# ---- block 1 ----
Figure 1. Met3 routing (block 1).
The bar under the picture is 20 um long.
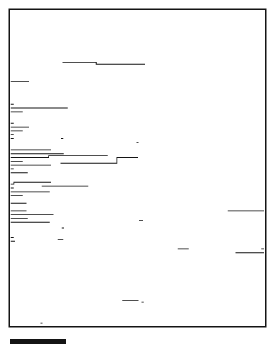
Figure 2. Selected gate families (block 1).
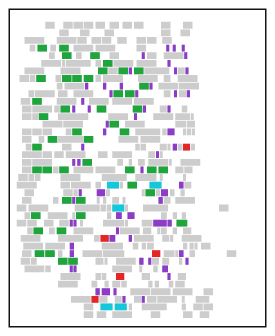
$ cat config.mk
export PLATFORM = sky130hd
export DESIGN_NAME = counter_reader
export DESIGN_NICKNAME = d
export VERILOG_FILES = /design/src/rtl/counter_reader_pkg.sv /design/src/rtl/next_idx_sel.sv /design/src/rtl/counter_reader.sv
export SDC_FILE = /design/constraint.sdc
export NUM_CORES = 1
export LEC_CHECK = 0
export CELL_PAD_IN_SITES_DETAIL_PLACEMENT = 0
export CELL_PAD_IN_SITES_GLOBAL_PLACEMENT = 2
export CORE_ASPECT_RATIO = 1.25
export CORE_MARGIN = 2
export CORE_UTILIZATION = 30
export DETAILED_ROUTE_END_ITERATION = 8
export GPL_TIMING_DRIVEN = 0
export PLACE_DENSITY = 0.91
export SYNTH_ARGS = -nofsm -noshare
export SYNTH_HDL_FRONTEND = slang
export SYNTH_HIERARCHICAL = 1
export SYNTH_SLANG_ARGS = --single-unit
$ cat constraint.sdc
create_clock -name clk -period 2.2 [get_ports clk]
set_input_delay 0.44 -clock clk [delete_from_list [all_inputs] [get_ports clk]]
set_output_delay 0.44 -clock clk [all_outputs]
set_load 0.01 [all_outputs]
$ cat src/rtl/counter_reader_pkg.sv
// Shared definitions for the counter read-out requester: controller state codes,
// default geometry and the reader FSM encoding.
package counter_reader_pkg;

    localparam logic [3:0] ST_RESET  = 4'b0001;
    localparam logic [3:0] ST_INIT   = 4'b0010;
    localparam logic [3:0] ST_IDLE   = 4'b0100;
    localparam logic [3:0] ST_ACTIVE = 4'b1000;

    localparam int NUM_CNT_DEF   = 5;
    localparam int DATA_W_DEF    = 8;
    localparam int IDX_W_DEF     = 3;
    localparam int STALL_MAX_DEF = 15;

    typedef enum logic [2:0] {
        S_IDLE = 3'd0,
        S_SEEK = 3'd1,
        S_REQ  = 3'd2,
        S_WAIT = 3'd3,
        S_DONE = 3'd4
    } rd_state_e;

endpackage

$ cat src/rtl/next_idx_sel.sv
// Priority search: lowest enabled counter index at or above the scan pointer.
module next_idx_sel #(
    parameter int NUM_CNT = 5,
    parameter int IDX_W   = 3,
    parameter int PTR_W   = 4
) (
    input  logic [NUM_CNT-1:0] mask_i,
    input  logic [PTR_W-1:0]   ptr_i,
    output logic               found_o,
    output logic [IDX_W-1:0]   next_o
);

    // NOTE: every output gets a default before the loop so no path leaves it unassigned (no latch).
    always_comb begin
        found_o = 1'b0;
        next_o  = '0;
        // Walk downwards so the last hit, the lowest index, wins.
        for (int i = NUM_CNT - 1; i >= 0; i--) begin
            if (mask_i[i] && (i >= int'(ptr_i))) begin
                found_o = 1'b1;
                next_o  = IDX_W'(i);
            end
        end
    end

endmodule

$ cat src/rtl/counter_reader.sv
// Requester side of the counter read-out port: walks the enabled counters in
// ascending order, one req/capture per counter, and packs the results.
module counter_reader
    import counter_reader_pkg::*;
#(
    parameter int NUM_CNT   = NUM_CNT_DEF,
    parameter int DATA_W    = DATA_W_DEF,
    parameter int IDX_W     = IDX_W_DEF,
    parameter int STALL_MAX = STALL_MAX_DEF
) (
    input  logic                      clk,
    input  logic                      reset_L,
    input  logic [3:0]                state,
    input  logic                      start,
    input  logic [NUM_CNT-1:0]        mask,
    input  logic [DATA_W-1:0]         data,
    input  logic                      valid,
    output logic                      req,
    output logic [IDX_W-1:0]          idx,
    output logic [NUM_CNT*DATA_W-1:0] snapshot,
    output logic                      busy,
    output logic                      done,
    output logic                      err
);

    localparam int PTR_W   = IDX_W + 1;
    localparam int STALL_W = $clog2(STALL_MAX + 1);

    rd_state_e                 state_q, state_d;
    logic [PTR_W-1:0]          ptr_q, ptr_d;
    logic [IDX_W-1:0]          idx_q, idx_d;
    logic [NUM_CNT-1:0]        mask_q, mask_d;
    logic [NUM_CNT*DATA_W-1:0] snap_q, snap_d;
    logic [STALL_W-1:0]        stall_q, stall_d;
    logic                      err_q, err_d;
    logic                      done_q;
    logic                      req_d;
    logic                      sel_found;
    logic [IDX_W-1:0]          sel_next;

    next_idx_sel #(
        .NUM_CNT (NUM_CNT),
        .IDX_W   (IDX_W),
        .PTR_W   (PTR_W)
    ) u_next_idx_sel (
        .mask_i  (mask_q),
        .ptr_i   (ptr_q),
        .found_o (sel_found),
        .next_o  (sel_next)
    );

    always_comb begin
        state_d = state_q;
        ptr_d   = ptr_q;
        idx_d   = idx_q;
        mask_d  = mask_q;
        snap_d  = snap_q;
        stall_d = stall_q;
        err_d   = err_q;
        req_d   = 1'b0;
        unique case (state_q)
            S_IDLE: begin
                if (start) begin
                    mask_d  = mask;
                    err_d   = 1'b0;
                    ptr_d   = '0;
                    stall_d = '0;
                    // An all-zero latched mask falls straight through the search to S_DONE.
                    state_d = S_SEEK;
                end
            end
            S_SEEK: begin
                if (sel_found) begin
                    ptr_d   = {1'b0, sel_next};
                    idx_d   = sel_next;
                    state_d = S_REQ;
                end else begin
                    state_d = S_DONE;
                end
            end
            S_REQ: begin
                if (state == ST_IDLE) begin
                    req_d   = 1'b1;
                    stall_d = '0;
                    state_d = S_WAIT;
                end else if ((stall_q + STALL_W'(1)) == STALL_W'(STALL_MAX)) begin
                    err_d   = 1'b1;
                    stall_d = '0;
                    state_d = S_DONE;
                end else begin
                    stall_d = stall_q + STALL_W'(1);
                end
            end
            S_WAIT: begin
                // valid is level-held by the mux; only this sample belongs to our request.
                if (valid) begin
                    snap_d[int'(idx_q)*DATA_W +: DATA_W] = data;
                end else begin
                    err_d = 1'b1;
                end
                ptr_d   = ptr_q + PTR_W'(1);
                state_d = S_SEEK;
            end
            S_DONE: begin
                state_d = S_IDLE;
            end
            default: begin
                state_d = S_IDLE;
            end
        endcase
    end

    // NOTE: state registers use non-blocking assignment so every flop samples pre-edge values.
    always_ff @(posedge clk) begin
        if (!reset_L) begin
            state_q <= S_IDLE;
            ptr_q   <= '0;
            idx_q   <= '0;
            mask_q  <= '0;
            // NOTE: the snapshot bank is reset so a read before the first scan returns zeros.
            snap_q  <= '0;
            stall_q <= '0;
            err_q   <= 1'b0;
            done_q  <= 1'b0;
        end else begin
            state_q <= state_d;
            ptr_q   <= ptr_d;
            idx_q   <= idx_d;
            mask_q  <= mask_d;
            snap_q  <= snap_d;
            stall_q <= stall_d;
            err_q   <= err_d;
            done_q  <= (state_d == S_DONE);
        end
    end

    // req must coincide with an idle controller in the same cycle, so it is decoded.
    assign req      = req_d;
    assign idx      = idx_q;
    assign snapshot = snap_q;
    assign busy     = (state_q != S_IDLE) && (state_q != S_DONE);
    assign done     = done_q;
    assign err      = err_q;

endmodule

==> reports/notes.md <==
The later pin in the worst-skew pair is clocked with a latency of 0.33 ns. The report counts max-capacitance violations totalling 0. The internal portion of the total power is 2.119 mW. Pins over their slew limit in the final report were tallied at 0. The share of total power dissipated in sequential elements is 41.4%. Counting flops with an async set or reset pin after synthesis yields a share of 0%. According to the I/O placement log, the pin count is 68. Measured on the final layout, buffering overhead outside the clock network stands at 19.77%. The tools report the total power as 2.773 mW. The run finished with clean final reports.

The combinational power reported by the tool is 252 uW. The proportion of cell area spent on the clock network works out to 7.254%. The tools report the net count reported at finish as 406. Along the worst hold path, the cell count comes to 2. The total grt overflow was 0; the fraction of power consumed by the clock network was 49.6%. In the final layout, flip-flops and latches take up 30.42% of the cell area. The uppermost layer routed was met4.

The synthesized netlist has a Yosys-reported chip area of 0.002845 mm^2. Counting both buffers and inverters, the worst setup path holds a total of 2. Entering global routing, the biggest net connects 14 pins. The analysis attributes to cell leakage a power of 1.458 nW.

In the floorplan report the effective utilization is 31.01%. The startpoint identified for the worst hold timing path is snapshot[7]. In the finished layout, the clock tree contains a buffer count of 10. Across all setup checks in the final design, the least slack found is 0.08146 ns. The run gives 67.77% for the relative slew slack. The number of warning messages in the logs is 27, and the inverter count of the layout excluding clock inverters is 9.
Notes on Figure 1 above:
share of all routed wire: 4.5%
nets with wire on the layer: 34
total wire length after detailed routing: 7187 um
M3 GR Usage: 3.928%
Vias: 2,360

Notes on Figure 2 above:
[cyan] adder and majority cells | cells: 5
[red] AND-OR and OR-AND gates | cells: 5 | where: south
[purple] NAND gates | cells: 62
[green] multiplexers | cells: 46
most instantiated logic cell after routing: clkdlybuf4s50_1
post-route insts no fill: 508
multi-input combinational area share: 37.89%

cells by family after synthesis:
family / Yosys count / share of synthesized area [%]
AOI/OAI and AO/OA: 41 / 9.983
DFF: 61 / 42.92
adders and majority gates: 5 / 2.199
muxes: 46 / 16.23
and+or+nand+nor: 121 / 24.06
xor gates and xnor gates: 3 / 0.9237
buffers and inverters: 23 / 3.694
flip-flops by register name, indices dropped and copies added (netlist names):
register  count
state_q       3
mask_q        5
idx           3
snapshot     40
ptr_q         4
done          1
stall_q       4
err           1
layout by cell type, fill, tap and decap left out, types with 3 or more instances in the layout:
cell type / synthesis / routed
a21oi_1: 4 / 4
nand2_1: 44 / 44
clkbuf_16: 0 / 9
dfxtp_1: 61 / 60
buf_2: 3 / 4
buf_12: 0 / 3
nor2_1: 11 / 11
nand3b_1: 3 / 3
ha_1: 5 / 5
nand3_1: 9 / 9
clkbuf_1: 9 / 8
nor4_4: 3 / 3
clkinv_2: 0 / 3
o21ai_0: 12 / 11
nand2b_1: 3 / 3
inv_1: 9 / 9
clkdlybuf4s50_1: 0 / 66
and3_1: 3 / 3
nor2b_1: 30 / 30
mux2i_1: 45 / 45
a21boi_0: 8 / 8

# ---- block 2 ----
<file path="src/rtl/mem_access_stage_pkg.sv">
// Shared definitions for the memory-access stage: execute-stage mem_op codes and FSM states.
package mem_stage_pkg;

  localparam logic [4:0] OP_LW  = 5'b01100;
  localparam logic [4:0] OP_LH  = 5'b01101;
  localparam logic [4:0] OP_LHU = 5'b01110;
  localparam logic [4:0] OP_LB  = 5'b01111;
  localparam logic [4:0] OP_LBU = 5'b10000;
  localparam logic [4:0] OP_SW  = 5'b10001;
  localparam logic [4:0] OP_SH  = 5'b10010;
  localparam logic [4:0] OP_SB  = 5'b10011;

  typedef enum logic {S_IDLE, S_WAIT} state_e;

  // Memory ops occupy one contiguous code range in the execute-stage encoding.
  function automatic logic is_mem_op(input logic [4:0] op);
    return (op >= OP_LW) && (op <= OP_SB);
  endfunction

endpackage

</file>
<file path="src/rtl/mem_access_stage_if.sv">
// Data-memory request/response bus between the memory-access stage (master) and memory (slave).
interface mem_access_stage_if;
  logic        dmem_req;
  logic        dmem_we;
  logic [31:0] dmem_addr;
  logic [3:0]  dmem_be;
  logic [31:0] dmem_wdata;
  logic        dmem_ack;
  logic [31:0] dmem_rdata;

  modport master (
    output dmem_req, dmem_we, dmem_addr, dmem_be, dmem_wdata,
    input  dmem_ack, dmem_rdata
  );

  modport slave (
    input  dmem_req, dmem_we, dmem_addr, dmem_be, dmem_wdata,
    output dmem_ack, dmem_rdata
  );
endinterface

</file>
<file path="src/rtl/mem_access_stage_load_store_align.sv">
// Combinational lane logic: alignment check, store byte enables/replication, load extract/extend.
module load_store_align
  import mem_stage_pkg::*;
(
  input  logic [4:0]  op,
  input  logic [1:0]  addr_lo,
  input  logic [31:0] store_data,
  input  logic [31:0] rdata,
  output logic        is_mem,
  output logic        is_store,
  output logic        misaligned,
  output logic [3:0]  be,
  output logic [31:0] wdata,
  output logic [31:0] load_data
);

  logic [7:0]  lane_b;
  logic [15:0] lane_h;

  always_comb begin
    lane_b     = rdata[{addr_lo, 3'b000} +: 8];
    lane_h     = addr_lo[1] ? rdata[31:16] : rdata[15:0];
    is_mem     = is_mem_op(op);
    is_store   = 1'b0;
    misaligned = 1'b0;
    be         = '0;
    wdata      = '0;
    load_data  = '0;
    case (op)
      OP_LW: begin
        misaligned = |addr_lo;
        be         = '1;
        load_data  = rdata;
      end
      OP_LH, OP_LHU: begin
        misaligned = addr_lo[0];
        be         = addr_lo[1] ? 4'b1100 : 4'b0011;
        load_data  = (op == OP_LH) ? {{16{lane_h[15]}}, lane_h} : {16'h0000, lane_h};
      end
      OP_LB, OP_LBU: begin
        be        = 4'b0001 << addr_lo;
        load_data = (op == OP_LB) ? {{24{lane_b[7]}}, lane_b} : {24'h000000, lane_b};
      end
      OP_SW: begin
        is_store   = 1'b1;
        misaligned = |addr_lo;
        be         = '1;
        wdata      = store_data;
      end
      OP_SH: begin
        is_store   = 1'b1;
        misaligned = addr_lo[0];
        be         = addr_lo[1] ? 4'b1100 : 4'b0011;
        wdata      = {2{store_data[15:0]}};
      end
      OP_SB: begin
        is_store = 1'b1;
        be       = 4'b0001 << addr_lo;
        wdata    = {4{store_data[7:0]}};
      end
      default: ;
    endcase
  end

endmodule

</file>
<file path="src/rtl/mem_access_stage.sv">
// Memory-access pipeline stage: passes ALU results through, runs one dmem transfer at a time.
// Optional MEM_TIMEOUT_EN adds a dmem_ack watchdog of TIMEOUT_CYCLES (>= 1) wait cycles.
module mem_access_stage
  import mem_stage_pkg::*;
#(
  parameter int unsigned TIMEOUT_CYCLES = 255
) (
  input  logic                      clk,
  input  logic                      rst,
  input  logic                      valid_in,
  output logic                      ready_in,
  input  logic [4:0]                mem_op,
  input  logic [31:0]               alu_result,
  input  logic [31:0]               store_data,
  input  logic [4:0]                rd_in,
  input  logic                      reg_write_in,
  mem_access_stage_if.master        dmem,
  output logic                      wb_valid,
  output logic [4:0]                wb_rd,
  output logic                      wb_reg_write,
  output logic [31:0]               wb_data,
  output logic                      misalign_err,
  output logic                      bus_timeout
);

  state_e      state, state_nx;
  logic [4:0]  op_q;
  logic [1:0]  alo_q;
  logic [4:0]  rd_q;
  logic        rw_q;
  logic [4:0]  op_sel;
  logic [1:0]  alo_sel;
  logic        a_is_mem, a_is_store, a_misaligned;
  logic [3:0]  a_be;
  logic [31:0] a_wdata, a_load;
  logic        accept, pass_thru, bad_align, start_mem, ack_hit, tmo_hit;

  // One aligner serves both phases: request generation in IDLE, load extraction in WAIT.
  assign op_sel  = (state == S_WAIT) ? op_q  : mem_op;
  assign alo_sel = (state == S_WAIT) ? alo_q : alu_result[1:0];

  load_store_align u_align (
    .op         (op_sel),
    .addr_lo    (alo_sel),
    .store_data (store_data),
    .rdata      (dmem.dmem_rdata),
    .is_mem     (a_is_mem),
    .is_store   (a_is_store),
    .misaligned (a_misaligned),
    .be         (a_be),
    .wdata      (a_wdata),
    .load_data  (a_load)
  );

`ifdef MEM_TIMEOUT_EN
  localparam int unsigned CW = (TIMEOUT_CYCLES > 1) ? $clog2(TIMEOUT_CYCLES) : 1;
  logic [CW-1:0] tcnt;

  always_ff @(posedge clk) begin
    if (rst || state != S_WAIT) tcnt <= '0;
    else                        tcnt <= tcnt + 1'b1;
  end

  assign tmo_hit = (state == S_WAIT) && !dmem.dmem_ack && (tcnt == CW'(TIMEOUT_CYCLES - 1));
`else
  assign tmo_hit = 1'b0;
`endif

  always_ff @(posedge clk) begin
    if (rst) state <= S_IDLE;
    else     state <= state_nx;
  end

  always_comb begin
    state_nx = state;
    case (state)
      S_IDLE: if (start_mem)         state_nx = S_WAIT;
      S_WAIT: if (ack_hit || tmo_hit) state_nx = S_IDLE;
      default:                        state_nx = S_IDLE;
    endcase
  end

  always_comb begin
    ready_in  = (state == S_IDLE);
    accept    = valid_in && ready_in;
    pass_thru = accept && !a_is_mem;
    bad_align = accept && a_is_mem && a_misaligned;
    start_mem = accept && a_is_mem && !a_misaligned;
    ack_hit   = (state == S_WAIT) && dmem.dmem_ack;
  end

  always_ff @(posedge clk) begin
    if (rst) begin
      dmem.dmem_req   <= 1'b0;
      dmem.dmem_we    <= 1'b0;
      dmem.dmem_addr  <= '0;
      dmem.dmem_be    <= '0;
      dmem.dmem_wdata <= '0;
      wb_valid        <= 1'b0;
      wb_rd           <= '0;
      wb_reg_write    <= 1'b0;
      wb_data         <= '0;
      misalign_err    <= 1'b0;
      bus_timeout     <= 1'b0;
      op_q            <= '0;
      alo_q           <= '0;
      rd_q            <= '0;
      rw_q            <= 1'b0;
    end else begin
      wb_valid     <= 1'b0;
      misalign_err <= 1'b0;
      bus_timeout  <= 1'b0;
      if (pass_thru) begin
        wb_valid     <= 1'b1;
        wb_data      <= alu_result;
        wb_rd        <= rd_in;
        wb_reg_write <= reg_write_in;
      end
      if (bad_align) misalign_err <= 1'b1;
      if (start_mem) begin
        dmem.dmem_req   <= 1'b1;
        dmem.dmem_we    <= a_is_store;
        dmem.dmem_addr  <= {alu_result[31:2], 2'b00};
        dmem.dmem_be    <= a_be;
        dmem.dmem_wdata <= a_wdata;
        op_q            <= mem_op;
        alo_q           <= alu_result[1:0];
        rd_q            <= rd_in;
        rw_q            <= reg_write_in && !a_is_store;
      end
      if (ack_hit) begin
        dmem.dmem_req <= 1'b0;
        dmem.dmem_we  <= 1'b0;
        wb_valid      <= 1'b1;
        wb_rd         <= rd_q;
        wb_reg_write  <= rw_q;
        wb_data       <= a_is_store ? '0 : a_load;
      end
      if (tmo_hit) begin
        dmem.dmem_req <= 1'b0;
        dmem.dmem_we  <= 1'b0;
        bus_timeout   <= 1'b1;
      end
    end
  end

endmodule

</file>
<file path="src/flat_wrapper.sv">
// flat-port wrapper written by rule: the top's interface ports become plain ports
module mem_access_stage_flat import mem_stage_pkg::*;
#(
  parameter int unsigned TIMEOUT_CYCLES = 255
)
  (clk, rst, valid_in, ready_in, mem_op, alu_result, store_data, rd_in, reg_write_in, wb_valid, wb_rd, wb_reg_write, wb_data, misalign_err, bus_timeout, dmem_dmem_req, dmem_dmem_we, dmem_dmem_addr, dmem_dmem_be, dmem_dmem_wdata, dmem_dmem_ack, dmem_dmem_rdata);
  mem_access_stage_if dmem_i ();
  input  logic clk;
  input  logic rst;
  input  logic valid_in;
  output logic ready_in;
  input  logic [4:0] mem_op;
  input  logic [31:0] alu_result;
  input  logic [31:0] store_data;
  input  logic [4:0] rd_in;
  input  logic reg_write_in;
  output logic wb_valid;
  output logic [4:0] wb_rd;
  output logic wb_reg_write;
  output logic [31:0] wb_data;
  output logic misalign_err;
  output logic bus_timeout;
  output wire logic [$bits(dmem_i.dmem_req)-1:0] dmem_dmem_req;
  output wire logic [$bits(dmem_i.dmem_we)-1:0] dmem_dmem_we;
  output wire logic [$bits(dmem_i.dmem_addr)-1:0] dmem_dmem_addr;
  output wire logic [$bits(dmem_i.dmem_be)-1:0] dmem_dmem_be;
  output wire logic [$bits(dmem_i.dmem_wdata)-1:0] dmem_dmem_wdata;
  input wire logic [$bits(dmem_i.dmem_ack)-1:0] dmem_dmem_ack;
  input wire logic [$bits(dmem_i.dmem_rdata)-1:0] dmem_dmem_rdata;
  assign dmem_dmem_req = dmem_i.dmem_req;
  assign dmem_dmem_we = dmem_i.dmem_we;
  assign dmem_dmem_addr = dmem_i.dmem_addr;
  assign dmem_dmem_be = dmem_i.dmem_be;
  assign dmem_dmem_wdata = dmem_i.dmem_wdata;
  assign dmem_i.dmem_ack = dmem_dmem_ack;
  assign dmem_i.dmem_rdata = dmem_dmem_rdata;
  mem_access_stage #(.TIMEOUT_CYCLES(TIMEOUT_CYCLES)) u_core (.clk(clk), .rst(rst), .valid_in(valid_in), .ready_in(ready_in), .mem_op(mem_op), .alu_result(alu_result), .store_data(store_data), .rd_in(rd_in), .reg_write_in(reg_write_in), .dmem(dmem_i), .wb_valid(wb_valid), .wb_rd(wb_rd), .wb_reg_write(wb_reg_write), .wb_data(wb_data), .misalign_err(misalign_err), .bus_timeout(bus_timeout));
endmodule
</file>
<file path="config.mk">
export PLATFORM = sky130hd
export DESIGN_NAME = mem_access_stage_flat
export DESIGN_NICKNAME = d
export VERILOG_FILES = /design/src/rtl/mem_access_stage_pkg.sv /design/src/rtl/mem_access_stage_if.sv /design/src/rtl/mem_access_stage_load_store_align.sv /design/src/rtl/mem_access_stage.sv /design/src/flat_wrapper.sv
export SDC_FILE = /design/constraint.sdc
export NUM_CORES = 1
export LEC_CHECK = 0
export ABC_AREA = 1
export CELL_PAD_IN_SITES_DETAIL_PLACEMENT = 1
export CELL_PAD_IN_SITES_GLOBAL_PLACEMENT = 2
export CORE_ASPECT_RATIO = 0.8
export CORE_MARGIN = 2
export CORE_UTILIZATION = 23
export CTS_CLUSTER_DIAMETER = 30
export DETAILED_ROUTE_END_ITERATION = 8
export HOLD_SLACK_MARGIN = 0.02
export PLACE_DENSITY_LB_ADDON = 0.1
export SLEW_MARGIN = 20
export SYNTH_ARGS = -nofsm -noshare
export SYNTH_HDL_FRONTEND = slang
export SYNTH_SLANG_ARGS = --single-unit
</file>
<file path="constraint.sdc">
create_clock -name clk -period 2.6 [get_ports clk]
set_clock_uncertainty 0.1 [all_clocks]
set_input_delay 0.65 -clock clk [delete_from_list [all_inputs] [get_ports clk]]
set_output_delay 0.65 -clock clk [all_outputs]
set_load 0.03 [all_outputs]
</file>
==> reports/notes.md <==
The flow ran to the end, and the final reports show no timing, DRC or antenna violations. Measured along the y axis, the die boundary spans 150.8 um. The region available for standard cell placement spans 0.02639 mm^2. Recorded from the global router log, the overflow total was 0.

For the number of global-route vias before repair, the log shows 7,233. 223 I/O pins were placed. The level count of the clock H-tree was 4; the count of TritonRoute iterations in the first routing pass was 5.

The most common logic cell in the final layout is nand2_1. At the pin with the least slew margin, the transition time is 0.9057 ns. The count of endpoints failing setup in the final report was 0; the top-area cell type share of the netlist area was 39.44%.

The number of standard cells reported by yosys is 971, and the biggest fanout along the worst timing path is 13. The final antenna-violating net count was 0. The run gives 42,600 um for the global-route wire length before repair.

Following the worst setup path forward leads to its endpoint at ready_in. CTS reports a maximum clock tree buffer depth of 2. Per the post-synthesis stats, the area per cell is 6.377 um^2. The master cell of the clock root buffer is clkbuf_16. The run gives 6.148 mW for the total power. Of all power groups, the one with the highest power is the clock network. The script reports the combined buffer and inverter count of the critical path as 2.

The placement row count came out at 53.
==> registers in the layout, indices dropped and copies added, names as in the netlist, 2 cells and up <==
name                    flops
u_core.alo_q                2
u_core.dmem.dmem_addr      30
u_core.dmem.dmem_be         4
u_core.dmem.dmem_wdata     32
u_core.op_q                 5
u_core.rd_q                 5
u_core.wb_data             32
u_core.wb_rd                5
==> stage by stage <==
stage | std cells | worst slack (ns) | utilization (%) | area, um^2
floorplan | 973 | 0.6136 | - | 6200
global placement | 1550 | -0.1716 | 34.92 | 9216
detailed placement | 1550 | -0.2652 | 34.92 | 9216
CTS | 1582 | 0.08287 | 37.25 | 9831
global route | 1582 | 0.005226 | 37.25 | 9831
finish | 1582 | 0.1391 | 37.25 | 9831
==> cell type report <==
type,count,share of cell area [%]
timing repair buffer,289,29.40
clock buffer,17,4.327
sequential,122,24.84
multi-input combinational,743,33.47
inverter,39,1.489
tap,357,4.544
clock inverter,15,1.922
==> layer usage <==
metal	vias to the layer above	share of wire [%]	global-route usage, %
met5	-	0	0
met2	160	40	27.71
met1	3294	54	29.23
li1	3656	-	-
met4	0	1.1	4.921
met3	19	4.5	4.755
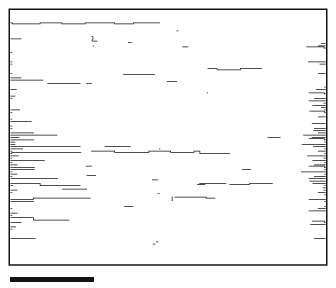
Figure 3: block 2, met3 routing.
The bar under the picture is 50 um long.
longest straight run: 41.2 um
wire length on this layer: 1,220 um
share of all routed wire: 4.5%
nets with wire on the layer: 127
Vias: 7,129
M3 GR Usage: 4.755%
total wire length after detailed routing: 27,010 um

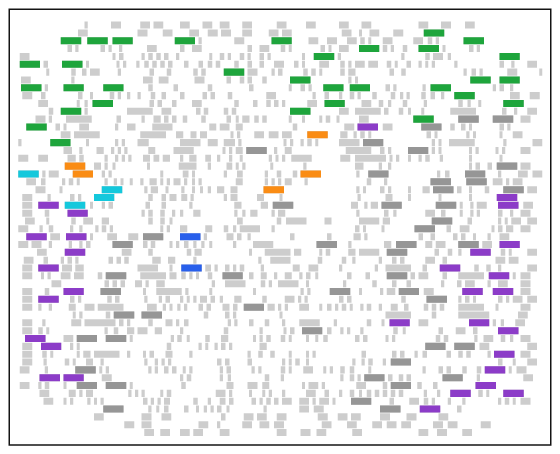
Figure 4: block 2, sequential cells colored by netlist name.
Other sequential cells in the stronger gray, the rest of the logic in the fainter gray.
[green] u_core.dmem.dmem_wdata | flops: 32 | where: a horizontal strip, top
[orange] u_core.op_q | flops: 5
[cyan] u_core.dmem.dmem_be | flops: 4 | where: west
[blue] u_core.alo_q | flops: 2
[purple] u_core.dmem.dmem_addr | flops: 30
not colored: 49

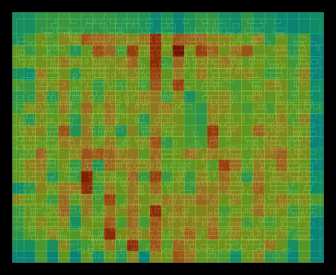
Figure 5: block 2, routing congestion.
overall global routing resource usage: 19.55%
GR peak layer: met1
met2 usage: 27.71%


# ---- block 3 ----
$ cat config.mk
export PLATFORM = sky130hd
export DESIGN_NAME = odometer_meas_seq_flat
export DESIGN_NICKNAME = d
export VERILOG_FILES = /design/src/rtl/odometer_meas_seq_if.sv /design/src/rtl/odometer_meas_seq.sv /design/src/flat_wrapper.sv
export SDC_FILE = /design/constraint.sdc
export NUM_CORES = 1
export LEC_CHECK = 0
export CAP_MARGIN = 10
export CORE_MARGIN = 1.5
export CORE_UTILIZATION = 56
export DETAILED_ROUTE_END_ITERATION = 10
export PLACE_DENSITY = 0.91
export RECOVER_POWER = 50
export SLEW_MARGIN = 20
export SYNTH_ARGS = -nofsm -noshare
export SYNTH_HDL_FRONTEND = slang
export SYNTH_SLANG_ARGS = --single-unit
$ cat constraint.sdc
create_clock -name CLK -period 4.6 [get_ports CLK]
set_input_delay 0.92 -clock CLK [delete_from_list [all_inputs] [get_ports CLK]]
set_output_delay 0.92 -clock CLK [all_outputs]
set_load 0.02 [all_outputs]
$ cat src/rtl/odometer_meas_seq_if.sv
// Control/status bundle between the odometer sequencer and its scan-in/scan-out
// neighbours: configuration, async trigger/beat inputs, stress drives and result.
interface odometer_meas_seq_if #(
  parameter int unsigned CNT_W = 12
);
  logic             stress_en;
  logic             ac_mode;
  logic             meas_trig;
  logic             beat;
  logic             stress_on;
  logic             ac_toggle;
  logic             meas_en;
  logic             busy;
  logic [CNT_W-1:0] result;
  logic             result_valid;
  logic             overflow;
  logic [23:0]      stress_cycles;

  modport master (
    output stress_en, ac_mode, meas_trig, beat,
    input  stress_on, ac_toggle, meas_en, busy, result, result_valid, overflow,
           stress_cycles
  );

  modport slave (
    input  stress_en, ac_mode, meas_trig, beat,
    output stress_on, ac_toggle, meas_en, busy, result, result_valid, overflow,
           stress_cycles
  );
endinterface

$ cat src/rtl/odometer_meas_seq.sv
// Stress/measure sequencer and beat counter for the odometer aging sensor.
// Optional stress-cycle counter built only when ODO_STRESS_CYCLE_CNT_EN is defined.
module odometer_meas_seq #(
  parameter int unsigned CNT_W         = 12,
  parameter int unsigned SETTLE_CYCLES = 16,
  parameter int unsigned WINDOW_CYCLES = 1024,
  parameter int unsigned SYNC_STAGES   = 2
) (
  input logic                CLK,
  input logic                RESETB,
  odometer_meas_seq_if.slave bus
);

  localparam int unsigned CYC_MAX = (SETTLE_CYCLES > WINDOW_CYCLES) ? SETTLE_CYCLES
                                                                    : WINDOW_CYCLES;
  localparam int unsigned CYC_W   = $clog2(CYC_MAX + 1);
  localparam int unsigned SC_W    = 24;

  localparam logic [2:0] ST_IDLE    = 3'd0;
  localparam logic [2:0] ST_STRESS  = 3'd1;
  localparam logic [2:0] ST_SETTLE  = 3'd2;
  localparam logic [2:0] ST_MEASURE = 3'd3;
  localparam logic [2:0] ST_DONE    = 3'd4;

  logic [2:0]             state, state_nxt;
  logic [CYC_W-1:0]       cyc_cnt, cyc_nxt;
  logic [CNT_W-1:0]       beat_cnt, beat_cnt_nxt;
  logic                   ovf, ovf_nxt;

  logic [SYNC_STAGES-1:0] trig_sync, beat_sync;
  logic                   trig_d, beat_d;
  logic                   trig_s, beat_s;
  logic                   trig_rise, beat_rise;

  logic                   stress_on, stress_on_nxt;
  logic                   ac_toggle, ac_toggle_nxt;
  logic                   meas_en, meas_en_nxt;
  logic                   busy, busy_nxt;
  logic [CNT_W-1:0]       result, result_nxt;
  logic                   result_valid, result_valid_nxt;
  logic                   overflow, overflow_nxt;

  assign trig_s    = trig_sync[SYNC_STAGES-1];
  assign beat_s    = beat_sync[SYNC_STAGES-1];
  assign trig_rise = trig_s & ~trig_d;
  assign beat_rise = beat_s & ~beat_d;

  // Synchronizers and edge-detect history for the two asynchronous inputs
  always_ff @(posedge CLK or negedge RESETB) begin
    if (!RESETB) begin
      trig_sync <= '0;
      beat_sync <= '0;
      trig_d    <= 1'b0;
      beat_d    <= 1'b0;
    end else begin
      trig_sync <= {trig_sync[SYNC_STAGES-2:0], bus.meas_trig};
      beat_sync <= {beat_sync[SYNC_STAGES-2:0], bus.beat};
      trig_d    <= trig_s;
      beat_d    <= beat_s;
    end
  end

  // State, counters and registered outputs
  always_ff @(posedge CLK or negedge RESETB) begin
    if (!RESETB) begin
      state        <= ST_IDLE;
      cyc_cnt      <= '0;
      beat_cnt     <= '0;
      ovf          <= 1'b0;
      stress_on    <= 1'b0;
      ac_toggle    <= 1'b0;
      meas_en      <= 1'b0;
      busy         <= 1'b0;
      result       <= '0;
      result_valid <= 1'b0;
      overflow     <= 1'b0;
    end else begin
      state        <= state_nxt;
      cyc_cnt      <= cyc_nxt;
      beat_cnt     <= beat_cnt_nxt;
      ovf          <= ovf_nxt;
      stress_on    <= stress_on_nxt;
      ac_toggle    <= ac_toggle_nxt;
      meas_en      <= meas_en_nxt;
      busy         <= busy_nxt;
      result       <= result_nxt;
      result_valid <= result_valid_nxt;
      overflow     <= overflow_nxt;
    end
  end

  // Next state, counter updates, and outputs decoded from the next state
  always_comb begin
    state_nxt        = state;
    cyc_nxt          = cyc_cnt;
    beat_cnt_nxt     = beat_cnt;
    ovf_nxt          = ovf;
    stress_on_nxt    = 1'b0;
    ac_toggle_nxt    = 1'b0;
    meas_en_nxt      = 1'b0;
    busy_nxt         = 1'b0;
    result_nxt       = result;
    result_valid_nxt = result_valid;
    overflow_nxt     = overflow;

    case (state)
      ST_IDLE: begin
        if (trig_rise)          state_nxt = ST_SETTLE;
        else if (bus.stress_en) state_nxt = ST_STRESS;
      end
      ST_STRESS: begin
        if (trig_rise)          state_nxt = ST_SETTLE;
        else if (!bus.stress_en) state_nxt = ST_IDLE;
      end
      ST_SETTLE: begin
        if (cyc_cnt == CYC_W'(SETTLE_CYCLES - 1)) begin
          state_nxt = ST_MEASURE;
          cyc_nxt   = '0;
        end else begin
          cyc_nxt   = cyc_cnt + CYC_W'(1);
        end
      end
      ST_MEASURE: begin
        if (beat_rise) begin
          if (beat_cnt == {CNT_W{1'b1}}) ovf_nxt      = 1'b1;
          else                           beat_cnt_nxt = beat_cnt + CNT_W'(1);
        end
        if (cyc_cnt == CYC_W'(WINDOW_CYCLES - 1)) begin
          state_nxt = ST_DONE;
          cyc_nxt   = '0;
        end else begin
          cyc_nxt   = cyc_cnt + CYC_W'(1);
        end
      end
      ST_DONE: begin
        // a held-high trigger parks us here, so it can never retrigger
        if (!trig_s) state_nxt = bus.stress_en ? ST_STRESS : ST_IDLE;
      end
      default: state_nxt = ST_IDLE;
    endcase

    if (state_nxt == ST_SETTLE && state != ST_SETTLE) begin
      cyc_nxt          = '0;
      beat_cnt_nxt     = '0;
      ovf_nxt          = 1'b0;
      result_valid_nxt = 1'b0;
      overflow_nxt     = 1'b0;
    end

    // the final window cycle's beat edge is included via beat_cnt_nxt/ovf_nxt
    if (state_nxt == ST_DONE && state == ST_MEASURE) begin
      result_nxt       = beat_cnt_nxt;
      overflow_nxt     = ovf_nxt;
      result_valid_nxt = 1'b1;
    end

    case (state_nxt)
      ST_STRESS: begin
        stress_on_nxt = 1'b1;
        ac_toggle_nxt = bus.ac_mode ? ~ac_toggle : 1'b1;
      end
      ST_SETTLE, ST_MEASURE: begin
        meas_en_nxt = 1'b1;
        busy_nxt    = 1'b1;
      end
      default: ;
    endcase
  end

`ifdef ODO_STRESS_CYCLE_CNT_EN
  logic [SC_W-1:0] stress_cnt;

  // Lifetime stress-cycle counter, saturating, cleared only by reset
  always_ff @(posedge CLK or negedge RESETB) begin
    if (!RESETB) begin
      stress_cnt <= '0;
    end else if (state == ST_STRESS && stress_cnt != {SC_W{1'b1}}) begin
      stress_cnt <= stress_cnt + SC_W'(1);
    end
  end

  assign bus.stress_cycles = stress_cnt;
`else
  assign bus.stress_cycles = '0;
`endif

  assign bus.stress_on    = stress_on;
  assign bus.ac_toggle    = ac_toggle;
  assign bus.meas_en      = meas_en;
  assign bus.busy         = busy;
  assign bus.result       = result;
  assign bus.result_valid = result_valid;
  assign bus.overflow     = overflow;

endmodule

$ cat src/flat_wrapper.sv
// flat-port wrapper written by rule: the top's interface ports become plain ports
module odometer_meas_seq_flat 
#(
  parameter int unsigned CNT_W         = 12,
  parameter int unsigned SETTLE_CYCLES = 16,
  parameter int unsigned WINDOW_CYCLES = 1024,
  parameter int unsigned SYNC_STAGES   = 2
)
  (CLK, RESETB, bus_stress_en, bus_ac_mode, bus_meas_trig, bus_beat, bus_stress_on, bus_ac_toggle, bus_meas_en, bus_busy, bus_result, bus_result_valid, bus_overflow, bus_stress_cycles);
  odometer_meas_seq_if #(.CNT_W(CNT_W)) bus_i ();
  input logic CLK;
  input logic RESETB;
  input wire logic [$bits(bus_i.stress_en)-1:0] bus_stress_en;
  input wire logic [$bits(bus_i.ac_mode)-1:0] bus_ac_mode;
  input wire logic [$bits(bus_i.meas_trig)-1:0] bus_meas_trig;
  input wire logic [$bits(bus_i.beat)-1:0] bus_beat;
  output wire logic [$bits(bus_i.stress_on)-1:0] bus_stress_on;
  output wire logic [$bits(bus_i.ac_toggle)-1:0] bus_ac_toggle;
  output wire logic [$bits(bus_i.meas_en)-1:0] bus_meas_en;
  output wire logic [$bits(bus_i.busy)-1:0] bus_busy;
  output wire logic [$bits(bus_i.result)-1:0] bus_result;
  output wire logic [$bits(bus_i.result_valid)-1:0] bus_result_valid;
  output wire logic [$bits(bus_i.overflow)-1:0] bus_overflow;
  output wire logic [$bits(bus_i.stress_cycles)-1:0] bus_stress_cycles;
  assign bus_i.stress_en = bus_stress_en;
  assign bus_i.ac_mode = bus_ac_mode;
  assign bus_i.meas_trig = bus_meas_trig;
  assign bus_i.beat = bus_beat;
  assign bus_stress_on = bus_i.stress_on;
  assign bus_ac_toggle = bus_i.ac_toggle;
  assign bus_meas_en = bus_i.meas_en;
  assign bus_busy = bus_i.busy;
  assign bus_result = bus_i.result;
  assign bus_result_valid = bus_i.result_valid;
  assign bus_overflow = bus_i.overflow;
  assign bus_stress_cycles = bus_i.stress_cycles;
  odometer_meas_seq #(.CNT_W(CNT_W), .SETTLE_CYCLES(SETTLE_CYCLES), .WINDOW_CYCLES(WINDOW_CYCLES), .SYNC_STAGES(SYNC_STAGES)) u_core (.CLK(CLK), .RESETB(RESETB), .bus(bus_i));
endmodule
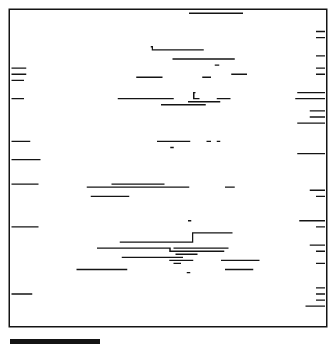
Figure 6: block 3, met3 routing.
The bar under the picture is 20 um long.
share of all routed wire: 7.0%
main direction: horizontal
nets with wire on the layer: 53
wire length on this layer: 356 um
M3 GR Usage: 4.762%
Vias: 2,022
total wire length after detailed routing: 5073 um

==> reports/notes.md <==
The worst setup path is captured at an asynchronous set/reset pin. Listed in order, past its start point the critical path passes clkbuf_1. Number of pins with negative max-slew slack in the final report: 51. The checks that failed: capacitance limit, slew limit.

The switching share of power works out to 31.67%. By count the netlist is led by 50 x dfrtp_1, 25 x buf_4, 19 x nand2_1. The count of plain and timing-repair buffers is 25. Per the run report, area growth between synthesis and finish was 10.18%.

The number of buffers inserted to repair setup after CTS came out at 0. In the detailed route, the total length drawn on met3 is 355 um. Clock tree synthesis inserted a total of 5 buffers. The netlist uses 50 different library cells. The final antenna diode tally reported by the flow is 0.

Per the placement log, port buffering inserted 23 buffers. The logs give 50 for the clock sink count and 0.001251 mm^2 for the area of all sequential standard cells. Synthesis handed over a netlist of 256 instances. Proportion of synthesized chip area in sequential cells: 49.16%. The flow ran to the end, but the final reports show violations. For reference, the top cells by area after synthesis are dfrtp_1 49%, buf_4 7.4%, nand2_1 2.8%, a21oi_1 2.6%, a31oi_1 2.5%.

For the max-capacitance violation count, the log shows 1. The run gives 193 for the layout multi-input combinational cell count. After filler insertion, the fill cell instance count of the layout stands at 375.

The tally of non-filler cells in the final layout came out at 330. For reference, XOR and XNOR gates occupy 0% of the area reported after synthesis. For the number of tap cells added at floorplan, the log shows 52. Setup repair after global routing left no endpoint under its margin. The end-of-flow core utilization was 64.40%; the register share of the cell area was 44.62%.

The worst path buffer plus inverter count is 1.
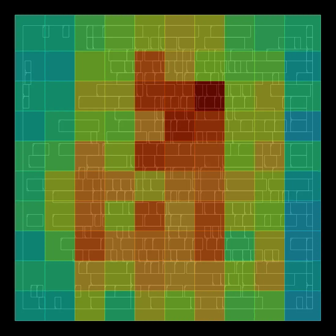
Figure 7: block 3, routing congestion.
met2 usage: 33.23%
met1 GRT Util: 30.78%
overall global routing resource usage: 21.84%

path summary, 6_finish.rpt:
kind	from	endpoint	slack (ns)	depth (start not counted)
max in group CLK	u_core.cyc_cnt[1]	u_core.bus.result[4]	2.32	5
hold reg to reg	u_core.beat_sync[0]	u_core.beat_sync[1]	0.35	0
hold / removal	u_core.beat_sync[0]	u_core.beat_sync[1]	0.35	0
setup reg to reg	u_core.cyc_cnt[1]	u_core.bus.result[4]	2.32	5
min in group asynchronous	RESETB	u_core.beat_cnt[7]	1.42	1
setup / recovery	RESETB	u_core.cyc_cnt[3]	1.72	1
cells in the final DEF (no fill, tap or decap), types with 2 or more instances in the layout:
cell / n
o41ai_1: 3
dfrtp_1: 50
nand3b_1: 4
nor2_1: 15
a21o_1: 3
clkdlybuf4s50_1: 19
nor3_1: 11
buf_4: 2
ha_1: 2
o22ai_1: 2
dlygate4sd3_1: 3
a22o_1: 2
o31ai_1: 6
nor4_1: 5
nand3_1: 11
nor2b_1: 2
o211ai_1: 2
nand4_1: 8
conb_1: 24
inv_1: 4
o21ai_0: 12
or4_1: 6
nand2_1: 19
and3_1: 4
a221o_1: 2
a31oi_1: 10
clkbuf_8: 6
or3_1: 6
a21oi_1: 13

# ---- block 4 ----
[config.mk]
export PLATFORM = sky130hd
export DESIGN_NAME = systolic_edge_feeder
export DESIGN_NICKNAME = d
export VERILOG_FILES = /design/src/rtl/systolic_pkg.sv /design/src/rtl/skew_delay_line.sv /design/src/rtl/systolic_edge_feeder.sv
export SDC_FILE = /design/constraint.sdc
export NUM_CORES = 1
export LEC_CHECK = 0
export ABC_AREA = 1
export CAP_MARGIN = 20
export CORE_AREA = 4 4 143 248
export DETAILED_ROUTE_END_ITERATION = 6
export DIE_AREA = 0 0 147 252
export GPL_TIMING_DRIVEN = 0
export PLACE_DENSITY_LB_ADDON = 0.25
export REMOVE_ABC_BUFFERS = 1
export SYNTH_ARGS = -nofsm -noshare
export SYNTH_HDL_FRONTEND = slang
export SYNTH_SLANG_ARGS = --single-unit
[constraint.sdc]
create_clock -name clk_i -period 2.05 [get_ports clk_i]
set_input_delay 0.41 -clock clk_i [delete_from_list [all_inputs] [get_ports clk_i]]
set_output_delay 0.41 -clock clk_i [all_outputs]
set_load 0.02 [all_outputs]
[src/rtl/systolic_pkg.sv]
// Shared types and limits for the systolic array edge feeder.
package systolic_pkg;

    // Minimum cycles a PE needs between consecutive operand beats.
    localparam int unsigned MIN_PE_TURNAROUND = 4;

    typedef enum logic [1:0] {
        IDLE,
        FEED,
        FLUSH
    } feeder_state_t;

endpackage

[src/rtl/skew_delay_line.sv]
// Per-lane wavefront delay line of {data, valid, last}; advances only when shift_en_i is high.
module skew_delay_line #(
    parameter int unsigned DATA_WIDTH = 32,
    parameter int unsigned DEPTH      = 0
) (
    input  logic                  clk_i,
    input  logic                  rstn_i,
    input  logic                  shift_en_i,
    input  logic [DATA_WIDTH-1:0] data_i,
    input  logic                  valid_i,
    input  logic                  last_i,
    output logic [DATA_WIDTH-1:0] tap_data_o,
    output logic                  tap_valid_o,
    output logic                  tap_last_o
);

    localparam int D = int'(DEPTH);

    if (D == 0) begin : g_wire
        assign tap_data_o  = data_i;
        assign tap_valid_o = valid_i;
        assign tap_last_o  = last_i;

        logic unused_ok;
        assign unused_ok = ^{clk_i, rstn_i, shift_en_i};
    end else begin : g_shift
        logic [DATA_WIDTH-1:0] data_q [D];
        logic [D-1:0]          valid_q;
        logic [D-1:0]          last_q;

        always_ff @(posedge clk_i or negedge rstn_i) begin
            if (!rstn_i) begin
                for (int i = 0; i < D; i++) begin
                    data_q[i] <= '0;
                end
                valid_q <= '0;
                last_q  <= '0;
            end else if (shift_en_i) begin
                data_q[0]  <= data_i;
                valid_q[0] <= valid_i;
                last_q[0]  <= last_i;
                for (int i = 1; i < D; i++) begin
                    data_q[i]  <= data_q[i-1];
                    valid_q[i] <= valid_q[i-1];
                    last_q[i]  <= last_q[i-1];
                end
            end
        end

        assign tap_data_o  = data_q[D-1];
        assign tap_valid_o = valid_q[D-1];
        assign tap_last_o  = last_q[D-1];
    end

endmodule

[src/rtl/systolic_edge_feeder.sv]
// Accepts LANES-wide operand vectors and drives one PE array edge with diagonal skew,
// one wavefront every BEAT_INTERVAL cycles, flushing the skew after the last vector.
module systolic_edge_feeder
    import systolic_pkg::*;
#(
    parameter int unsigned DATA_WIDTH    = 32,
    parameter int unsigned LANES         = 4,
    parameter int unsigned BEAT_INTERVAL = 6
) (
    input  logic                        clk_i,
    input  logic                        rstn_i,
    input  logic                        s_valid_i,
    output logic                        s_ready_o,
    input  logic [LANES*DATA_WIDTH-1:0] s_data_i,
    input  logic                        s_last_i,
    output logic [LANES*DATA_WIDTH-1:0] lane_data_o,
    output logic [LANES-1:0]            lane_valid_o,
    output logic [LANES-1:0]            lane_last_o,
    output logic                        busy_o,
    output logic                        done_o
);

    if (BEAT_INTERVAL < MIN_PE_TURNAROUND) begin : g_bad_interval
        $error("BEAT_INTERVAL must be at least MIN_PE_TURNAROUND");
    end
    if (LANES < 1) begin : g_bad_lanes
        $error("LANES must be at least 1");
    end

    localparam int unsigned    CntW      = (BEAT_INTERVAL > 1) ? $clog2(BEAT_INTERVAL) : 1;
    localparam int unsigned    RemW      = $clog2(LANES + 1);
    localparam logic [CntW-1:0] CntReload = CntW'(BEAT_INTERVAL - 1);
    localparam logic [RemW-1:0] RemInit   = RemW'(LANES - 1);

    feeder_state_t state_q, state_d;
    logic [CntW-1:0] cnt_q, cnt_d;
    logic [RemW-1:0] rem_q, rem_d;
    logic            done_q, done_d;

    logic [LANES*DATA_WIDTH-1:0] data_q, data_d;
    logic [LANES-1:0]            valid_q, valid_d;
    logic [LANES-1:0]            last_q, last_d;

    logic [LANES*DATA_WIDTH-1:0] tap_data;
    logic [LANES-1:0]            tap_valid;
    logic [LANES-1:0]            tap_last;

    logic tick;
    logic hs;
    logic push;

    assign tick      = (cnt_q == '0);
    assign s_ready_o = tick & ((state_q == IDLE) | (state_q == FEED));
    assign hs        = s_valid_i & s_ready_o;

    // Lane r sees each wavefront r ticks after lane 0, giving the diagonal skew.
    for (genvar r = 0; r < LANES; r++) begin : g_lane
        skew_delay_line #(
            .DATA_WIDTH(DATA_WIDTH),
            .DEPTH     (r)
        ) u_skew (
            .clk_i      (clk_i),
            .rstn_i     (rstn_i),
            .shift_en_i (push),
            .data_i     (s_data_i[r*DATA_WIDTH +: DATA_WIDTH]),
            .valid_i    (hs),
            .last_i     (s_last_i),
            .tap_data_o (tap_data[r*DATA_WIDTH +: DATA_WIDTH]),
            .tap_valid_o(tap_valid[r]),
            .tap_last_o (tap_last[r])
        );
    end

    always_comb begin
        state_d = state_q;
        cnt_d   = cnt_q;
        rem_d   = rem_q;
        done_d  = 1'b0;
        push    = 1'b0;
        unique case (state_q)
            IDLE: begin
                cnt_d = '0;
                if (hs) begin
                    push  = 1'b1;
                    cnt_d = CntReload;
                    if (s_last_i) begin
                        state_d = FLUSH;
                        rem_d   = RemInit;
                    end else begin
                        state_d = FEED;
                    end
                end
            end
            FEED: begin
                if (tick) begin
                    push  = 1'b1;
                    cnt_d = CntReload;
                    if (hs && s_last_i) begin
                        state_d = FLUSH;
                        rem_d   = RemInit;
                    end
                end else begin
                    cnt_d = cnt_q - CntW'(1);
                end
            end
            FLUSH: begin
                // Last lane's final beat was issued the previous cycle; finish now.
                if (rem_q == '0) begin
                    done_d  = 1'b1;
                    state_d = IDLE;
                    cnt_d   = '0;
                end else if (tick) begin
                    push  = 1'b1;
                    cnt_d = CntReload;
                    rem_d = rem_q - RemW'(1);
                end else begin
                    cnt_d = cnt_q - CntW'(1);
                end
            end
            default: begin
                state_d = IDLE;
                cnt_d   = '0;
            end
        endcase
    end

    // Data only reloads on a real beat so it stays stable for the PE's late sample.
    always_comb begin
        valid_d = '0;
        last_d  = '0;
        data_d  = data_q;
        if (push) begin
            valid_d = tap_valid;
            last_d  = tap_valid & tap_last;
            for (int r = 0; r < int'(LANES); r++) begin
                if (tap_valid[r]) begin
                    data_d[r*DATA_WIDTH +: DATA_WIDTH] = tap_data[r*DATA_WIDTH +: DATA_WIDTH];
                end
            end
        end
    end

    always_ff @(posedge clk_i or negedge rstn_i) begin
        if (!rstn_i) begin
            state_q <= IDLE;
            cnt_q   <= '0;
            rem_q   <= '0;
            done_q  <= 1'b0;
            data_q  <= '0;
            valid_q <= '0;
            last_q  <= '0;
        end else begin
            state_q <= state_d;
            cnt_q   <= cnt_d;
            rem_q   <= rem_d;
            done_q  <= done_d;
            data_q  <= data_d;
            valid_q <= valid_d;
            last_q  <= last_d;
        end
    end

    assign lane_data_o  = data_q;
    assign lane_valid_o = valid_q;
    assign lane_last_o  = last_q;
    assign busy_o       = (state_q != IDLE);
    assign done_o       = done_q;

endmodule

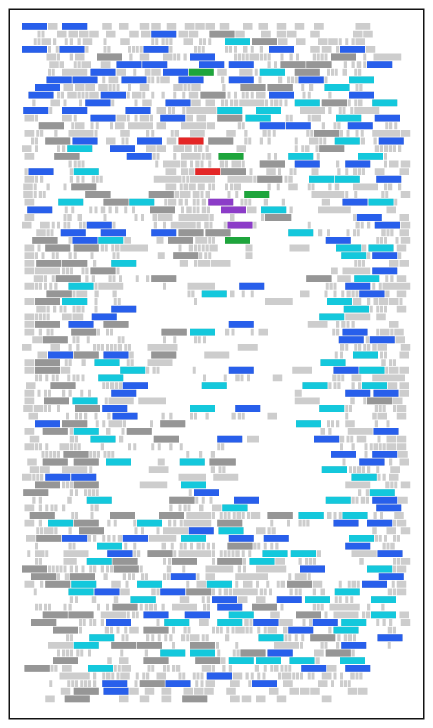
Figure 8: block 4, sequential cells colored by netlist name.
Other sequential cells in the stronger gray, the rest of the logic in the fainter gray.
[blue] lane_data_o | flops: 128 | where: widely spread
[cyan] g_lane.u_skew.tap_data_o | flops: 96 | where: widely spread
[red] state_q | flops: 2
[green] lane_last_o | flops: 4 | where: north
[purple] g_lane.u_skew.g_shift.last_q | flops: 3
not colored: 110
sequential-cell power consumption: 11.7 mW
utilization after layout: 53.63%
flop share of the area: 47.77%
register cell area after layout: 0.008586 mm^2

==> reports/notes.md <==
The flow ran to the end, but the final reports show violations. The final reports fail on hold timing. The relative slew slack is 34.05%. The run gives 61 as the final tally of hold violations.

Clock network power for this build is 6.26 mW. For this run, the chip area from Yosys synthesis comes to 0.01321 mm^2. The HPWL after detailed placement is 19,830 um, and the worst-case clock skew is 0.01862 ns.

The worst register-to-register path depth is 9. The tally of non-filler cells in the final layout was 2,214; the number of warning messages in the logs was 31. The tools report the synthesized cell area as 0.01321 mm^2.

Per the detail_route log, met2 wirelength is 19,540 um. For the initial antenna violation count, the log shows 2. The run gives 24.87% for the met1 capacity usage during global routing. STA classifies the critical path endpoint as a primary output. TritonCTS built the clock tree. The script logs the mean routed wire length per placed instance as 16.86 um. The run gives -0.2241 ns for the final hold slack.

For the count of endpoints failing setup in the final report, the log shows 0. In this build the clock could be raised as far as 499.9 MHz. Subtracting the final worst setup slack from the clock period gives 2.000 ns. The met2 track demand over resource came out at 35.41%. Setup repair after global routing left no endpoint under its margin. The initialized floorplan defines 89 standard-cell rows. The gate count after technology mapping is 1,467.
through the flow:
stage | hold slack [ns] | area (um^2) | setup TNS, ns | total power, mW | utilization [%]
CTS | -0.2266 | 17890 | -0.004452 | 32.29 | 53.37
floorplan | 0.1144 | 12710 | -600.15 | 18.05 | -
global placement | 0.4532 | 15980 | -6312.25 | 21.40 | 47.68
global route | -0.2053 | 17970 | 0 | 34.25 | 53.63
finish | -0.2241 | 17970 | 0 | 31.97 | 53.63
detailed placement | 0.3822 | 16240 | -485.47 | 23.54 | 48.46
cell type report:
type | count | area [um^2] | share of cell area [%]
Multi-Input combinational cell | 1028 | 4198 | 23.35
Inverter | 21 | 95.09 | 0.5290
Timing Repair Buffer | 306 | 3413 | 18.99
Timing Repair inverter | 2 | 17.52 | 0.09745
Clock inverter | 12 | 212.7 | 1.183
Tap cell | 455 | 569.3 | 3.167
Sequential cell | 343 | 8586 | 47.77
Antenna cell | 2 | 5.005 | 0.02784
Clock buffer | 45 | 878.3 | 4.887
repair_timing:
action                                  CTS  global route
gates resized                            24             9
buffers inserted                         10             5
endpoints found under the setup margin  308           238
gates cloned                             18             1
pin swaps                                 3             2
endpoints found under the hold margin    61            61

# ---- block 5 ----
Figure 9. Sequential cells colored by netlist name (block 5).
Other sequential cells in the stronger gray, the rest of the logic in the fainter gray.
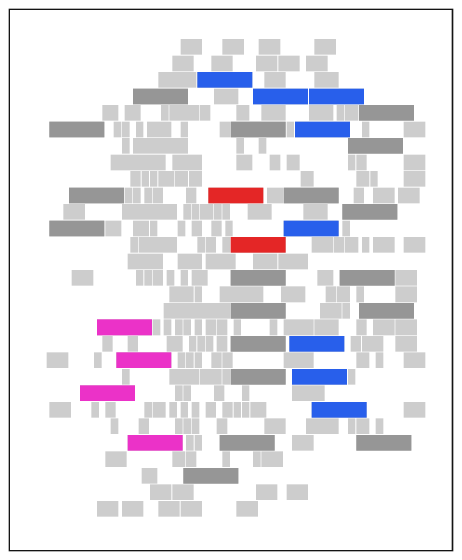
Figure 10. Met3 routing (block 5).
The bar under the picture is 20 um long.
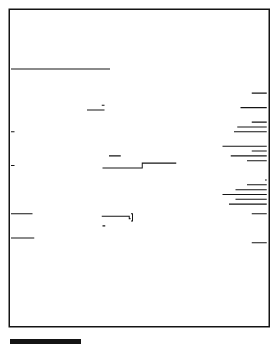
Figure 11. Selected gate families (block 5).
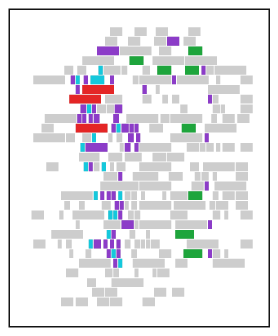
==> src/rtl/regwrite_arbiter.sv <==
// Arbitrates the single regfile write port between the writeback stage (A, priority)
// and a buffered secondary writer (B) with a starvation guard that stalls A for one cycle.
module regwrite_arbiter #(
  parameter int WIDTH      = 8,
  parameter int ADDRW      = 4,
  parameter int STARVE_MAX = 3
) (
  input  logic             clk,
  input  logic             reset,
  input  logic             a_valid,
  input  logic [ADDRW-1:0] a_addr,
  input  logic [WIDTH-1:0] a_data,
  output logic             stall_a,
  input  logic             b_valid,
  output logic             b_ready,
  input  logic [ADDRW-1:0] b_addr,
  input  logic [WIDTH-1:0] b_data,
  output logic             b_done,
  output logic             we3,
  output logic [ADDRW-1:0] wa3,
  output logic [WIDTH-1:0] wd3,
  output logic             err
);

  localparam int CW = $clog2(STARVE_MAX + 1);
  localparam logic [CW-1:0] CNT_MAX = CW'(STARVE_MAX);

  typedef enum logic [1:0] {
    IDLE  = 2'd0,
    HOLD  = 2'd1,
    FORCE = 2'd2
  } state_t;

  state_t           state;
  logic [CW-1:0]    cnt;
  logic [ADDRW-1:0] buf_addr;
  logic [WIDTH-1:0] buf_data;

  logic          handshake;
  logic          cancel;
  logic [CW-1:0] cnt_inc;

  assign b_ready = (state == IDLE) & reset;

  always_comb begin
    handshake = b_valid & b_ready;
    cancel    = (state == HOLD) & a_valid & (a_addr == buf_addr);
    cnt_inc   = cnt;
    if (cnt != CNT_MAX) cnt_inc = cnt + 1'b1;
  end

  // Register 0 is hardwired in the regfile, so writes to it are consumed but never enabled.
  always_ff @(posedge clk or negedge reset) begin
    if (!reset) begin
      state    <= IDLE;
      cnt      <= '0;
      buf_addr <= '0;
      buf_data <= '0;
      stall_a  <= 1'b0;
      b_done   <= 1'b0;
      we3      <= 1'b0;
      wa3      <= '0;
      wd3      <= '0;
      err      <= 1'b0;
    end else begin
      stall_a <= 1'b0;
      b_done  <= 1'b0;
      we3     <= 1'b0;
      unique case (state)
        FORCE: begin
          we3    <= (buf_addr != '0);
          wa3    <= buf_addr;
          wd3    <= buf_data;
          b_done <= 1'b1;
          state  <= IDLE;
          if (a_valid) err <= 1'b1;
        end
        HOLD: begin
          if (a_valid) begin
            we3 <= (a_addr != '0);
            wa3 <= a_addr;
            wd3 <= a_data;
            if (cancel) begin
              b_done <= 1'b1;
              state  <= IDLE;
            end else begin
              cnt <= cnt_inc;
              if (cnt_inc == CNT_MAX) begin
                state   <= FORCE;
                stall_a <= 1'b1;
              end
            end
          end else begin
            we3    <= (buf_addr != '0);
            wa3    <= buf_addr;
            wd3    <= buf_data;
            b_done <= 1'b1;
            state  <= IDLE;
          end
        end
        default: begin
          if (a_valid) begin
            we3 <= (a_addr != '0);
            wa3 <= a_addr;
            wd3 <= a_data;
          end
          if (handshake) begin
            buf_addr <= b_addr;
            buf_data <= b_data;
            cnt      <= '0;
            state    <= HOLD;
          end
        end
      endcase
    end
  end

endmodule
==> config.mk <==
export PLATFORM = sky130hd
export DESIGN_NAME = regwrite_arbiter
export DESIGN_NICKNAME = d
export VERILOG_FILES = /design/src/rtl/regwrite_arbiter.sv
export SDC_FILE = /design/constraint.sdc
export NUM_CORES = 1
export LEC_CHECK = 0
export ABC_AREA = 1
export CORE_ASPECT_RATIO = 1.25
export CORE_MARGIN = 4
export CORE_UTILIZATION = 30
export CTS_CLUSTER_DIAMETER = 200
export DETAILED_ROUTE_END_ITERATION = 16
export PLACE_DENSITY = 0.54
export SKIP_LAST_GASP = 1
export SLEW_MARGIN = 20
export SYNTH_ARGS = -nofsm -noshare
export SYNTH_HDL_FRONTEND = slang
export SYNTH_SLANG_ARGS = --single-unit
==> constraint.sdc <==
create_clock -name clk -period 1.7 [get_ports clk]
set_clock_uncertainty 0.2 [all_clocks]
set_input_delay 0.17 -clock clk [delete_from_list [all_inputs] [get_ports clk]]
set_output_delay 0.17 -clock clk [all_outputs]
set_load 0.01 [all_outputs]
==> reports/notes.md <==
The iteration count recorded for the first detailed-route pass is 4. Capturing instance or port of the critical path: wd3[2]. The largest registers in the layout are buf_data x8, wd3 x8. The number of buffers inserted to repair setup after CTS came out at 0. The tools report the number of antenna cells inserted as 0. In the synthesized netlist the dominant register cell turns out to be dfrtp_1. Counting cells, the worst reg-to-reg path comes to 7. The CTS buffer count is 5.

In the synthesis report, Yosys lists the chip area as 0.001577 mm^2. The mean area per synthesized cell is 9.009 um^2, and the wire length on met3 is 197 um. Ranked by total cell area, the synthesized netlist is headed by dfrtp_1 51%, nand2_1 8.6%, nor2_1 6.0%, o21ai_0 4.4%, mux2_2 4.3%.

For the number of different library cells in the post-synthesis netlist, the log shows 25. The minimum clock period was 1.617 ns. The area overhead of the layout relative to synthesis was 50.71%. The worst path buffer plus inverter count was 3.

With the core utilization before placement at 31.03%, the number of nets at floorplan is 206. The first global-routing pass estimated 6396 um of wire. The routed wire length per instance was 13.09 um. OpenSTA lists the critical path startpoint as state[0]. The instance count on the critical path is 7.

The flow ran to the end, and the final reports show no timing, DRC or antenna violations.
About Figure 9:
[red] cnt | flops: 2
[magenta] buf_addr | flops: 4
[blue] buf_data | flops: 8
not colored: 18
sequential-cell power consumption: 1.32 mW
register cell area after layout: 800.8 um^2
flop share of the area: 33.70%
utilization after layout: 46.77%

About Figure 10:
longest straight run: 27.6 um
share of all routed wire: 5.1%
nets with wire on the layer: 26
main direction: horizontal
wire length on this layer: 198 um
M3 GR Usage: 2.700%
Vias: 1,355

About Figure 11:
[green] multiplexers | cells: 8
[red] adder and majority cells | cells: 3
[cyan] inverters | cells: 17
[purple] NAND gates | cells: 48
multi-input combinational area share: 30.65%
post-route insts no fill: 299

## report_power, final
part,internal [mW],switching (mW),leakage [nW]
registers,1.13,0.197,0.382
clock network,0.517,0.291,0.0645
logic,1.05,1.01,0.615
total,2.70,1.49,1.06
## per-stage QoR
stage	worst slack (ns)	utilization, %
2_1_floorplan	-0.001712	-
3_3_place_gp	-0.1049	42.49
3_5_place_dp	-0.1082	42.49
4_1_cts	-0.01750	45.37
5_1_grt	-0.01256	46.77
6_report	0.08277	46.77
## cells by family (layout without fill, tap and decap cells)
logic type | Yosys count | count (layout) | synth area share [%]
buf+inv | 23 | 84 | 7.459
simple gates | 75 | 76 | 20.87
flops | 32 | 32 | 50.79
fa+ha+maj | 3 | 3 | 2.381
mux | 8 | 8 | 6.190
compound gates | 34 | 34 | 12.30
## area by class of cell
class,count,area [um^2],share of cell area (%)
clock inverter,1,30.03,1.264
inverter,17,71.32,3.002
multi-input combinational,121,728.2,30.65
timing repair buffer,59,571.8,24.07
tap,62,77.57,3.265
sequential,32,800.8,33.70
clock buffer,7,96.34,4.055

# ---- block 6 ----
### src/rtl/crc16_tx_sequencer_if.sv
// Handshake and status bundle of the CRC16 TX sequencer (payload in, serial bits out).
// The abort input exists only when CRC16_SEQ_ABORT_EN is defined.
interface crc16_tx_sequencer_if;
    logic        start;
    logic        zlp;
    logic [7:0]  in_data;
    logic        in_valid;
    logic        in_last;
    logic        in_ready;
    logic        bit_out;
    logic        bit_valid;
    logic        bit_ready;
    logic        busy;
    logic        done;
    logic        err;
    logic [15:0] crc_value;
`ifdef CRC16_SEQ_ABORT_EN
    logic        abort;

    modport master (
        output start, zlp, in_data, in_valid, in_last, bit_ready, abort,
        input  in_ready, bit_out, bit_valid, busy, done, err, crc_value
    );
    modport slave (
        input  start, zlp, in_data, in_valid, in_last, bit_ready, abort,
        output in_ready, bit_out, bit_valid, busy, done, err, crc_value
    );
`else
    modport master (
        output start, zlp, in_data, in_valid, in_last, bit_ready,
        input  in_ready, bit_out, bit_valid, busy, done, err, crc_value
    );
    modport slave (
        input  start, zlp, in_data, in_valid, in_last, bit_ready,
        output in_ready, bit_out, bit_valid, busy, done, err, crc_value
    );
`endif
endinterface

### src/rtl/crc16_tx_sequencer.sv
// Serialises a USB DATA payload LSB-first through a reflected CRC16 (0xA001) and appends ~CRC.
// Optional abort input is compiled in with `define CRC16_SEQ_ABORT_EN.
module crc16_tx_sequencer #(
    parameter int unsigned MAX_BYTES = 1023,
    parameter logic [15:0] CRC_INIT  = 16'hFFFF
) (
    input logic                 clk,
    input logic                 rst,
    crc16_tx_sequencer_if.slave bus
);
    localparam int unsigned      CNT_W   = $clog2(MAX_BYTES + 2);
    localparam logic [CNT_W-1:0] MAX_CNT = CNT_W'(MAX_BYTES);
    localparam logic [CNT_W-1:0] ONE_CNT = CNT_W'(1);
    localparam logic [15:0]      POLY    = 16'hA001;

    typedef enum logic [2:0] {
        S_IDLE  = 3'd0,
        S_LOAD  = 3'd1,
        S_SHIFT = 3'd2,
        S_CRC   = 3'd3,
        S_DONE  = 3'd4
    } state_t;

    state_t           state_q, state_d;
    logic [7:0]       sh_q, sh_d;
    logic [15:0]      crc_q, crc_d;
    logic [3:0]       cnt_q, cnt_d;
    logic [CNT_W-1:0] byte_cnt_q, byte_cnt_d;
    logic             last_q, last_d;
    logic             err_q, err_d;
    logic             bit_out_q, bit_out_d;
    logic             bit_valid_q, bit_valid_d;
    logic             busy_q, busy_d;
    logic             done_q, done_d;
    logic             in_ready_s;
    logic             accept_s;
    logic             abort_s;

    function automatic logic [15:0] crc_step(input logic [15:0] crc, input logic din);
        crc_step = (crc >> 1) ^ (((crc[0] ^ din) == 1'b1) ? POLY : 16'h0000);
    endfunction

`ifdef CRC16_SEQ_ABORT_EN
    assign abort_s = bus.abort;
`else
    assign abort_s = 1'b0;
`endif

    // Byte acceptance: always in LOAD, or on the final-bit transfer of a non-last byte for gap-free streaming.
    always_comb begin
        in_ready_s = 1'b0;
        if (state_q == S_LOAD) begin
            in_ready_s = !abort_s;
        end else if (state_q == S_SHIFT) begin
            in_ready_s = (cnt_q == 4'd7) && bus.bit_ready && !last_q && !abort_s;
        end else begin
            in_ready_s = 1'b0;
        end
    end

    assign accept_s = bus.in_valid && in_ready_s;

    // Next-state, datapath and registered-output decode.
    always_comb begin
        state_d    = state_q;
        sh_d       = sh_q;
        crc_d      = crc_q;
        cnt_d      = cnt_q;
        byte_cnt_d = byte_cnt_q;
        last_d     = last_q;
        err_d      = err_q;
        case (state_q)
            S_IDLE: begin
                if (bus.start) begin
                    crc_d      = CRC_INIT;
                    byte_cnt_d = '0;
                    err_d      = 1'b0;
                    cnt_d      = 4'd0;
                    state_d    = bus.zlp ? S_CRC : S_LOAD;
                end else begin
                    state_d = S_IDLE;
                end
            end
            S_LOAD: begin
                state_d = S_LOAD;
            end
            S_SHIFT: begin
                if (bus.bit_ready) begin
                    crc_d = crc_step(crc_q, sh_q[0]);
                    sh_d  = sh_q >> 1;
                    cnt_d = cnt_q + 4'd1;
                    if (cnt_q == 4'd7) begin
                        cnt_d   = 4'd0;
                        state_d = last_q ? S_CRC : S_LOAD;
                    end else begin
                        state_d = S_SHIFT;
                    end
                end else begin
                    state_d = S_SHIFT;
                end
            end
            S_CRC: begin
                if (bus.bit_ready) begin
                    crc_d   = crc_q >> 1;
                    cnt_d   = cnt_q + 4'd1;
                    state_d = (cnt_q == 4'd15) ? S_DONE : S_CRC;
                end else begin
                    state_d = S_CRC;
                end
            end
            S_DONE: begin
                state_d = S_IDLE;
            end
            default: begin
                state_d = S_IDLE;
            end
        endcase

        // A byte taken on the final-bit transfer overrides the LOAD/CRC decision made above.
        if (accept_s) begin
            sh_d    = bus.in_data;
            last_d  = bus.in_last;
            cnt_d   = 4'd0;
            state_d = S_SHIFT;
            if (byte_cnt_q == MAX_CNT) begin
                err_d = 1'b1;
            end else begin
                err_d = err_d;
            end
            if (byte_cnt_q <= MAX_CNT) begin
                byte_cnt_d = byte_cnt_q + ONE_CNT;
            end else begin
                byte_cnt_d = byte_cnt_q;
            end
        end else begin
            last_d = last_d;
        end

        if (abort_s && ((state_q == S_LOAD) || (state_q == S_SHIFT) || (state_q == S_CRC))) begin
            state_d = S_IDLE;
            err_d   = 1'b1;
        end else begin
            err_d = err_d;
        end

        busy_d = (state_d != S_IDLE);
        done_d = (state_d == S_DONE);
        case (state_d)
            S_SHIFT: begin
                bit_out_d   = sh_d[0];
                bit_valid_d = 1'b1;
            end
            S_CRC: begin
                bit_out_d   = ~crc_d[0];
                bit_valid_d = 1'b1;
            end
            default: begin
                bit_out_d   = 1'b0;
                bit_valid_d = 1'b0;
            end
        endcase
    end

    // State and output registers with synchronous reset.
    always_ff @(posedge clk) begin
        if (rst) begin
            state_q     <= S_IDLE;
            sh_q        <= 8'h00;
            crc_q       <= CRC_INIT;
            cnt_q       <= 4'd0;
            byte_cnt_q  <= '0;
            last_q      <= 1'b0;
            err_q       <= 1'b0;
            bit_out_q   <= 1'b0;
            bit_valid_q <= 1'b0;
            busy_q      <= 1'b0;
            done_q      <= 1'b0;
        end else begin
            state_q     <= state_d;
            sh_q        <= sh_d;
            crc_q       <= crc_d;
            cnt_q       <= cnt_d;
            byte_cnt_q  <= byte_cnt_d;
            last_q      <= last_d;
            err_q       <= err_d;
            bit_out_q   <= bit_out_d;
            bit_valid_q <= bit_valid_d;
            busy_q      <= busy_d;
            done_q      <= done_d;
        end
    end

    assign bus.in_ready  = in_ready_s;
    assign bus.bit_out   = bit_out_q;
    assign bus.bit_valid = bit_valid_q;
    assign bus.busy      = busy_q;
    assign bus.done      = done_q;
    assign bus.err       = err_q;
    assign bus.crc_value = crc_q;
endmodule

### src/flat_wrapper.sv
// flat-port wrapper written by rule: the top's interface ports become plain ports
module crc16_tx_sequencer_flat 
#(
    parameter int unsigned MAX_BYTES = 1023,
    parameter logic [15:0] CRC_INIT  = 16'hFFFF
)
  (clk, rst, bus_start, bus_zlp, bus_in_data, bus_in_valid, bus_in_last, bus_bit_ready, bus_in_ready, bus_bit_out, bus_bit_valid, bus_busy, bus_done, bus_err, bus_crc_value);
  crc16_tx_sequencer_if bus_i ();
  input logic clk;
  input logic rst;
  input wire logic [$bits(bus_i.start)-1:0] bus_start;
  input wire logic [$bits(bus_i.zlp)-1:0] bus_zlp;
  input wire logic [$bits(bus_i.in_data)-1:0] bus_in_data;
  input wire logic [$bits(bus_i.in_valid)-1:0] bus_in_valid;
  input wire logic [$bits(bus_i.in_last)-1:0] bus_in_last;
  input wire logic [$bits(bus_i.bit_ready)-1:0] bus_bit_ready;
  output wire logic [$bits(bus_i.in_ready)-1:0] bus_in_ready;
  output wire logic [$bits(bus_i.bit_out)-1:0] bus_bit_out;
  output wire logic [$bits(bus_i.bit_valid)-1:0] bus_bit_valid;
  output wire logic [$bits(bus_i.busy)-1:0] bus_busy;
  output wire logic [$bits(bus_i.done)-1:0] bus_done;
  output wire logic [$bits(bus_i.err)-1:0] bus_err;
  output wire logic [$bits(bus_i.crc_value)-1:0] bus_crc_value;
  assign bus_i.start = bus_start;
  assign bus_i.zlp = bus_zlp;
  assign bus_i.in_data = bus_in_data;
  assign bus_i.in_valid = bus_in_valid;
  assign bus_i.in_last = bus_in_last;
  assign bus_i.bit_ready = bus_bit_ready;
  assign bus_in_ready = bus_i.in_ready;
  assign bus_bit_out = bus_i.bit_out;
  assign bus_bit_valid = bus_i.bit_valid;
  assign bus_busy = bus_i.busy;
  assign bus_done = bus_i.done;
  assign bus_err = bus_i.err;
  assign bus_crc_value = bus_i.crc_value;
  crc16_tx_sequencer #(.MAX_BYTES(MAX_BYTES), .CRC_INIT(CRC_INIT)) u_core (.clk(clk), .rst(rst), .bus(bus_i));
endmodule
### config.mk
export PLATFORM = sky130hd
export DESIGN_NAME = crc16_tx_sequencer_flat
export DESIGN_NICKNAME = d
export VERILOG_FILES = /design/src/rtl/crc16_tx_sequencer_if.sv /design/src/rtl/crc16_tx_sequencer.sv /design/src/flat_wrapper.sv
export SDC_FILE = /design/constraint.sdc
export NUM_CORES = 1
export LEC_CHECK = 0
export CORE_ASPECT_RATIO = 2
export CORE_MARGIN = 2
export CORE_UTILIZATION = 40
export DETAILED_ROUTE_END_ITERATION = 8
export HOLD_SLACK_MARGIN = 0.1
export PLACE_DENSITY = 0.61
export SYNTH_ARGS = -nofsm -noshare
export SYNTH_HDL_FRONTEND = slang
export SYNTH_SLANG_ARGS = --single-unit
### constraint.sdc
create_clock -name clk -period 2.8 [get_ports clk]
set_input_delay 0.56 -clock clk [delete_from_list [all_inputs] [get_ports clk]]
set_output_delay 0.56 -clock clk [all_outputs]
set_load 0.05 [all_outputs]
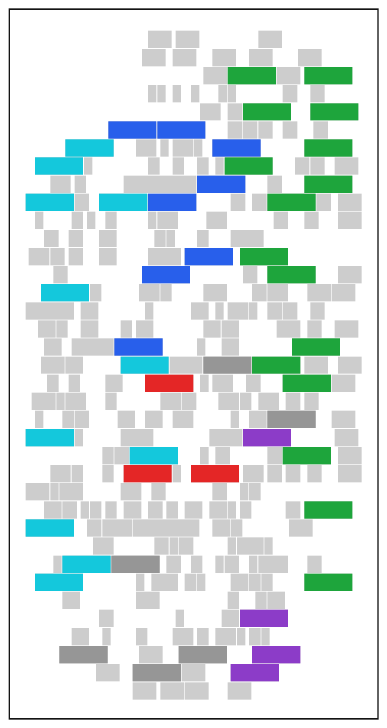
Figure 12: block 6, sequential cells colored by netlist name.
Other sequential cells in the stronger gray, the rest of the logic in the fainter gray.
[blue] u_core.sh_q | flops: 8 | where: north
[cyan] u_core.byte_cnt_q | flops: 11
[red] u_core.state_q | flops: 3
[purple] u_core.cnt_q | flops: 4
[green] u_core.bus.crc_value | flops: 16

==> reports/notes.md <==
Vertical die dimension: 106.4 um. The congestion estimate from routability-driven global placement came to 0.8181. The power report puts the leakage power at 0.9430 nW.

Entering global routing, the biggest net connects 24 pins. The run gives 14.67 um for the routed wire length per instance. Setup repair after global routing left no endpoint under its margin. In the detailed route, the total length drawn on met3 is 101 um.

Looking at the clock tree report, the H-tree level count equals 2. Net switching is 29.14% of the power. The logs give 0 for the number of gates resized after CTS and 5 for the CTS buffer count. The number of fill cells in the layout is 515.

Synthesis inferred 48 register bits. The tally of buffers added on design ports works out to 36. Per the post-synthesis report, the number of cells in the design is 235. The first global-routing pass estimated 8252 um of wire. The final tally of hold violations is 0.

STA on the placed design reports a worst setup slack of 0.1873 ns. In this run the cell area of the synthesized design comes to 0.002098 mm^2. After layout, the worst setup slack is 0.2131 ns.

The total routed wirelength is 4885 um, and the fraction of registers with async set/reset is 0%. The run finished with clean final reports.
final cells by class:
type / instances / area [um^2] / share of cell area [%]
Clock inverter: 3 / 46.29 / 1.733
Timing Repair Buffer: 46 / 445.4 / 16.67
Sequential cell: 48 / 960.9 / 35.97
Multi-Input combinational cell: 173 / 1077 / 40.33
Clock buffer: 5 / 68.82 / 2.576
Tap cell: 58 / 72.57 / 2.717
placed cells by master (no fill, tap or decap), drive strengths merged, types with 6 or more instances in the layout:
cell           instances
a21oi                  9
a311oi                 6
buf                   11
clkdlybuf4s50         35
dfxtp                 48
nand2                 18
nand2b                19
nand3                 14
nor2                  23
o21ai                 11
o22ai                 15
power groups by stage:
stage                     sequential (mW)  combinational [mW]  clock, mW
after CTS                           0.743               0.318      0.530
after floorplan                     0.776               0.191          0
final                               0.744               0.316      0.513
after global routing                0.748               0.343      0.561
after detailed placement            0.759               0.317          0
after global placement              0.758               0.316          0
synthesized netlist by cell type, drive strengths merged, types with 4 or more instances:
cell,number
xor2,5
nand3,14
clkbuf,8
o22ai,15
o21ai,11
dfxtp,48
a21oi,9
a311oi,6
buf,6
nand2b,19
nand2,18
a21o,4
nor2,23

# ---- block 7 ----
===== src/rtl/sensor_pkg.sv =====
// Shared definitions for the light-sensor serial emulator: FSM state
// encoding and default frame geometry.
package sensor_pkg;

  typedef enum logic [1:0] {
    IDLE  = 2'd0,
    SHIFT = 2'd1,
    HOLD  = 2'd2
  } state_e;

  localparam int DEFAULT_FRAME_BITS = 16;
  localparam int DEFAULT_LEAD_ZEROS = 3;
  localparam int SAMPLE_BITS        = 8;

endpackage


===== src/rtl/sync2.sv =====
// Two-flop synchronizer with a parameterised reset level, used to bring the
// master's ncs and sck into the clk domain.
module sync2 #(
  parameter logic RST_VAL = 1'b0
) (
  input  logic clk,
  input  logic rst_n,
  input  logic d,
  output logic q
);

  logic meta_q;

  // Two back-to-back flops; both reset to the idle level of the line.
  always_ff @(posedge clk) begin
    if (!rst_n) begin
      meta_q <= RST_VAL;
      q      <= RST_VAL;
    end else begin
      meta_q <= d;
      q      <= meta_q;
    end
  end

endmodule


===== src/rtl/sensor_emu.sv =====
// Light-sensor serial emulator. Presents an 8-bit sample inside a
// FRAME_BITS-long frame on sdo, MSB first, framed by ncs and clocked by sck
// (sck idles high; sdo launched on sck fall, sampled by the master on rise).
// Macro SENSOR_EMU_SYNC_EN: pass ncs/sck through sync2 synchronizers
// (asynchronous master). Undefined: a single register stage (master on clk).
// state_dbg exposes the FSM state for checkers.
module sensor_emu
  import sensor_pkg::*;
#(
  parameter int FRAME_BITS = DEFAULT_FRAME_BITS,
  parameter int LEAD_ZEROS = DEFAULT_LEAD_ZEROS
) (
  input  logic                   clk,
  input  logic                   rst_n,
  input  logic                   ncs,
  input  logic                   sck,
  output logic                   sdo,
  input  logic [SAMPLE_BITS-1:0] sample,
  output logic                   busy,
  output logic                   frame_done,
  output state_e                 state_dbg
);

  localparam int CNT_W = $clog2(FRAME_BITS + 1);
  localparam int TAIL  = FRAME_BITS - LEAD_ZEROS - SAMPLE_BITS;

  logic ncs_s, sck_s;   // clk-domain copies of the pins
  logic ncs_d, sck_d;   // previous samples for edge detection
  logic ncs_fall, ncs_rise, sck_fall, sck_rise;

`ifdef SENSOR_EMU_SYNC_EN
  sync2 #(.RST_VAL(1'b1)) u_ncs_sync (.clk(clk), .rst_n(rst_n), .d(ncs), .q(ncs_s));
  sync2 #(.RST_VAL(1'b1)) u_sck_sync (.clk(clk), .rst_n(rst_n), .d(sck), .q(sck_s));
`else
  // Single register stage; master shares clk so no metastability concern.
  always_ff @(posedge clk) begin
    if (!rst_n) begin
      ncs_s <= 1'b1;
      sck_s <= 1'b1;
    end else begin
      ncs_s <= ncs;
      sck_s <= sck;
    end
  end
`endif

  // Edge-detect history, reset to the idle-high levels of ncs and sck.
  always_ff @(posedge clk) begin
    if (!rst_n) begin
      ncs_d <= 1'b1;
      sck_d <= 1'b1;
    end else begin
      ncs_d <= ncs_s;
      sck_d <= sck_s;
    end
  end

  assign ncs_fall = ncs_d & ~ncs_s;
  assign ncs_rise = ~ncs_d & ncs_s;
  assign sck_fall = sck_d & ~sck_s;
  assign sck_rise = ~sck_d & sck_s;

  state_e                state_q, state_d;
  logic [FRAME_BITS-1:0] shreg_q, shreg_d;
  logic [CNT_W-1:0]      cnt_q, cnt_d;
  logic                  done_d;
  logic [FRAME_BITS-1:0] load_word;

  assign load_word = {{(FRAME_BITS-SAMPLE_BITS){1'b0}}, sample} << TAIL;

  // FSM state, shift register, bit counter and frame_done pulse registers.
  always_ff @(posedge clk) begin
    if (!rst_n) begin
      state_q    <= IDLE;
      shreg_q    <= '0;
      cnt_q      <= '0;
      frame_done <= 1'b0;
    end else begin
      state_q    <= state_d;
      shreg_q    <= shreg_d;
      cnt_q      <= cnt_d;
      frame_done <= done_d;
    end
  end

  // Next-state logic. An ncs rise beats any simultaneous sck edge. The very
  // first sck fall of a frame launches the already-loaded MSB, so shifting
  // only starts once at least one bit has been sampled by the master.
  always_comb begin
    state_d = state_q;
    shreg_d = shreg_q;
    cnt_d   = cnt_q;
    done_d  = 1'b0;
    case (state_q)
      IDLE: begin
        if (ncs_fall) begin
          shreg_d = load_word;
          cnt_d   = '0;
          state_d = SHIFT;
        end
      end
      SHIFT: begin
        if (ncs_rise) begin
          cnt_d   = '0;
          state_d = IDLE;
        end else if (sck_fall && (cnt_q != '0)) begin
          shreg_d = {shreg_q[FRAME_BITS-2:0], 1'b0};
        end else if (sck_rise) begin
          cnt_d = cnt_q + CNT_W'(1);
          if (cnt_q + CNT_W'(1) == CNT_W'(FRAME_BITS)) begin
            state_d = HOLD;
          end
        end
      end
      HOLD: begin
        if (ncs_rise) begin
          done_d  = 1'b1;
          cnt_d   = '0;
          state_d = IDLE;
        end
      end
      default: state_d = IDLE;
    endcase
  end

  assign sdo       = (state_q == SHIFT) & shreg_q[FRAME_BITS-1];
  assign busy      = (state_q != IDLE);
  assign state_dbg = state_q;

endmodule


===== config.mk =====
export PLATFORM = sky130hd
export DESIGN_NAME = sensor_emu
export DESIGN_NICKNAME = d
export VERILOG_FILES = /design/src/rtl/sensor_pkg.sv /design/src/rtl/sync2.sv /design/src/rtl/sensor_emu.sv
export SDC_FILE = /design/constraint.sdc
export NUM_CORES = 1
export LEC_CHECK = 0
export CORE_MARGIN = 3
export CORE_UTILIZATION = 44
export CTS_BUF_LIST = sky130_fd_sc_hd__clkbuf_4
export CTS_CLUSTER_DIAMETER = 120
export DETAILED_ROUTE_END_ITERATION = 7
export PLACE_DENSITY = 0.66
export SYNTH_ARGS = -nofsm -noshare
export SYNTH_HDL_FRONTEND = slang
export SYNTH_SLANG_ARGS = --single-unit

===== constraint.sdc =====
create_clock -name clk -period 3.7 [get_ports clk]
set_input_delay 1.11 -clock clk [delete_from_list [all_inputs] [get_ports clk]]
set_output_delay 1.11 -clock clk [all_outputs]
set_load 0.01 [all_outputs]

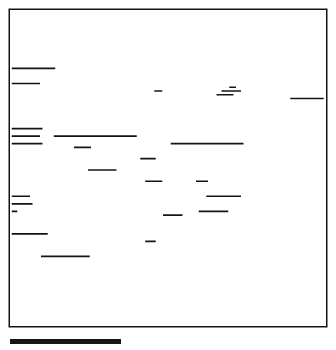
Figure 13: block 7, met3 routing.
The bar under the picture is 20 um long.
share of all routed wire: 4.9%
longest straight run: 14.7 um
M3 GR Usage: 2.715%
total wire length after detailed routing: 2473 um
Vias: 1,034

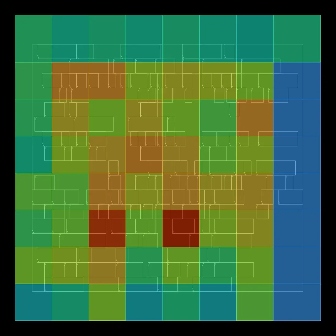
Figure 14: block 7, routing congestion.
overall global routing resource usage: 16.23%
utilization after layout: 57.01%
GR peak layer: met2

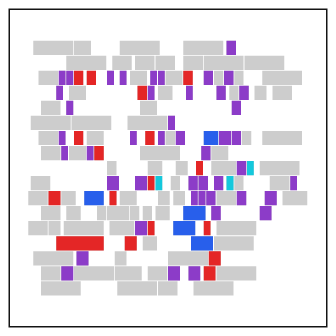
Figure 15: block 7, selected gate families.
[purple] NAND gates | cells: 45
[cyan] inverters | cells: 3
[red] NOR gates | cells: 17
[blue] AND-OR and OR-AND gates | cells: 5
post-route insts no fill: 176
multi-input combinational area share: 47.37%
most instantiated logic cell after routing: dfxtp_1

==> reports/notes.md <==
The flow ran to the end, and the final reports show no timing, DRC or antenna violations. The dominant combinational cell family by area after synthesis is simple AND/OR/NAND/NOR gates. Number of placed I/O pins: 17. With the layout clock buffer count at 3, the share of power burned in combinational logic is 23.4%. Of all the cell area in the finished design, the clock network holds 2.064%. With the level count of the clock H-tree at 1, the ratio of total power to cell area is 385.1 mW/mm^2.

For the number of warning messages in the yosys log, the log shows 0. STA classifies the critical path startpoint as a register. The number of clock sinks came to 23. The residual DRC count is 0.

STA puts the critical path data arrival time at 1.92 ns. The synthesized cell area was 0.001151 mm^2; the mean area per synthesized cell was 8.527 um^2. From the final report, the count of setup violators was given as 0.

Per the breakdown, switching nets consume 30.17% of all power. Non-clock buffer contribution to total cell area: 12.57%.
-- power by group through the flow --
| stage | Clock (mW) | Sequential (mW) | Combinational [mW] |
|---|---|---|---|
| final | 0.117 | 0.276 | 0.120 |
| after global routing | 0.132 | 0.278 | 0.131 |
| after CTS | 0.122 | 0.276 | 0.120 |
| after detailed placement | 0 | 0.281 | 0.119 |
| after global placement | 0 | 0.281 | 0.118 |
| after floorplan | 0 | 0.276 | 0.0923 |
-- metrics by stage --
step           area, um^2  utilization, %
2_1_floorplan        1151               -
5_1_grt              1334           57.01
6_report             1334           57.01
3_5_place_dp         1306           55.83
3_3_place_gp         1306           55.83
4_1_cts              1334           57.01
-- routing by layer --
| metal | up-vias | routed length [um] | share of wire [%] | GRT usage, % |
|---|---|---|---|---|
| li1 | 517 | - | - | - |
| met1 | 475 | 1230 | 50 | 22.65 |
| met2 | 37 | 1078 | 44 | 24.31 |
| met3 | 5 | 121 | 4.9 | 2.715 |
| met4 | 0 | 42 | 1.7 | 7.616 |
| met5 | - | 0 | 0 | 0 |
-- sequential cells by signal (all words and copies together) (netlist names) --
register	flops
cnt_q	5
frame_done	1
ncs_d	1
ncs_s	1
sck_d	1
sck_s	1
shreg_q	11
state_dbg	2

# ---- block 8 ----
[src/rtl/soc_top.sv]
// Demo SoC: mirrors switches/buttons onto LEDs and hex digits, and loops the switch
// word through a TX FIFO, an 8N1 UART and an RX FIFO into the LCD word.

module soc_fifo #(
    parameter int DEPTH = 8
) (
    input  logic                         clk,
    input  logic                         rst_n,
    input  logic                         push,
    input  logic                         pop,
    input  logic [7:0]                   wr_data,
    output logic [7:0]                   rd_data,
    output logic [$clog2(DEPTH+1)-1:0]   count,
    output logic                         empty,
    output logic                         full
);
    localparam int AW = $clog2(DEPTH);
    localparam int CW = $clog2(DEPTH + 1);

    logic [7:0]    mem [DEPTH];
    logic [7:0]    rd_data_reg;
    logic [AW-1:0] wr_ptr_reg, rd_ptr_reg;
    logic [CW-1:0] count_reg, count_next;
    logic          empty_reg, full_reg, do_push, do_pop;

    assign do_push = push && !full_reg;
    assign do_pop  = pop && !empty_reg;

    always_comb begin
        count_next = count_reg;
        if (do_push && !do_pop)
            count_next = count_reg + 1'b1;
        else if (do_pop && !do_push)
            count_next = count_reg - 1'b1;
    end

    // Storage has no reset so it maps onto RAM; read data appears the cycle after pop.
    always_ff @(posedge clk) begin
        if (do_push)
            mem[wr_ptr_reg] <= wr_data;
        if (do_pop)
            rd_data_reg <= mem[rd_ptr_reg];
    end

    always_ff @(posedge clk or negedge rst_n) begin
        if (!rst_n) begin
            wr_ptr_reg <= '0;
            rd_ptr_reg <= '0;
            count_reg  <= '0;
            empty_reg  <= 1'b1;
            full_reg   <= 1'b0;
        end else begin
            if (do_push)
                wr_ptr_reg <= wr_ptr_reg + 1'b1;
            if (do_pop)
                rd_ptr_reg <= rd_ptr_reg + 1'b1;
            count_reg <= count_next;
            empty_reg <= (count_next == '0);
            full_reg  <= (count_next == CW'(DEPTH));
        end
    end

    assign rd_data = rd_data_reg;
    assign count   = count_reg;
    assign empty   = empty_reg;
    assign full    = full_reg;
endmodule

module soc_top #(
    parameter int CLK_FREQ   = 50_000_000,
    parameter int BAUD       = 115200,
    parameter int FIFO_DEPTH = 8
) (
    input  logic        clk,
    input  logic        rst_n,
    input  logic [31:0] sw,
    input  logic [3:0]  btn,
    output logic [31:0] pc_debug,
    output logic        instr_vld,
    output logic [31:0] ledr,
    output logic [31:0] ledg,
    output logic [31:0] lcd,
    output logic [6:0]  hex0,
    output logic [6:0]  hex1,
    output logic [6:0]  hex2,
    output logic [6:0]  hex3,
    output logic [6:0]  hex4,
    output logic [6:0]  hex5,
    output logic [6:0]  hex6,
    output logic [6:0]  hex7,
    input  logic        UART_RX_I,
    output logic        UART_TX_O,
    output logic        tx_fifo_empty,
    output logic        tx_fifo_full,
    output logic        rx_fifo_empty,
    output logic        rx_fifo_full
);
    localparam int BIT_CYC  = CLK_FREQ / BAUD;
    localparam int HALF_CYC = BIT_CYC / 2;
    localparam int TW       = $clog2(BIT_CYC + 1);
    localparam int FCW      = $clog2(FIFO_DEPTH + 1);

    typedef enum logic {SEQ_IDLE, SEQ_LOAD} seq_state_t;
    typedef enum logic [1:0] {RX_IDLE, RX_START, RX_DATA, RX_STOP} rx_state_t;

    logic [31:0] sw_meta_reg, sw_sync_reg, ledr_reg;
    logic [3:0]  btn_meta_reg, btn_sync_reg, ledg_reg;
    logic        rx_meta_reg, rx_sync_reg, rx_prev_reg;
    logic [1:0]  settle_reg;

    always_ff @(posedge clk or negedge rst_n) begin
        if (!rst_n) begin
            sw_meta_reg  <= '0;
            sw_sync_reg  <= '0;
            ledr_reg     <= '0;
            btn_meta_reg <= '0;
            btn_sync_reg <= '0;
            ledg_reg     <= '0;
            rx_meta_reg  <= 1'b1;
            rx_sync_reg  <= 1'b1;
            rx_prev_reg  <= 1'b1;
            settle_reg   <= '0;
        end else begin
            sw_meta_reg  <= sw;
            sw_sync_reg  <= sw_meta_reg;
            ledr_reg     <= sw_sync_reg;
            btn_meta_reg <= btn;
            btn_sync_reg <= btn_meta_reg;
            ledg_reg     <= btn_sync_reg;
            rx_meta_reg  <= UART_RX_I;
            rx_sync_reg  <= rx_meta_reg;
            rx_prev_reg  <= rx_sync_reg;
            // Hold off the first send until the synchronisers carry real switch values.
            if (settle_reg != 2'd3)
                settle_reg <= settle_reg + 2'd1;
        end
    end

    assign ledr = ledr_reg;
    assign ledg = {28'd0, ledg_reg};

    // Sequencer
    seq_state_t     seq_state_reg, seq_state_next;
    logic [31:0]    snapshot_reg, snapshot_next, last_sent_reg, last_sent_next, pc_reg, pc_next;
    logic           sent_valid_reg, sent_valid_next, btn_prev_reg, btn_pend_reg, btn_pend_next;
    logic [1:0]     byte_idx_reg, byte_idx_next;
    logic           btn_edge, send_pending, tx_room, tx_push;
    logic [7:0]     tx_wr_data;
    logic [FCW-1:0] tx_count;

    assign btn_edge     = btn_sync_reg[0] && !btn_prev_reg;
    assign send_pending = !sent_valid_reg || (sw_sync_reg != last_sent_reg) || btn_pend_reg || btn_edge;
    assign tx_room      = (FIFO_DEPTH - int'(tx_count)) >= 4;

    always_comb begin
        seq_state_next  = seq_state_reg;
        snapshot_next   = snapshot_reg;
        last_sent_next  = last_sent_reg;
        sent_valid_next = sent_valid_reg;
        pc_next         = pc_reg;
        byte_idx_next   = byte_idx_reg;
        btn_pend_next   = btn_pend_reg || btn_edge;
        tx_push         = 1'b0;
        tx_wr_data      = snapshot_reg[8*byte_idx_reg +: 8];
        case (seq_state_reg)
            SEQ_IDLE: begin
                if (settle_reg == 2'd3 && send_pending && tx_room) begin
                    seq_state_next  = SEQ_LOAD;
                    snapshot_next   = sw_sync_reg;
                    last_sent_next  = sw_sync_reg;
                    sent_valid_next = 1'b1;
                    btn_pend_next   = 1'b0;
                    byte_idx_next   = 2'd0;
                end
            end
            SEQ_LOAD: begin
                tx_push       = 1'b1;
                pc_next       = pc_reg + 32'd4;
                byte_idx_next = byte_idx_reg + 2'd1;
                if (byte_idx_reg == 2'd3)
                    seq_state_next = SEQ_IDLE;
            end
            default: seq_state_next = SEQ_IDLE;
        endcase
    end

    always_ff @(posedge clk or negedge rst_n) begin
        if (!rst_n) begin
            seq_state_reg  <= SEQ_IDLE;
            snapshot_reg   <= '0;
            last_sent_reg  <= '0;
            sent_valid_reg <= 1'b0;
            pc_reg         <= '0;
            byte_idx_reg   <= '0;
            btn_pend_reg   <= 1'b0;
            btn_prev_reg   <= 1'b0;
        end else begin
            seq_state_reg  <= seq_state_next;
            snapshot_reg   <= snapshot_next;
            last_sent_reg  <= last_sent_next;
            sent_valid_reg <= sent_valid_next;
            pc_reg         <= pc_next;
            byte_idx_reg   <= byte_idx_next;
            btn_pend_reg   <= btn_pend_next;
            btn_prev_reg   <= btn_sync_reg[0];
        end
    end

    assign instr_vld = (seq_state_reg == SEQ_LOAD);
    assign pc_debug  = pc_reg;

    // UART transmitter: start bit is sent while the popped byte is still in flight from the FIFO.
    logic          tx_pop, tx_busy_reg, tx_load_reg, tx_line_reg, tx_bit_end, tx_frame_end;
    logic [7:0]    tx_rd_data, tx_shift_reg;
    logic [3:0]    tx_bit_reg;
    logic [TW-1:0] tx_cyc_reg;

    soc_fifo #(.DEPTH(FIFO_DEPTH)) u_tx_fifo (
        .clk(clk), .rst_n(rst_n), .push(tx_push), .pop(tx_pop), .wr_data(tx_wr_data),
        .rd_data(tx_rd_data), .count(tx_count), .empty(tx_fifo_empty), .full(tx_fifo_full)
    );

    assign tx_bit_end   = (tx_cyc_reg == TW'(BIT_CYC - 1));
    assign tx_frame_end = tx_bit_end && (tx_bit_reg == 4'd9);
    assign tx_pop       = !tx_fifo_empty && (!tx_busy_reg || tx_frame_end);

    always_ff @(posedge clk or negedge rst_n) begin
        if (!rst_n) begin
            tx_busy_reg  <= 1'b0;
            tx_load_reg  <= 1'b0;
            tx_line_reg  <= 1'b1;
            tx_shift_reg <= '0;
            tx_bit_reg   <= '0;
            tx_cyc_reg   <= '0;
        end else begin
            tx_load_reg <= tx_pop;
            if (tx_load_reg)
                tx_shift_reg <= tx_rd_data;
            if (tx_pop) begin
                tx_busy_reg <= 1'b1;
                tx_bit_reg  <= '0;
                tx_cyc_reg  <= '0;
                tx_line_reg <= 1'b0;
            end else if (tx_frame_end) begin
                tx_busy_reg <= 1'b0;
                tx_line_reg <= 1'b1;
            end else if (tx_busy_reg) begin
                if (tx_bit_end) begin
                    tx_cyc_reg <= '0;
                    tx_bit_reg <= tx_bit_reg + 4'd1;
                    if (tx_bit_reg == 4'd8) begin
                        tx_line_reg <= 1'b1;
                    end else begin
                        tx_line_reg  <= tx_shift_reg[0];
                        tx_shift_reg <= {1'b0, tx_shift_reg[7:1]};
                    end
                end else begin
                    tx_cyc_reg <= tx_cyc_reg + 1'b1;
                end
            end
        end
    end

    assign UART_TX_O = tx_line_reg;

    // UART receiver
    rx_state_t     rx_state_reg, rx_state_next;
    logic [TW-1:0] rx_cyc_reg, rx_cyc_next;
    logic [2:0]    rx_bit_reg, rx_bit_next;
    logic [7:0]    rx_shift_reg, rx_shift_next;
    logic          rx_push;

    always_comb begin
        rx_state_next = rx_state_reg;
        rx_cyc_next   = rx_cyc_reg + 1'b1;
        rx_bit_next   = rx_bit_reg;
        rx_shift_next = rx_shift_reg;
        rx_push       = 1'b0;
        case (rx_state_reg)
            RX_IDLE: begin
                rx_cyc_next = '0;
                if (rx_prev_reg && !rx_sync_reg)
                    rx_state_next = RX_START;
            end
            RX_START: begin
                if (rx_cyc_reg == TW'(HALF_CYC - 1)) begin
                    rx_cyc_next   = '0;
                    rx_bit_next   = '0;
                    rx_state_next = rx_sync_reg ? RX_IDLE : RX_DATA;
                end
            end
            RX_DATA: begin
                if (rx_cyc_reg == TW'(BIT_CYC - 1)) begin
                    rx_cyc_next   = '0;
                    rx_shift_next = {rx_sync_reg, rx_shift_reg[7:1]};
                    rx_bit_next   = rx_bit_reg + 3'd1;
                    if (rx_bit_reg == 3'd7)
                        rx_state_next = RX_STOP;
                end
            end
            RX_STOP: begin
                if (rx_cyc_reg == TW'(BIT_CYC - 1)) begin
                    rx_state_next = RX_IDLE;
                    rx_push       = rx_sync_reg;
                end
            end
            default: rx_state_next = RX_IDLE;
        endcase
    end

    always_ff @(posedge clk or negedge rst_n) begin
        if (!rst_n) begin
            rx_state_reg <= RX_IDLE;
            rx_cyc_reg   <= '0;
            rx_bit_reg   <= '0;
            rx_shift_reg <= '0;
        end else begin
            rx_state_reg <= rx_state_next;
            rx_cyc_reg   <= rx_cyc_next;
            rx_bit_reg   <= rx_bit_next;
            rx_shift_reg <= rx_shift_next;
        end
    end

    // RX drain into the LCD word and the receive counters
    logic [7:0]     rx_rd_data, last_byte_reg, rx_count_reg;
    logic [FCW-1:0] rx_level;
    logic [31:0]    lcd_reg;
    logic           rx_pop, rx_pop_d_reg;

    soc_fifo #(.DEPTH(FIFO_DEPTH)) u_rx_fifo (
        .clk(clk), .rst_n(rst_n), .push(rx_push), .pop(rx_pop), .wr_data(rx_shift_reg),
        .rd_data(rx_rd_data), .count(rx_level), .empty(rx_fifo_empty), .full(rx_fifo_full)
    );

    assign rx_pop = (rx_level != '0);

    always_ff @(posedge clk or negedge rst_n) begin
        if (!rst_n) begin
            rx_pop_d_reg  <= 1'b0;
            lcd_reg       <= '0;
            last_byte_reg <= '0;
            rx_count_reg  <= '0;
        end else begin
            rx_pop_d_reg <= rx_pop;
            if (rx_pop_d_reg) begin
                lcd_reg       <= {lcd_reg[23:0], rx_rd_data};
                last_byte_reg <= rx_rd_data;
                rx_count_reg  <= rx_count_reg + 8'd1;
            end
        end
    end

    assign lcd = lcd_reg;

    // Hex displays, active-low {g,f,e,d,c,b,a}
    function automatic logic [6:0] seg7(input logic [3:0] n);
        case (n)
            4'h0: seg7 = 7'b1000000;  4'h1: seg7 = 7'b1111001;
            4'h2: seg7 = 7'b0100100;  4'h3: seg7 = 7'b0110000;
            4'h4: seg7 = 7'b0011001;  4'h5: seg7 = 7'b0010010;
            4'h6: seg7 = 7'b0000010;  4'h7: seg7 = 7'b1111000;
            4'h8: seg7 = 7'b0000000;  4'h9: seg7 = 7'b0010000;
            4'hA: seg7 = 7'b0001000;  4'hB: seg7 = 7'b0000011;
            4'hC: seg7 = 7'b1000110;  4'hD: seg7 = 7'b0100001;
            4'hE: seg7 = 7'b0000110;  default: seg7 = 7'b0001110;
        endcase
    endfunction

    logic [3:0] hex_nib [8];
    logic [6:0] hex_seg [8];

    genvar gi;
    generate
        for (gi = 0; gi < 4; gi++) begin : g_sw_nib
            assign hex_nib[gi] = sw_sync_reg[4*gi +: 4];
        end
        for (gi = 0; gi < 8; gi++) begin : g_hex
            assign hex_seg[gi] = seg7(hex_nib[gi]);
        end
    endgenerate

    assign hex_nib[4] = last_byte_reg[3:0];
    assign hex_nib[5] = last_byte_reg[7:4];
    assign hex_nib[6] = rx_count_reg[3:0];
    assign hex_nib[7] = rx_count_reg[7:4];

    assign hex0 = hex_seg[0];
    assign hex1 = hex_seg[1];
    assign hex2 = hex_seg[2];
    assign hex3 = hex_seg[3];
    assign hex4 = hex_seg[4];
    assign hex5 = hex_seg[5];
    assign hex6 = hex_seg[6];
    assign hex7 = hex_seg[7];
endmodule

[config.mk]
export PLATFORM = sky130hd
export DESIGN_NAME = soc_top
export DESIGN_NICKNAME = d
export VERILOG_FILES = /design/src/rtl/soc_top.sv
export SDC_FILE = /design/constraint.sdc
export NUM_CORES = 1
export LEC_CHECK = 0
export CORE_MARGIN = 3
export CORE_UTILIZATION = 50
export DETAILED_ROUTE_END_ITERATION = 10
export PLACE_DENSITY = 0.76
export RECOVER_POWER = 25
export SYNTH_ARGS = -nofsm -noshare
export SYNTH_HDL_FRONTEND = slang
export SYNTH_SLANG_ARGS = --single-unit
[constraint.sdc]
create_clock -name clk -period 6.6 [get_ports clk]
set_input_delay 1.65 -clock clk [delete_from_list [all_inputs] [get_ports clk]]
set_output_delay 1.65 -clock clk [all_outputs]
set_load 0.01 [all_outputs]
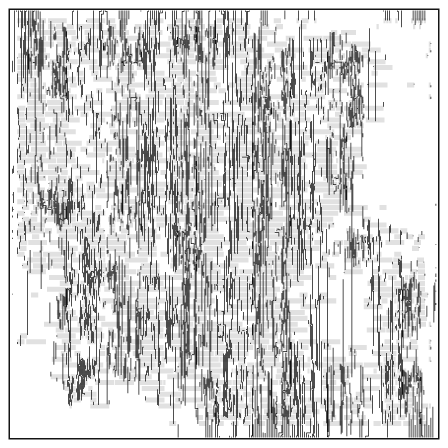
Figure 16: block 8, metal 2.
Cells faint in the background.
share of all routed wire: 48%
longest straight run: 116 um
wire length on this layer: 18,200 um
nets with wire on the layer: 1,390
main direction: vertical
Vias: 10.89k
total wire length after detailed routing: 38,130 um
met2 usage: 30.42%

==> cell type report <==
| cell class | instances | share of cell area, % |
|---|---|---|
| Antenna cell | 1 | 0.01108 |
| Clock buffer | 58 | 5.434 |
| Clock inverter | 26 | 1.219 |
| Inverter | 47 | 0.7810 |
| Multi-Input combinational cell | 776 | 29.30 |
| Sequential cell | 435 | 51.42 |
| Tap cell | 468 | 2.592 |
| Timing Repair Buffer | 212 | 9.251 |
==> stage by stage <==
step | area, um^2 | hold WS [ns]
after detailed placement | 21100 | 0.3347
after global placement | 21100 | 0.3313
after global routing | 22590 | 0.3475
final | 22590 | 0.3389
after floorplan | 18830 | 0.3312
after CTS | 22600 | 0.3389
==> cells by family (layout without fill, tap and decap cells) <==
logic type                 count (synthesis)  count (layout)  share of synthesized area [%]
buffers and inverters                    129             343                          3.314
muxes                                    173             173                          13.08
and+or+nand+nor                          275             275                          7.685
xor gates and xnor gates                  95              95                          4.444
other                                      1              31                        0.02003
adders and majority gates                 70              70                          4.678
DFF                                      435             435                          62.02
AOI/OAI and AO/OA                        133             133                          4.751
==> reports/notes.md <==
The run finished, with violations left. The checks that failed: capacitance limit, slew limit. The main area contributors are dfrtp_1 38%, edfxtp_1 23%, mux4_2 5.8%, mux2_2 5.7%, ha_1 4.7%. The finished layout reports a core utilization of 61.40%.

For this design, Yosys synthesis ends with a cell count of 1,311. The first global-routing pass estimated 60,550 um of wire. Per the run report, area growth between synthesis and finish was 20.63%. The worst path meets setup with 2.227 ns of slack.

After clock tree synthesis, the setup repair step added 0 buffers. The capturing instance or port of the critical path is hex1[1]. The logs give 3.692% for the global-route track usage on met3 and 0.01900 ns for the worst-case clock skew. Of the available clock period, the critical path in the final layout requires 66.26%.

The run gives 1965 um for the wire length on met3. Entering global routing, the biggest net connects 182 pins. According to the CTS report, the clock sink count is 435. Summing the sequential cell areas from Yosys gives 62.02% of the chip area.

The number of pins with negative max-slew slack in the final report came out at 99. The worst-case max-slew headroom was logged as -121.1%. Placement row count: 70. The worst setup path is launched from a register. The initial utilization of the core area, before any placement, comes to 50.90%. The tools report the core region area as 0.03679 mm^2.

The average instance in the mapped netlist occupies 14.28 um^2. Across the run, the number of max-cap violations was 2. The sequential group share of total power was 50.8%. The run gives 0.01872 mm^2 for the synthesized cell area.

# ---- block 9 ----
**src/rtl/button_enable_gen.sv**
```systemverilog
// Debounced push-button front end: produces one enable pulse per accepted press.
// Define BUTTON_AUTOREPEAT_EN to also emit repeat pulses while the button is held.
module button_enable_gen #(
    parameter int DEBOUNCE_CYCLES = 16,
    parameter int REPEAT_DELAY    = 64,
    parameter int REPEAT_PERIOD   = 16
) (
    input  logic clock_i,
    input  logic reset_n_i,
    input  logic button_n_i,
    output logic enable_o,
    output logic pressed_o
);

    typedef enum logic [1:0] {
        IDLE,
        PRESS_DB,
        HELD,
        RELEASE_DB
    } state_t;

    localparam logic [15:0] DB_LAST = 16'(DEBOUNCE_CYCLES - 1);

    // Reject out-of-range timing parameters at elaboration.
    if (DEBOUNCE_CYCLES < 2 || DEBOUNCE_CYCLES > 65535 ||
        REPEAT_DELAY < 2 || REPEAT_DELAY > 65535 ||
        REPEAT_PERIOD < 2 || REPEAT_PERIOD > 65535) begin : gBadParam
        $error("button_enable_gen: timing parameter outside 2..65535");
    end

    state_t      state_q, state_d;
    logic [15:0] count_q, count_d;
    logic        sync1_q, sync2_q;
    logic        enable_q, enable_d;
    logic        pressed_q, pressed_d;
    logic        levelPressed;
    logic [15:0] countInc;

    assign levelPressed = ~sync2_q;
    assign countInc     = (count_q == 16'hFFFF) ? count_q : count_q + 16'd1;
    assign enable_o     = enable_q;
    assign pressed_o    = pressed_q;

`ifdef BUTTON_AUTOREPEAT_EN
    localparam logic [15:0] RD_LAST = 16'(REPEAT_DELAY - 1);
    localparam logic [15:0] RP_LAST = 16'(REPEAT_PERIOD - 1);

    // repeat_q distinguishes the initial delay from the steady repeat period.
    logic        repeat_q, repeat_d;
    logic [15:0] repeatLimit;

    assign repeatLimit = repeat_q ? RP_LAST : RD_LAST;

    always_ff @(posedge clock_i) begin
        if (!reset_n_i) begin
            repeat_q <= 1'b0;
        end else begin
            repeat_q <= repeat_d;
        end
    end
`endif

    always_ff @(posedge clock_i) begin
        if (!reset_n_i) begin
            sync1_q   <= 1'b1;
            sync2_q   <= 1'b1;
            state_q   <= IDLE;
            count_q   <= 16'd0;
            enable_q  <= 1'b0;
            pressed_q <= 1'b0;
        end else begin
            sync1_q   <= button_n_i;
            sync2_q   <= sync1_q;
            state_q   <= state_d;
            count_q   <= count_d;
            enable_q  <= enable_d;
            pressed_q <= pressed_d;
        end
    end

    always_comb begin
        state_d   = state_q;
        count_d   = count_q;
        enable_d  = 1'b0;
        pressed_d = pressed_q;
`ifdef BUTTON_AUTOREPEAT_EN
        repeat_d  = repeat_q;
`endif
        case (state_q)
            IDLE: begin
                if (levelPressed) begin
                    state_d = PRESS_DB;
                    count_d = 16'd0;
                end
            end
            PRESS_DB: begin
                if (!levelPressed) begin
                    state_d = IDLE;
                    count_d = 16'd0;
                end else if (count_q >= DB_LAST) begin
                    state_d   = HELD;
                    count_d   = 16'd0;
                    enable_d  = 1'b1;
                    pressed_d = 1'b1;
`ifdef BUTTON_AUTOREPEAT_EN
                    repeat_d  = 1'b0;
`endif
                end else begin
                    count_d = countInc;
                end
            end
            HELD: begin
                if (!levelPressed) begin
                    state_d = RELEASE_DB;
                    count_d = 16'd0;
                end
`ifdef BUTTON_AUTOREPEAT_EN
                else if (count_q >= repeatLimit) begin
                    enable_d = 1'b1;
                    count_d  = 16'd0;
                    repeat_d = 1'b1;
                end else begin
                    count_d = countInc;
                end
`endif
            end
            RELEASE_DB: begin
                // A re-press bounce returns to HELD silently and restarts repeat timing.
                if (levelPressed) begin
                    state_d = HELD;
                    count_d = 16'd0;
`ifdef BUTTON_AUTOREPEAT_EN
                    repeat_d = 1'b0;
`endif
                end else if (count_q >= DB_LAST) begin
                    state_d   = IDLE;
                    count_d   = 16'd0;
                    pressed_d = 1'b0;
                end else begin
                    count_d = countInc;
                end
            end
            default: begin
                state_d = IDLE;
                count_d = 16'd0;
            end
        endcase
    end

endmodule

```
**config.mk**
```make
export PLATFORM = sky130hd
export DESIGN_NAME = button_enable_gen
export DESIGN_NICKNAME = d
export VERILOG_FILES = /design/src/rtl/button_enable_gen.sv
export SDC_FILE = /design/constraint.sdc
export NUM_CORES = 1
export LEC_CHECK = 0
export ABC_CLOCK_PERIOD_IN_PS = 5100
export CAP_MARGIN = 20
export CORE_MARGIN = 3
export CORE_UTILIZATION = 30
export DETAILED_ROUTE_END_ITERATION = 8
export PLACE_DENSITY = 0.56
export SKIP_CTS_REPAIR_TIMING = 1
export SLEW_MARGIN = 15
export SYNTH_ARGS = -nofsm -noshare
export SYNTH_HDL_FRONTEND = slang
export SYNTH_SLANG_ARGS = --single-unit
```
**constraint.sdc**
```tcl
create_clock -name clock_i -period 5.1 [get_ports clock_i]
set_input_delay 1.275 -clock clock_i [delete_from_list [all_inputs] [get_ports clock_i]]
set_output_delay 1.275 -clock clock_i [all_outputs]
set_load 0.03 [all_outputs]
```
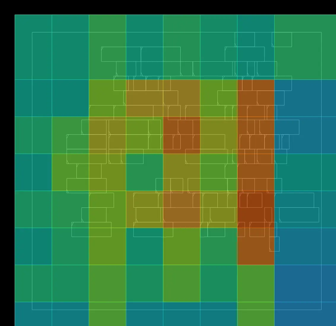
Figure 17: block 9, routing congestion.
met1 GRT Util: 13.43%
overall global routing resource usage: 10.52%
GR peak layer: met2

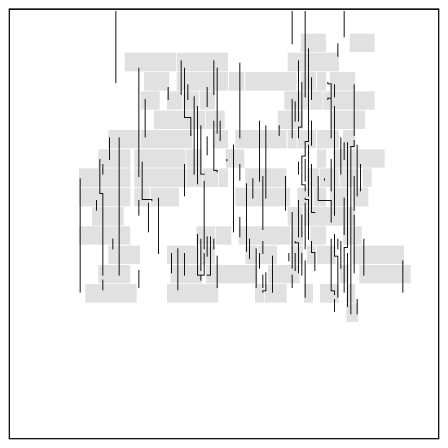
Figure 18: block 9, metal 2.
Cells faint in the background.
nets with wire on the layer: 76
share of all routed wire: 46%
wire length on this layer: 658 um
met2 usage: 15.59%
total wire length after detailed routing: 1428 um
Vias: 596

==> reports/notes.md <==
Of the combinational cells, the family taking the most area is simple AND/OR/NAND/NOR gates. The final layout contains 93 nets. The run finished with clean final reports. The synthesis report lists the most area-consuming cells as dfxtp_1 50%, nor3b_2 9.9%, and3_1 4.9%, o211ai_1 3.4%, nor4_4 2.4%. The data required time at the worst endpoint was 3.83 ns; the biggest fanout along the worst timing path was 3. The run gives 19 for the placement row count.

Source of the worst register-to-register timing path: count_q[12]. For this run, combinational gates with multiple inputs come to 54. The initial antenna violation count was 0; the total grt overflow was 0. In the per-layer breakdown of the detailed-route log, met1 shows 707 um. The vertical die dimension was 60.38 um.

The tools report the number of warning messages in the yosys log as 0. Per the slew report, the remaining headroom to the max-slew limit stands at 56.33%. The run gives 1 for the worst path buffer plus inverter count.

The critical path in this run is classified as reg -> out. For this run, the detailed router reports a per-instance via density of 5.008. The run gives 381.7 MHz as the highest attainable clock frequency.
sequential cells by signal, indices dropped and copies added (netlist names), named ones only:
register	flops
count_q	16
enable_o	1
pressed_o	1
state_q	1
sync1_q	1
sync2_q	1
worst paths after layout:
path	end	slack (ns)	cells past startpoint
setup / recovery	pressed_o	2.48	1
hold reg to reg	sync2_q	0.41	1
setup reg to reg	count_q[5]	3.21	4
hold / removal	sync2_q	0.41	1
layout by cell type, fill, tap and decap left out:
master           count
dfxtp_1             22
and3_1               7
nor3b_2              7
nand2_1              5
inv_1                4
o211ai_1             4
clkdlybuf4s50_1      4
nand2b_1             3
nor3_1               3
nand3_1              3
nand4_1              3
clkbuf_4             3
or4_1                2
a211oi_1             2
a21oi_1              2
or4_4                1
o41ai_2              1
a311o_1              1
xnor2_1              1
nor2_1               1
nor4_4               1
and2_0               1
nor4_1               1
a31oi_1              1
a21boi_1             1
a21oi_2              1
mux2i_1              1
ha_1                 1
clkbuf_8             1
Yosys cell counts, drive strengths merged (3+ instances only):
master	instances
nand2b	3
o211ai	4
dfxtp	22
a21oi	3
nor3	3
inv	4
nand4	3
and3	7
clkbuf	4
nor3b	7
nand2	5
nand3	3
or4	3

# ---- block 10 ----
Figure 19. Sequential cells colored by netlist name (block 10).
Other sequential cells in the stronger gray, the rest of the logic in the fainter gray.
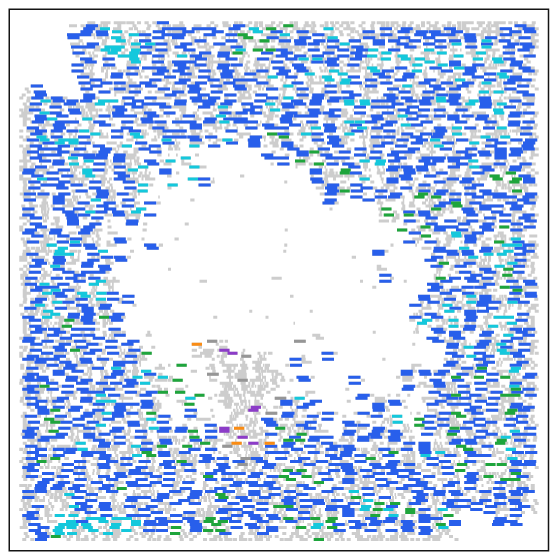
Figure 20. Routing congestion (block 10).
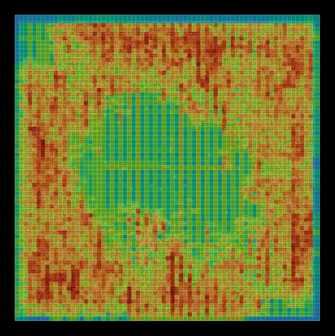
<file path="src/rtl/cdb_arbiter_pkg.sv">
// Shared CDB types: result packet, retirement trace, and the combined entry
// that FIFO slots and broadcast ports both carry.
package cdb_arbiter_pkg;

    localparam int unsigned CDB_TAG_W       = 4;
    localparam int unsigned NUM_CDB_DEFAULT = 2;

    typedef struct packed {
        logic                 valid;
        logic [CDB_TAG_W-1:0] tag;
        logic [31:0]          value;
        logic                 br_en;
        logic [31:0]          br_target;
    } cdb_t;

    typedef struct packed {
        logic [31:0] insn;
        logic [31:0] pc_rdata;
        logic [31:0] pc_wdata;
        logic [4:0]  rd_addr;
        logic [31:0] rd_wdata;
    } rvfi_data;

    typedef struct packed {
        cdb_t     pkt;
        rvfi_data rvfi;
    } cdb_port_t;

    // (a + b) mod m for operands already known to satisfy a + b < 2m.
    function automatic int wrap_add(input int a, input int b, input int m);
        int s;
        s = a + b;
        return (s >= m) ? (s - m) : s;
    endfunction

endpackage

</file>
<file path="src/rtl/cdb_fu_fifo.sv">
// Per-channel result FIFO. Pointers wrap explicitly at DEPTH-1, so any depth
// works; a full FIFO refuses a push even when it is popped in the same cycle.
module cdb_fu_fifo
    import cdb_arbiter_pkg::*;
#(
    parameter int unsigned DEPTH = 2
) (
    input  logic      i_clk,
    input  logic      i_rst_n,
    input  logic      i_flush,
    input  logic      i_push,
    input  logic      i_pop,
    input  cdb_port_t i_data,
    output cdb_port_t o_head,
    output logic      o_full,
    output logic      o_empty
);

    localparam int unsigned PTR_W = (DEPTH > 1) ? $clog2(DEPTH) : 1;
    localparam int unsigned CNT_W = $clog2(DEPTH + 1);

    cdb_port_t        r_mem [DEPTH];
    logic [PTR_W-1:0] r_wr_ptr;
    logic [PTR_W-1:0] r_rd_ptr;
    logic [CNT_W-1:0] r_count;
    logic             w_do_push;
    logic             w_do_pop;

    function automatic logic [PTR_W-1:0] next_ptr(input logic [PTR_W-1:0] p);
        return (p == PTR_W'(DEPTH - 1)) ? '0 : p + 1'b1;
    endfunction

    assign o_full    = (r_count == CNT_W'(DEPTH));
    assign o_empty   = (r_count == '0);
    assign w_do_push = i_push && !o_full;
    assign w_do_pop  = i_pop && !o_empty;
    assign o_head    = r_mem[r_rd_ptr];

    always_ff @(posedge i_clk or negedge i_rst_n) begin
        if (!i_rst_n) begin
            r_wr_ptr <= '0;
            r_rd_ptr <= '0;
            r_count  <= '0;
        end else if (i_flush) begin
            r_wr_ptr <= '0;
            r_rd_ptr <= '0;
            r_count  <= '0;
        end else begin
            if (w_do_push) r_wr_ptr <= next_ptr(r_wr_ptr);
            if (w_do_pop)  r_rd_ptr <= next_ptr(r_rd_ptr);
            case ({w_do_push, w_do_pop})
                2'b10:   r_count <= r_count + 1'b1;
                2'b01:   r_count <= r_count - 1'b1;
                default: r_count <= r_count;
            endcase
        end
    end

    // Storage carries no reset; occupancy alone decides what is valid.
    always_ff @(posedge i_clk) begin
        if (w_do_push && !i_flush) r_mem[r_wr_ptr] <= i_data;
    end

endmodule

</file>
<file path="src/rtl/cdb_arbiter.sv">
// Round-robin CDB arbiter: NUM_FU buffered result channels onto NUM_CDB ports.
// Define CDB_BYPASS_EN for zero-latency bypass of empty channels (combinational cdb_out).
module cdb_arbiter
    import cdb_arbiter_pkg::*;
#(
    parameter int unsigned NUM_FU     = 4,
    parameter int unsigned NUM_CDB    = NUM_CDB_DEFAULT,
    parameter int unsigned FIFO_DEPTH = 2,
    parameter int unsigned TAG_W      = 4
) (
    input  logic                      i_clk,
    input  logic                      i_rst_n,
    input  logic                      i_flush,
    input  logic     [NUM_FU-1:0]     i_fu_valid,
    output logic     [NUM_FU-1:0]     o_fu_ready,
    input  cdb_t     [NUM_FU-1:0]     i_fu_pkt,
    input  rvfi_data [NUM_FU-1:0]     i_fu_rvfi,
    output cdb_t     [NUM_CDB-1:0]    o_cdb_out,
    output rvfi_data [NUM_CDB-1:0]    o_cdb_rvfi,
    output logic     [NUM_FU-1:0]     o_fu_overflow
);

    // Elaboration divides by zero if TAG_W disagrees with the packet's tag field.
    localparam int unsigned TAG_W_OK = 1 / ((TAG_W == CDB_TAG_W) ? 1 : 0);
    localparam int unsigned RR_W     = ((NUM_FU > 1) ? $clog2(NUM_FU) : 1) * TAG_W_OK;

    logic      [NUM_FU-1:0]  w_full;
    logic      [NUM_FU-1:0]  w_empty;
    logic      [NUM_FU-1:0]  w_push;
    logic      [NUM_FU-1:0]  w_pop;
    logic      [NUM_FU-1:0]  w_cand;
    logic      [NUM_FU-1:0]  w_grant;
    logic                    w_any_grant;
    cdb_port_t [NUM_FU-1:0]  w_in;
    cdb_port_t [NUM_FU-1:0]  w_fifo_head;
    cdb_port_t [NUM_FU-1:0]  w_src;
    cdb_port_t [NUM_CDB-1:0] w_port;
    int                      w_rank [NUM_FU];
    logic      [RR_W-1:0]    w_rr_next;
    logic      [RR_W-1:0]    r_rr_ptr;
    logic      [NUM_FU-1:0]  r_overflow;

    genvar gi;
    generate
        for (gi = 0; gi < NUM_FU; gi++) begin : g_chan
            assign w_in[gi] = '{pkt: i_fu_pkt[gi], rvfi: i_fu_rvfi[gi]};
`ifdef CDB_BYPASS_EN
            // An empty channel with a live input competes directly; if it wins,
            // the packet goes straight to the port and skips the FIFO.
            assign w_cand[gi] = !w_empty[gi] || i_fu_valid[gi];
            assign w_src[gi]  = w_empty[gi] ? w_in[gi] : w_fifo_head[gi];
            assign w_push[gi] = i_fu_valid[gi] && !(w_grant[gi] && w_empty[gi]);
`else
            assign w_cand[gi] = !w_empty[gi];
            assign w_src[gi]  = w_fifo_head[gi];
            assign w_push[gi] = i_fu_valid[gi];
`endif
            assign w_pop[gi] = w_grant[gi] && !w_empty[gi];

            cdb_fu_fifo #(
                .DEPTH (FIFO_DEPTH)
            ) u_fifo (
                .i_clk   (i_clk),
                .i_rst_n (i_rst_n),
                .i_flush (i_flush),
                .i_push  (w_push[gi]),
                .i_pop   (w_pop[gi]),
                .i_data  (w_in[gi]),
                .o_head  (w_fifo_head[gi]),
                .o_full  (w_full[gi]),
                .o_empty (w_empty[gi])
            );
        end
    endgenerate

    assign o_fu_ready    = ~w_full;
    assign o_fu_overflow = r_overflow;

    // Rank = number of candidates ahead of this channel in the scan from r_rr_ptr;
    // the first NUM_CDB ranks win and rank k drives port k.
    always_comb begin
        int off [NUM_FU];
        int rank;
        int max_off;
        w_grant     = '0;
        w_any_grant = 1'b0;
        max_off     = 0;
        rank        = 0;
        for (int i = 0; i < int'(NUM_FU); i++) begin
            off[i] = wrap_add(i, int'(NUM_FU) - int'(r_rr_ptr), int'(NUM_FU));
        end
        for (int i = 0; i < int'(NUM_FU); i++) begin
            rank = 0;
            for (int j = 0; j < int'(NUM_FU); j++) begin
                if (w_cand[j] && (off[j] < off[i])) rank = rank + 1;
            end
            w_rank[i] = rank;
            if (w_cand[i] && (rank < int'(NUM_CDB))) begin
                w_grant[i]  = 1'b1;
                w_any_grant = 1'b1;
                if (off[i] > max_off) max_off = off[i];
            end
        end
        w_rr_next = RR_W'(wrap_add(int'(r_rr_ptr), max_off + 1, int'(NUM_FU)));
    end

    always_comb begin
        for (int k = 0; k < int'(NUM_CDB); k++) begin
            w_port[k] = '0;
            for (int i = 0; i < int'(NUM_FU); i++) begin
                if (w_grant[i] && (w_rank[i] == k)) w_port[k] = w_src[i];
            end
        end
    end

    always_ff @(posedge i_clk or negedge i_rst_n) begin
        if (!i_rst_n) begin
            r_rr_ptr <= '0;
        end else if (i_flush) begin
            r_rr_ptr <= '0;
        end else if (w_any_grant) begin
            r_rr_ptr <= w_rr_next;
        end
    end

    // Overflow survives flush; only reset clears it.
    always_ff @(posedge i_clk or negedge i_rst_n) begin
        if (!i_rst_n) begin
            r_overflow <= '0;
        end else begin
            r_overflow <= r_overflow | (i_fu_valid & w_full);
        end
    end

`ifdef CDB_BYPASS_EN
    always_comb begin
        for (int k = 0; k < int'(NUM_CDB); k++) begin
            o_cdb_out[k]  = i_flush ? '0 : w_port[k].pkt;
            o_cdb_rvfi[k] = i_flush ? '0 : w_port[k].rvfi;
        end
    end
`else
    cdb_t     [NUM_CDB-1:0] r_cdb_out;
    rvfi_data [NUM_CDB-1:0] r_cdb_rvfi;

    always_ff @(posedge i_clk or negedge i_rst_n) begin
        if (!i_rst_n) begin
            r_cdb_out  <= '0;
            r_cdb_rvfi <= '0;
        end else if (i_flush) begin
            r_cdb_out  <= '0;
            r_cdb_rvfi <= '0;
        end else begin
            for (int k = 0; k < int'(NUM_CDB); k++) begin
                r_cdb_out[k]  <= w_port[k].pkt;
                r_cdb_rvfi[k] <= w_port[k].rvfi;
            end
        end
    end

    assign o_cdb_out  = r_cdb_out;
    assign o_cdb_rvfi = r_cdb_rvfi;
`endif

endmodule

</file>
<file path="config.mk">
export PLATFORM = sky130hd
export DESIGN_NAME = cdb_arbiter
export DESIGN_NICKNAME = d
export VERILOG_FILES = /design/src/rtl/cdb_arbiter_pkg.sv /design/src/rtl/cdb_fu_fifo.sv /design/src/rtl/cdb_arbiter.sv
export SDC_FILE = /design/constraint.sdc
export NUM_CORES = 2
export LEC_CHECK = 0
export CORE_AREA = 8 8 479 481
export DETAILED_ROUTE_END_ITERATION = 16
export DIE_AREA = 0 0 487 489
export HOLD_SLACK_MARGIN = 0.02
export PLACE_DENSITY = 0.6
export SLEW_MARGIN = 0
export SYNTH_ARGS = -nofsm -noshare
export SYNTH_HDL_FRONTEND = slang
export SYNTH_SLANG_ARGS = --single-unit
export TNS_END_PERCENT = 100
</file>
<file path="constraint.sdc">
create_clock -name i_clk -period 31.3 [get_ports i_clk]
set_input_delay 6.26 -clock i_clk [delete_from_list [all_inputs] [get_ports i_clk]]
set_output_delay 6.26 -clock i_clk [all_outputs]
set_load 0.02 [all_outputs]
</file>
==> reports/notes.md <==
The run finished with clean final reports. The endpoint identified for the worst register-to-register timing path is r_rr_ptr[1]. The run gives 0.2214 mm^2 as the core region area.

STA shows the worst min-delay path finishing at o_fu_overflow[2]. In the post-synthesis netlist, the biggest area contributors are edfxtp_1 59%, dfrtp_1 13%, mux2i_1 7.4%, a21oi_1 3.7%, a211oi_1 3.2%. Number of hold-repair buffers added at the cts stage: 0.

The vertical die dimension works out to 489 um. Per the synth log, the flip-flop and latch total comes to 2,052. Per STA, the startpoint of the critical path is r_rr_ptr[0].

With the number of different library cells in the post-synthesis netlist at 51, the level count of the clock H-tree is 4. The capturing instance or port of the critical path was r_rr_ptr[1]. The clock edge transition at the registers on the reported setup and hold paths is 0.06 ns.

Grouping non-sequential cells by family puts the most area in AND-OR/OR-AND gates. The count of TritonRoute iterations in the first routing pass came out at 8. The post-synthesis simple-gate area fraction came out at 3.433%. The run gives 0.8803 for the weighted congestion at the end of routability-driven global placement. According to the floorplan report, the die width is 487 um.

In this run the tools logged warnings totalling 61. According to the timing report, the arrival time at the worst endpoint equals 10.42 ns. The worst setup path is captured at a register. The type of element launching the critical path was a register. With fillers left out, the area of the finished cells amounts to 0.1058 mm^2.
About Figure 19:
[purple] g_chan.u_fifo.r_count | flops: 8 | where: south
[blue] g_chan.u_fifo.r_mem | flops: 1,624 | where: widely spread
[green] o_cdb_out | flops: 140 | where: widely spread
[orange] g_chan.u_fifo.r_wr_ptr | flops: 4 | where: south
[cyan] o_cdb_rvfi | flops: 266 | where: widely spread
not colored: 10
flop share of the area: 56.21%
utilization after layout: 47.80%
register cell area after layout: 0.05949 mm^2
sequential-cell power consumption: 3.49 mW

About Figure 20:
met1 GRT Util: 32.09%
overall global routing resource usage: 26.15%
met2 usage: 43.23%

## cell type report
cell class,count,area [um^2],area share [%]
timing repair buffer,1338,13280,12.54
clock inverter,112,1215,1.148
antenna,89,222.7,0.2104
inverter,29,108.9,0.1028
sequential,2052,59490,56.21
multi-input combinational,3084,21770,20.57
clock buffer,296,6037,5.704
tap,2975,3722,3.517
## state kept, by name, indices dropped and copies added, names as in the netlist
signal and cells:
g_chan.u_fifo.r_rd_ptr 4, o_cdb_rvfi 266, g_chan.u_fifo.r_mem 1624, o_fu_overflow 4
g_chan.u_fifo.r_count 8, r_rr_ptr 2, g_chan.u_fifo.r_wr_ptr 4, o_cdb_out 140
## power groups by stage
stage	Combinational, mW	Clock [mW]	Sequential [mW]
floorplan	1.50	0	3.73
global placement	3.21	0	3.55
detailed placement	3.25	0	3.54
CTS	3.26	2.64	3.49
global route	3.41	2.74	3.51
finish	3.26	2.60	3.49
## metal layers
layer / wire [um] / global-route usage [%] / part of all wire, %
met4: 13940 / 10.95 / 4.3
met3: 32370 / 7.762 / 9.9
met5: 775 / 0 / 0.24
met1: 122400 / 32.09 / 37
met2: 157400 / 43.23 / 48


==> gallery <==
Selected gate families.
shot_01.png
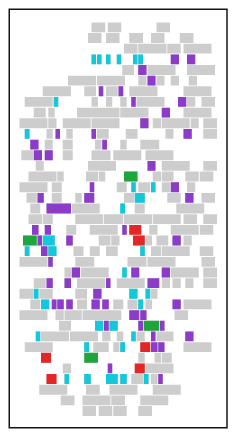
shot_02.png
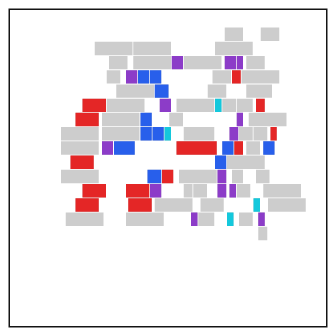
shot_03.png
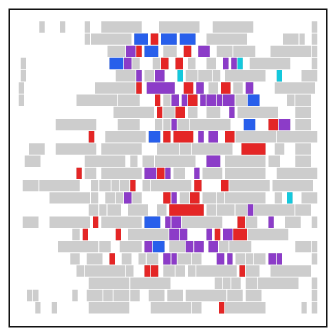
shot_04.png
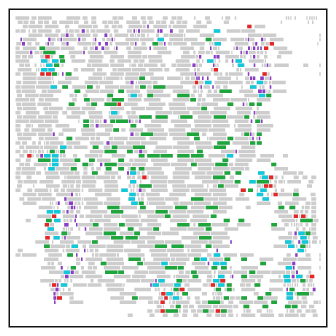
shot_05.png
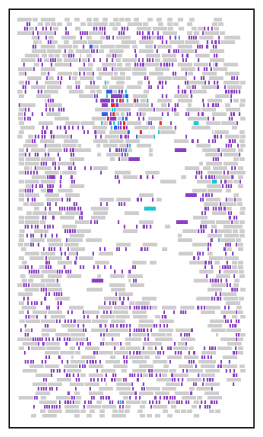
shot_06.png
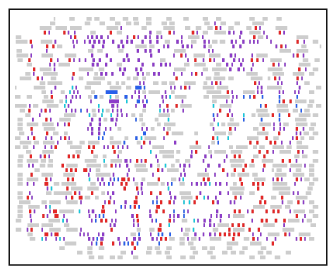
- fewest cells: shot_02.png
For block 3, see shot_03.png.
For block 2, see shot_06.png.
For block 4, see shot_05.png.
For block 9, see shot_02.png.
For block 8, see shot_04.png.
For block 6, see shot_01.png.

Key to shot_06.png:
[blue] NOR gates | cells: 56
[purple] NAND gates | cells: 477 | where: widely spread
[red] inverting AOI/OAI gates | cells: 204 | where: widely spread
[cyan] inverters | cells: 39


## Gallery

Metal 2.
Cells faint in the background.
panel A
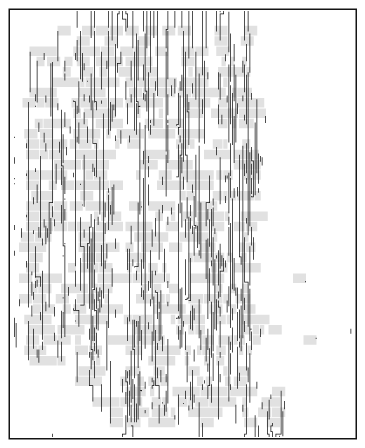
panel B
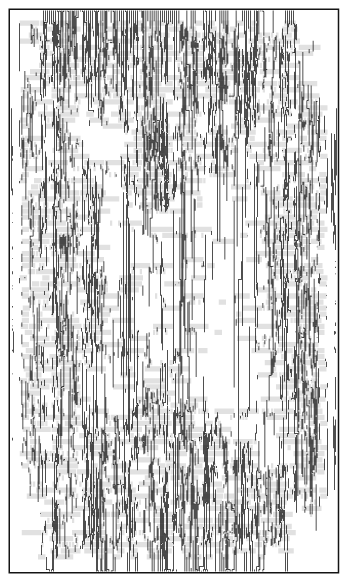
panel C
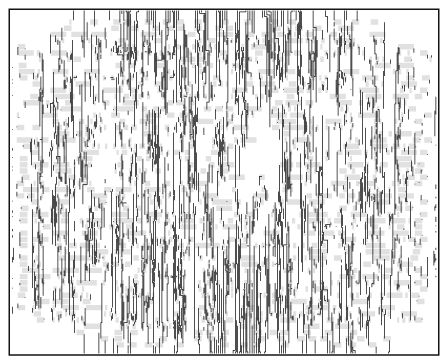
panel D
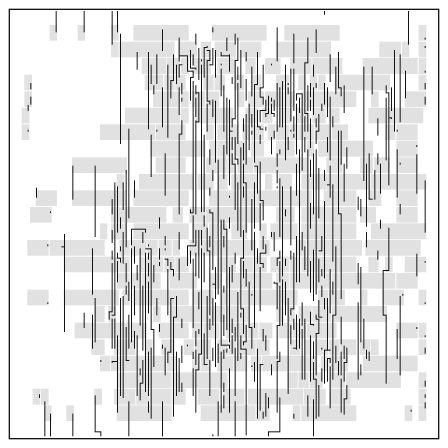
panel E
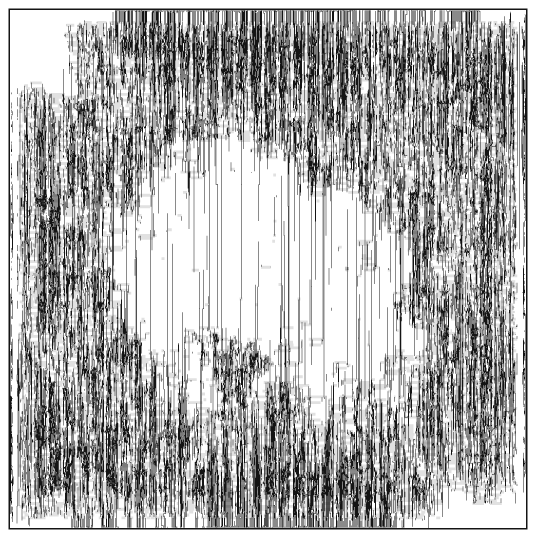
panel F
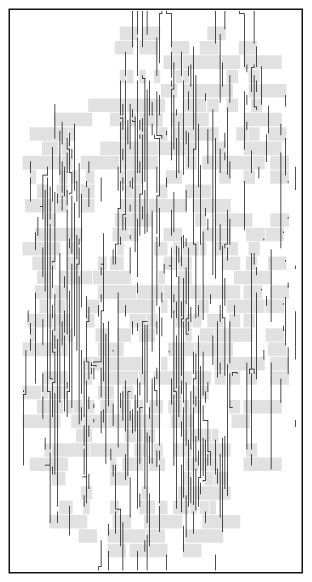
panel F: block 6
panel B: block 4
panel D: block 3
panel A: block 1
panel C: block 2
panel E: block 10

No activity file was given, so power comes from the tool's default toggle rates.
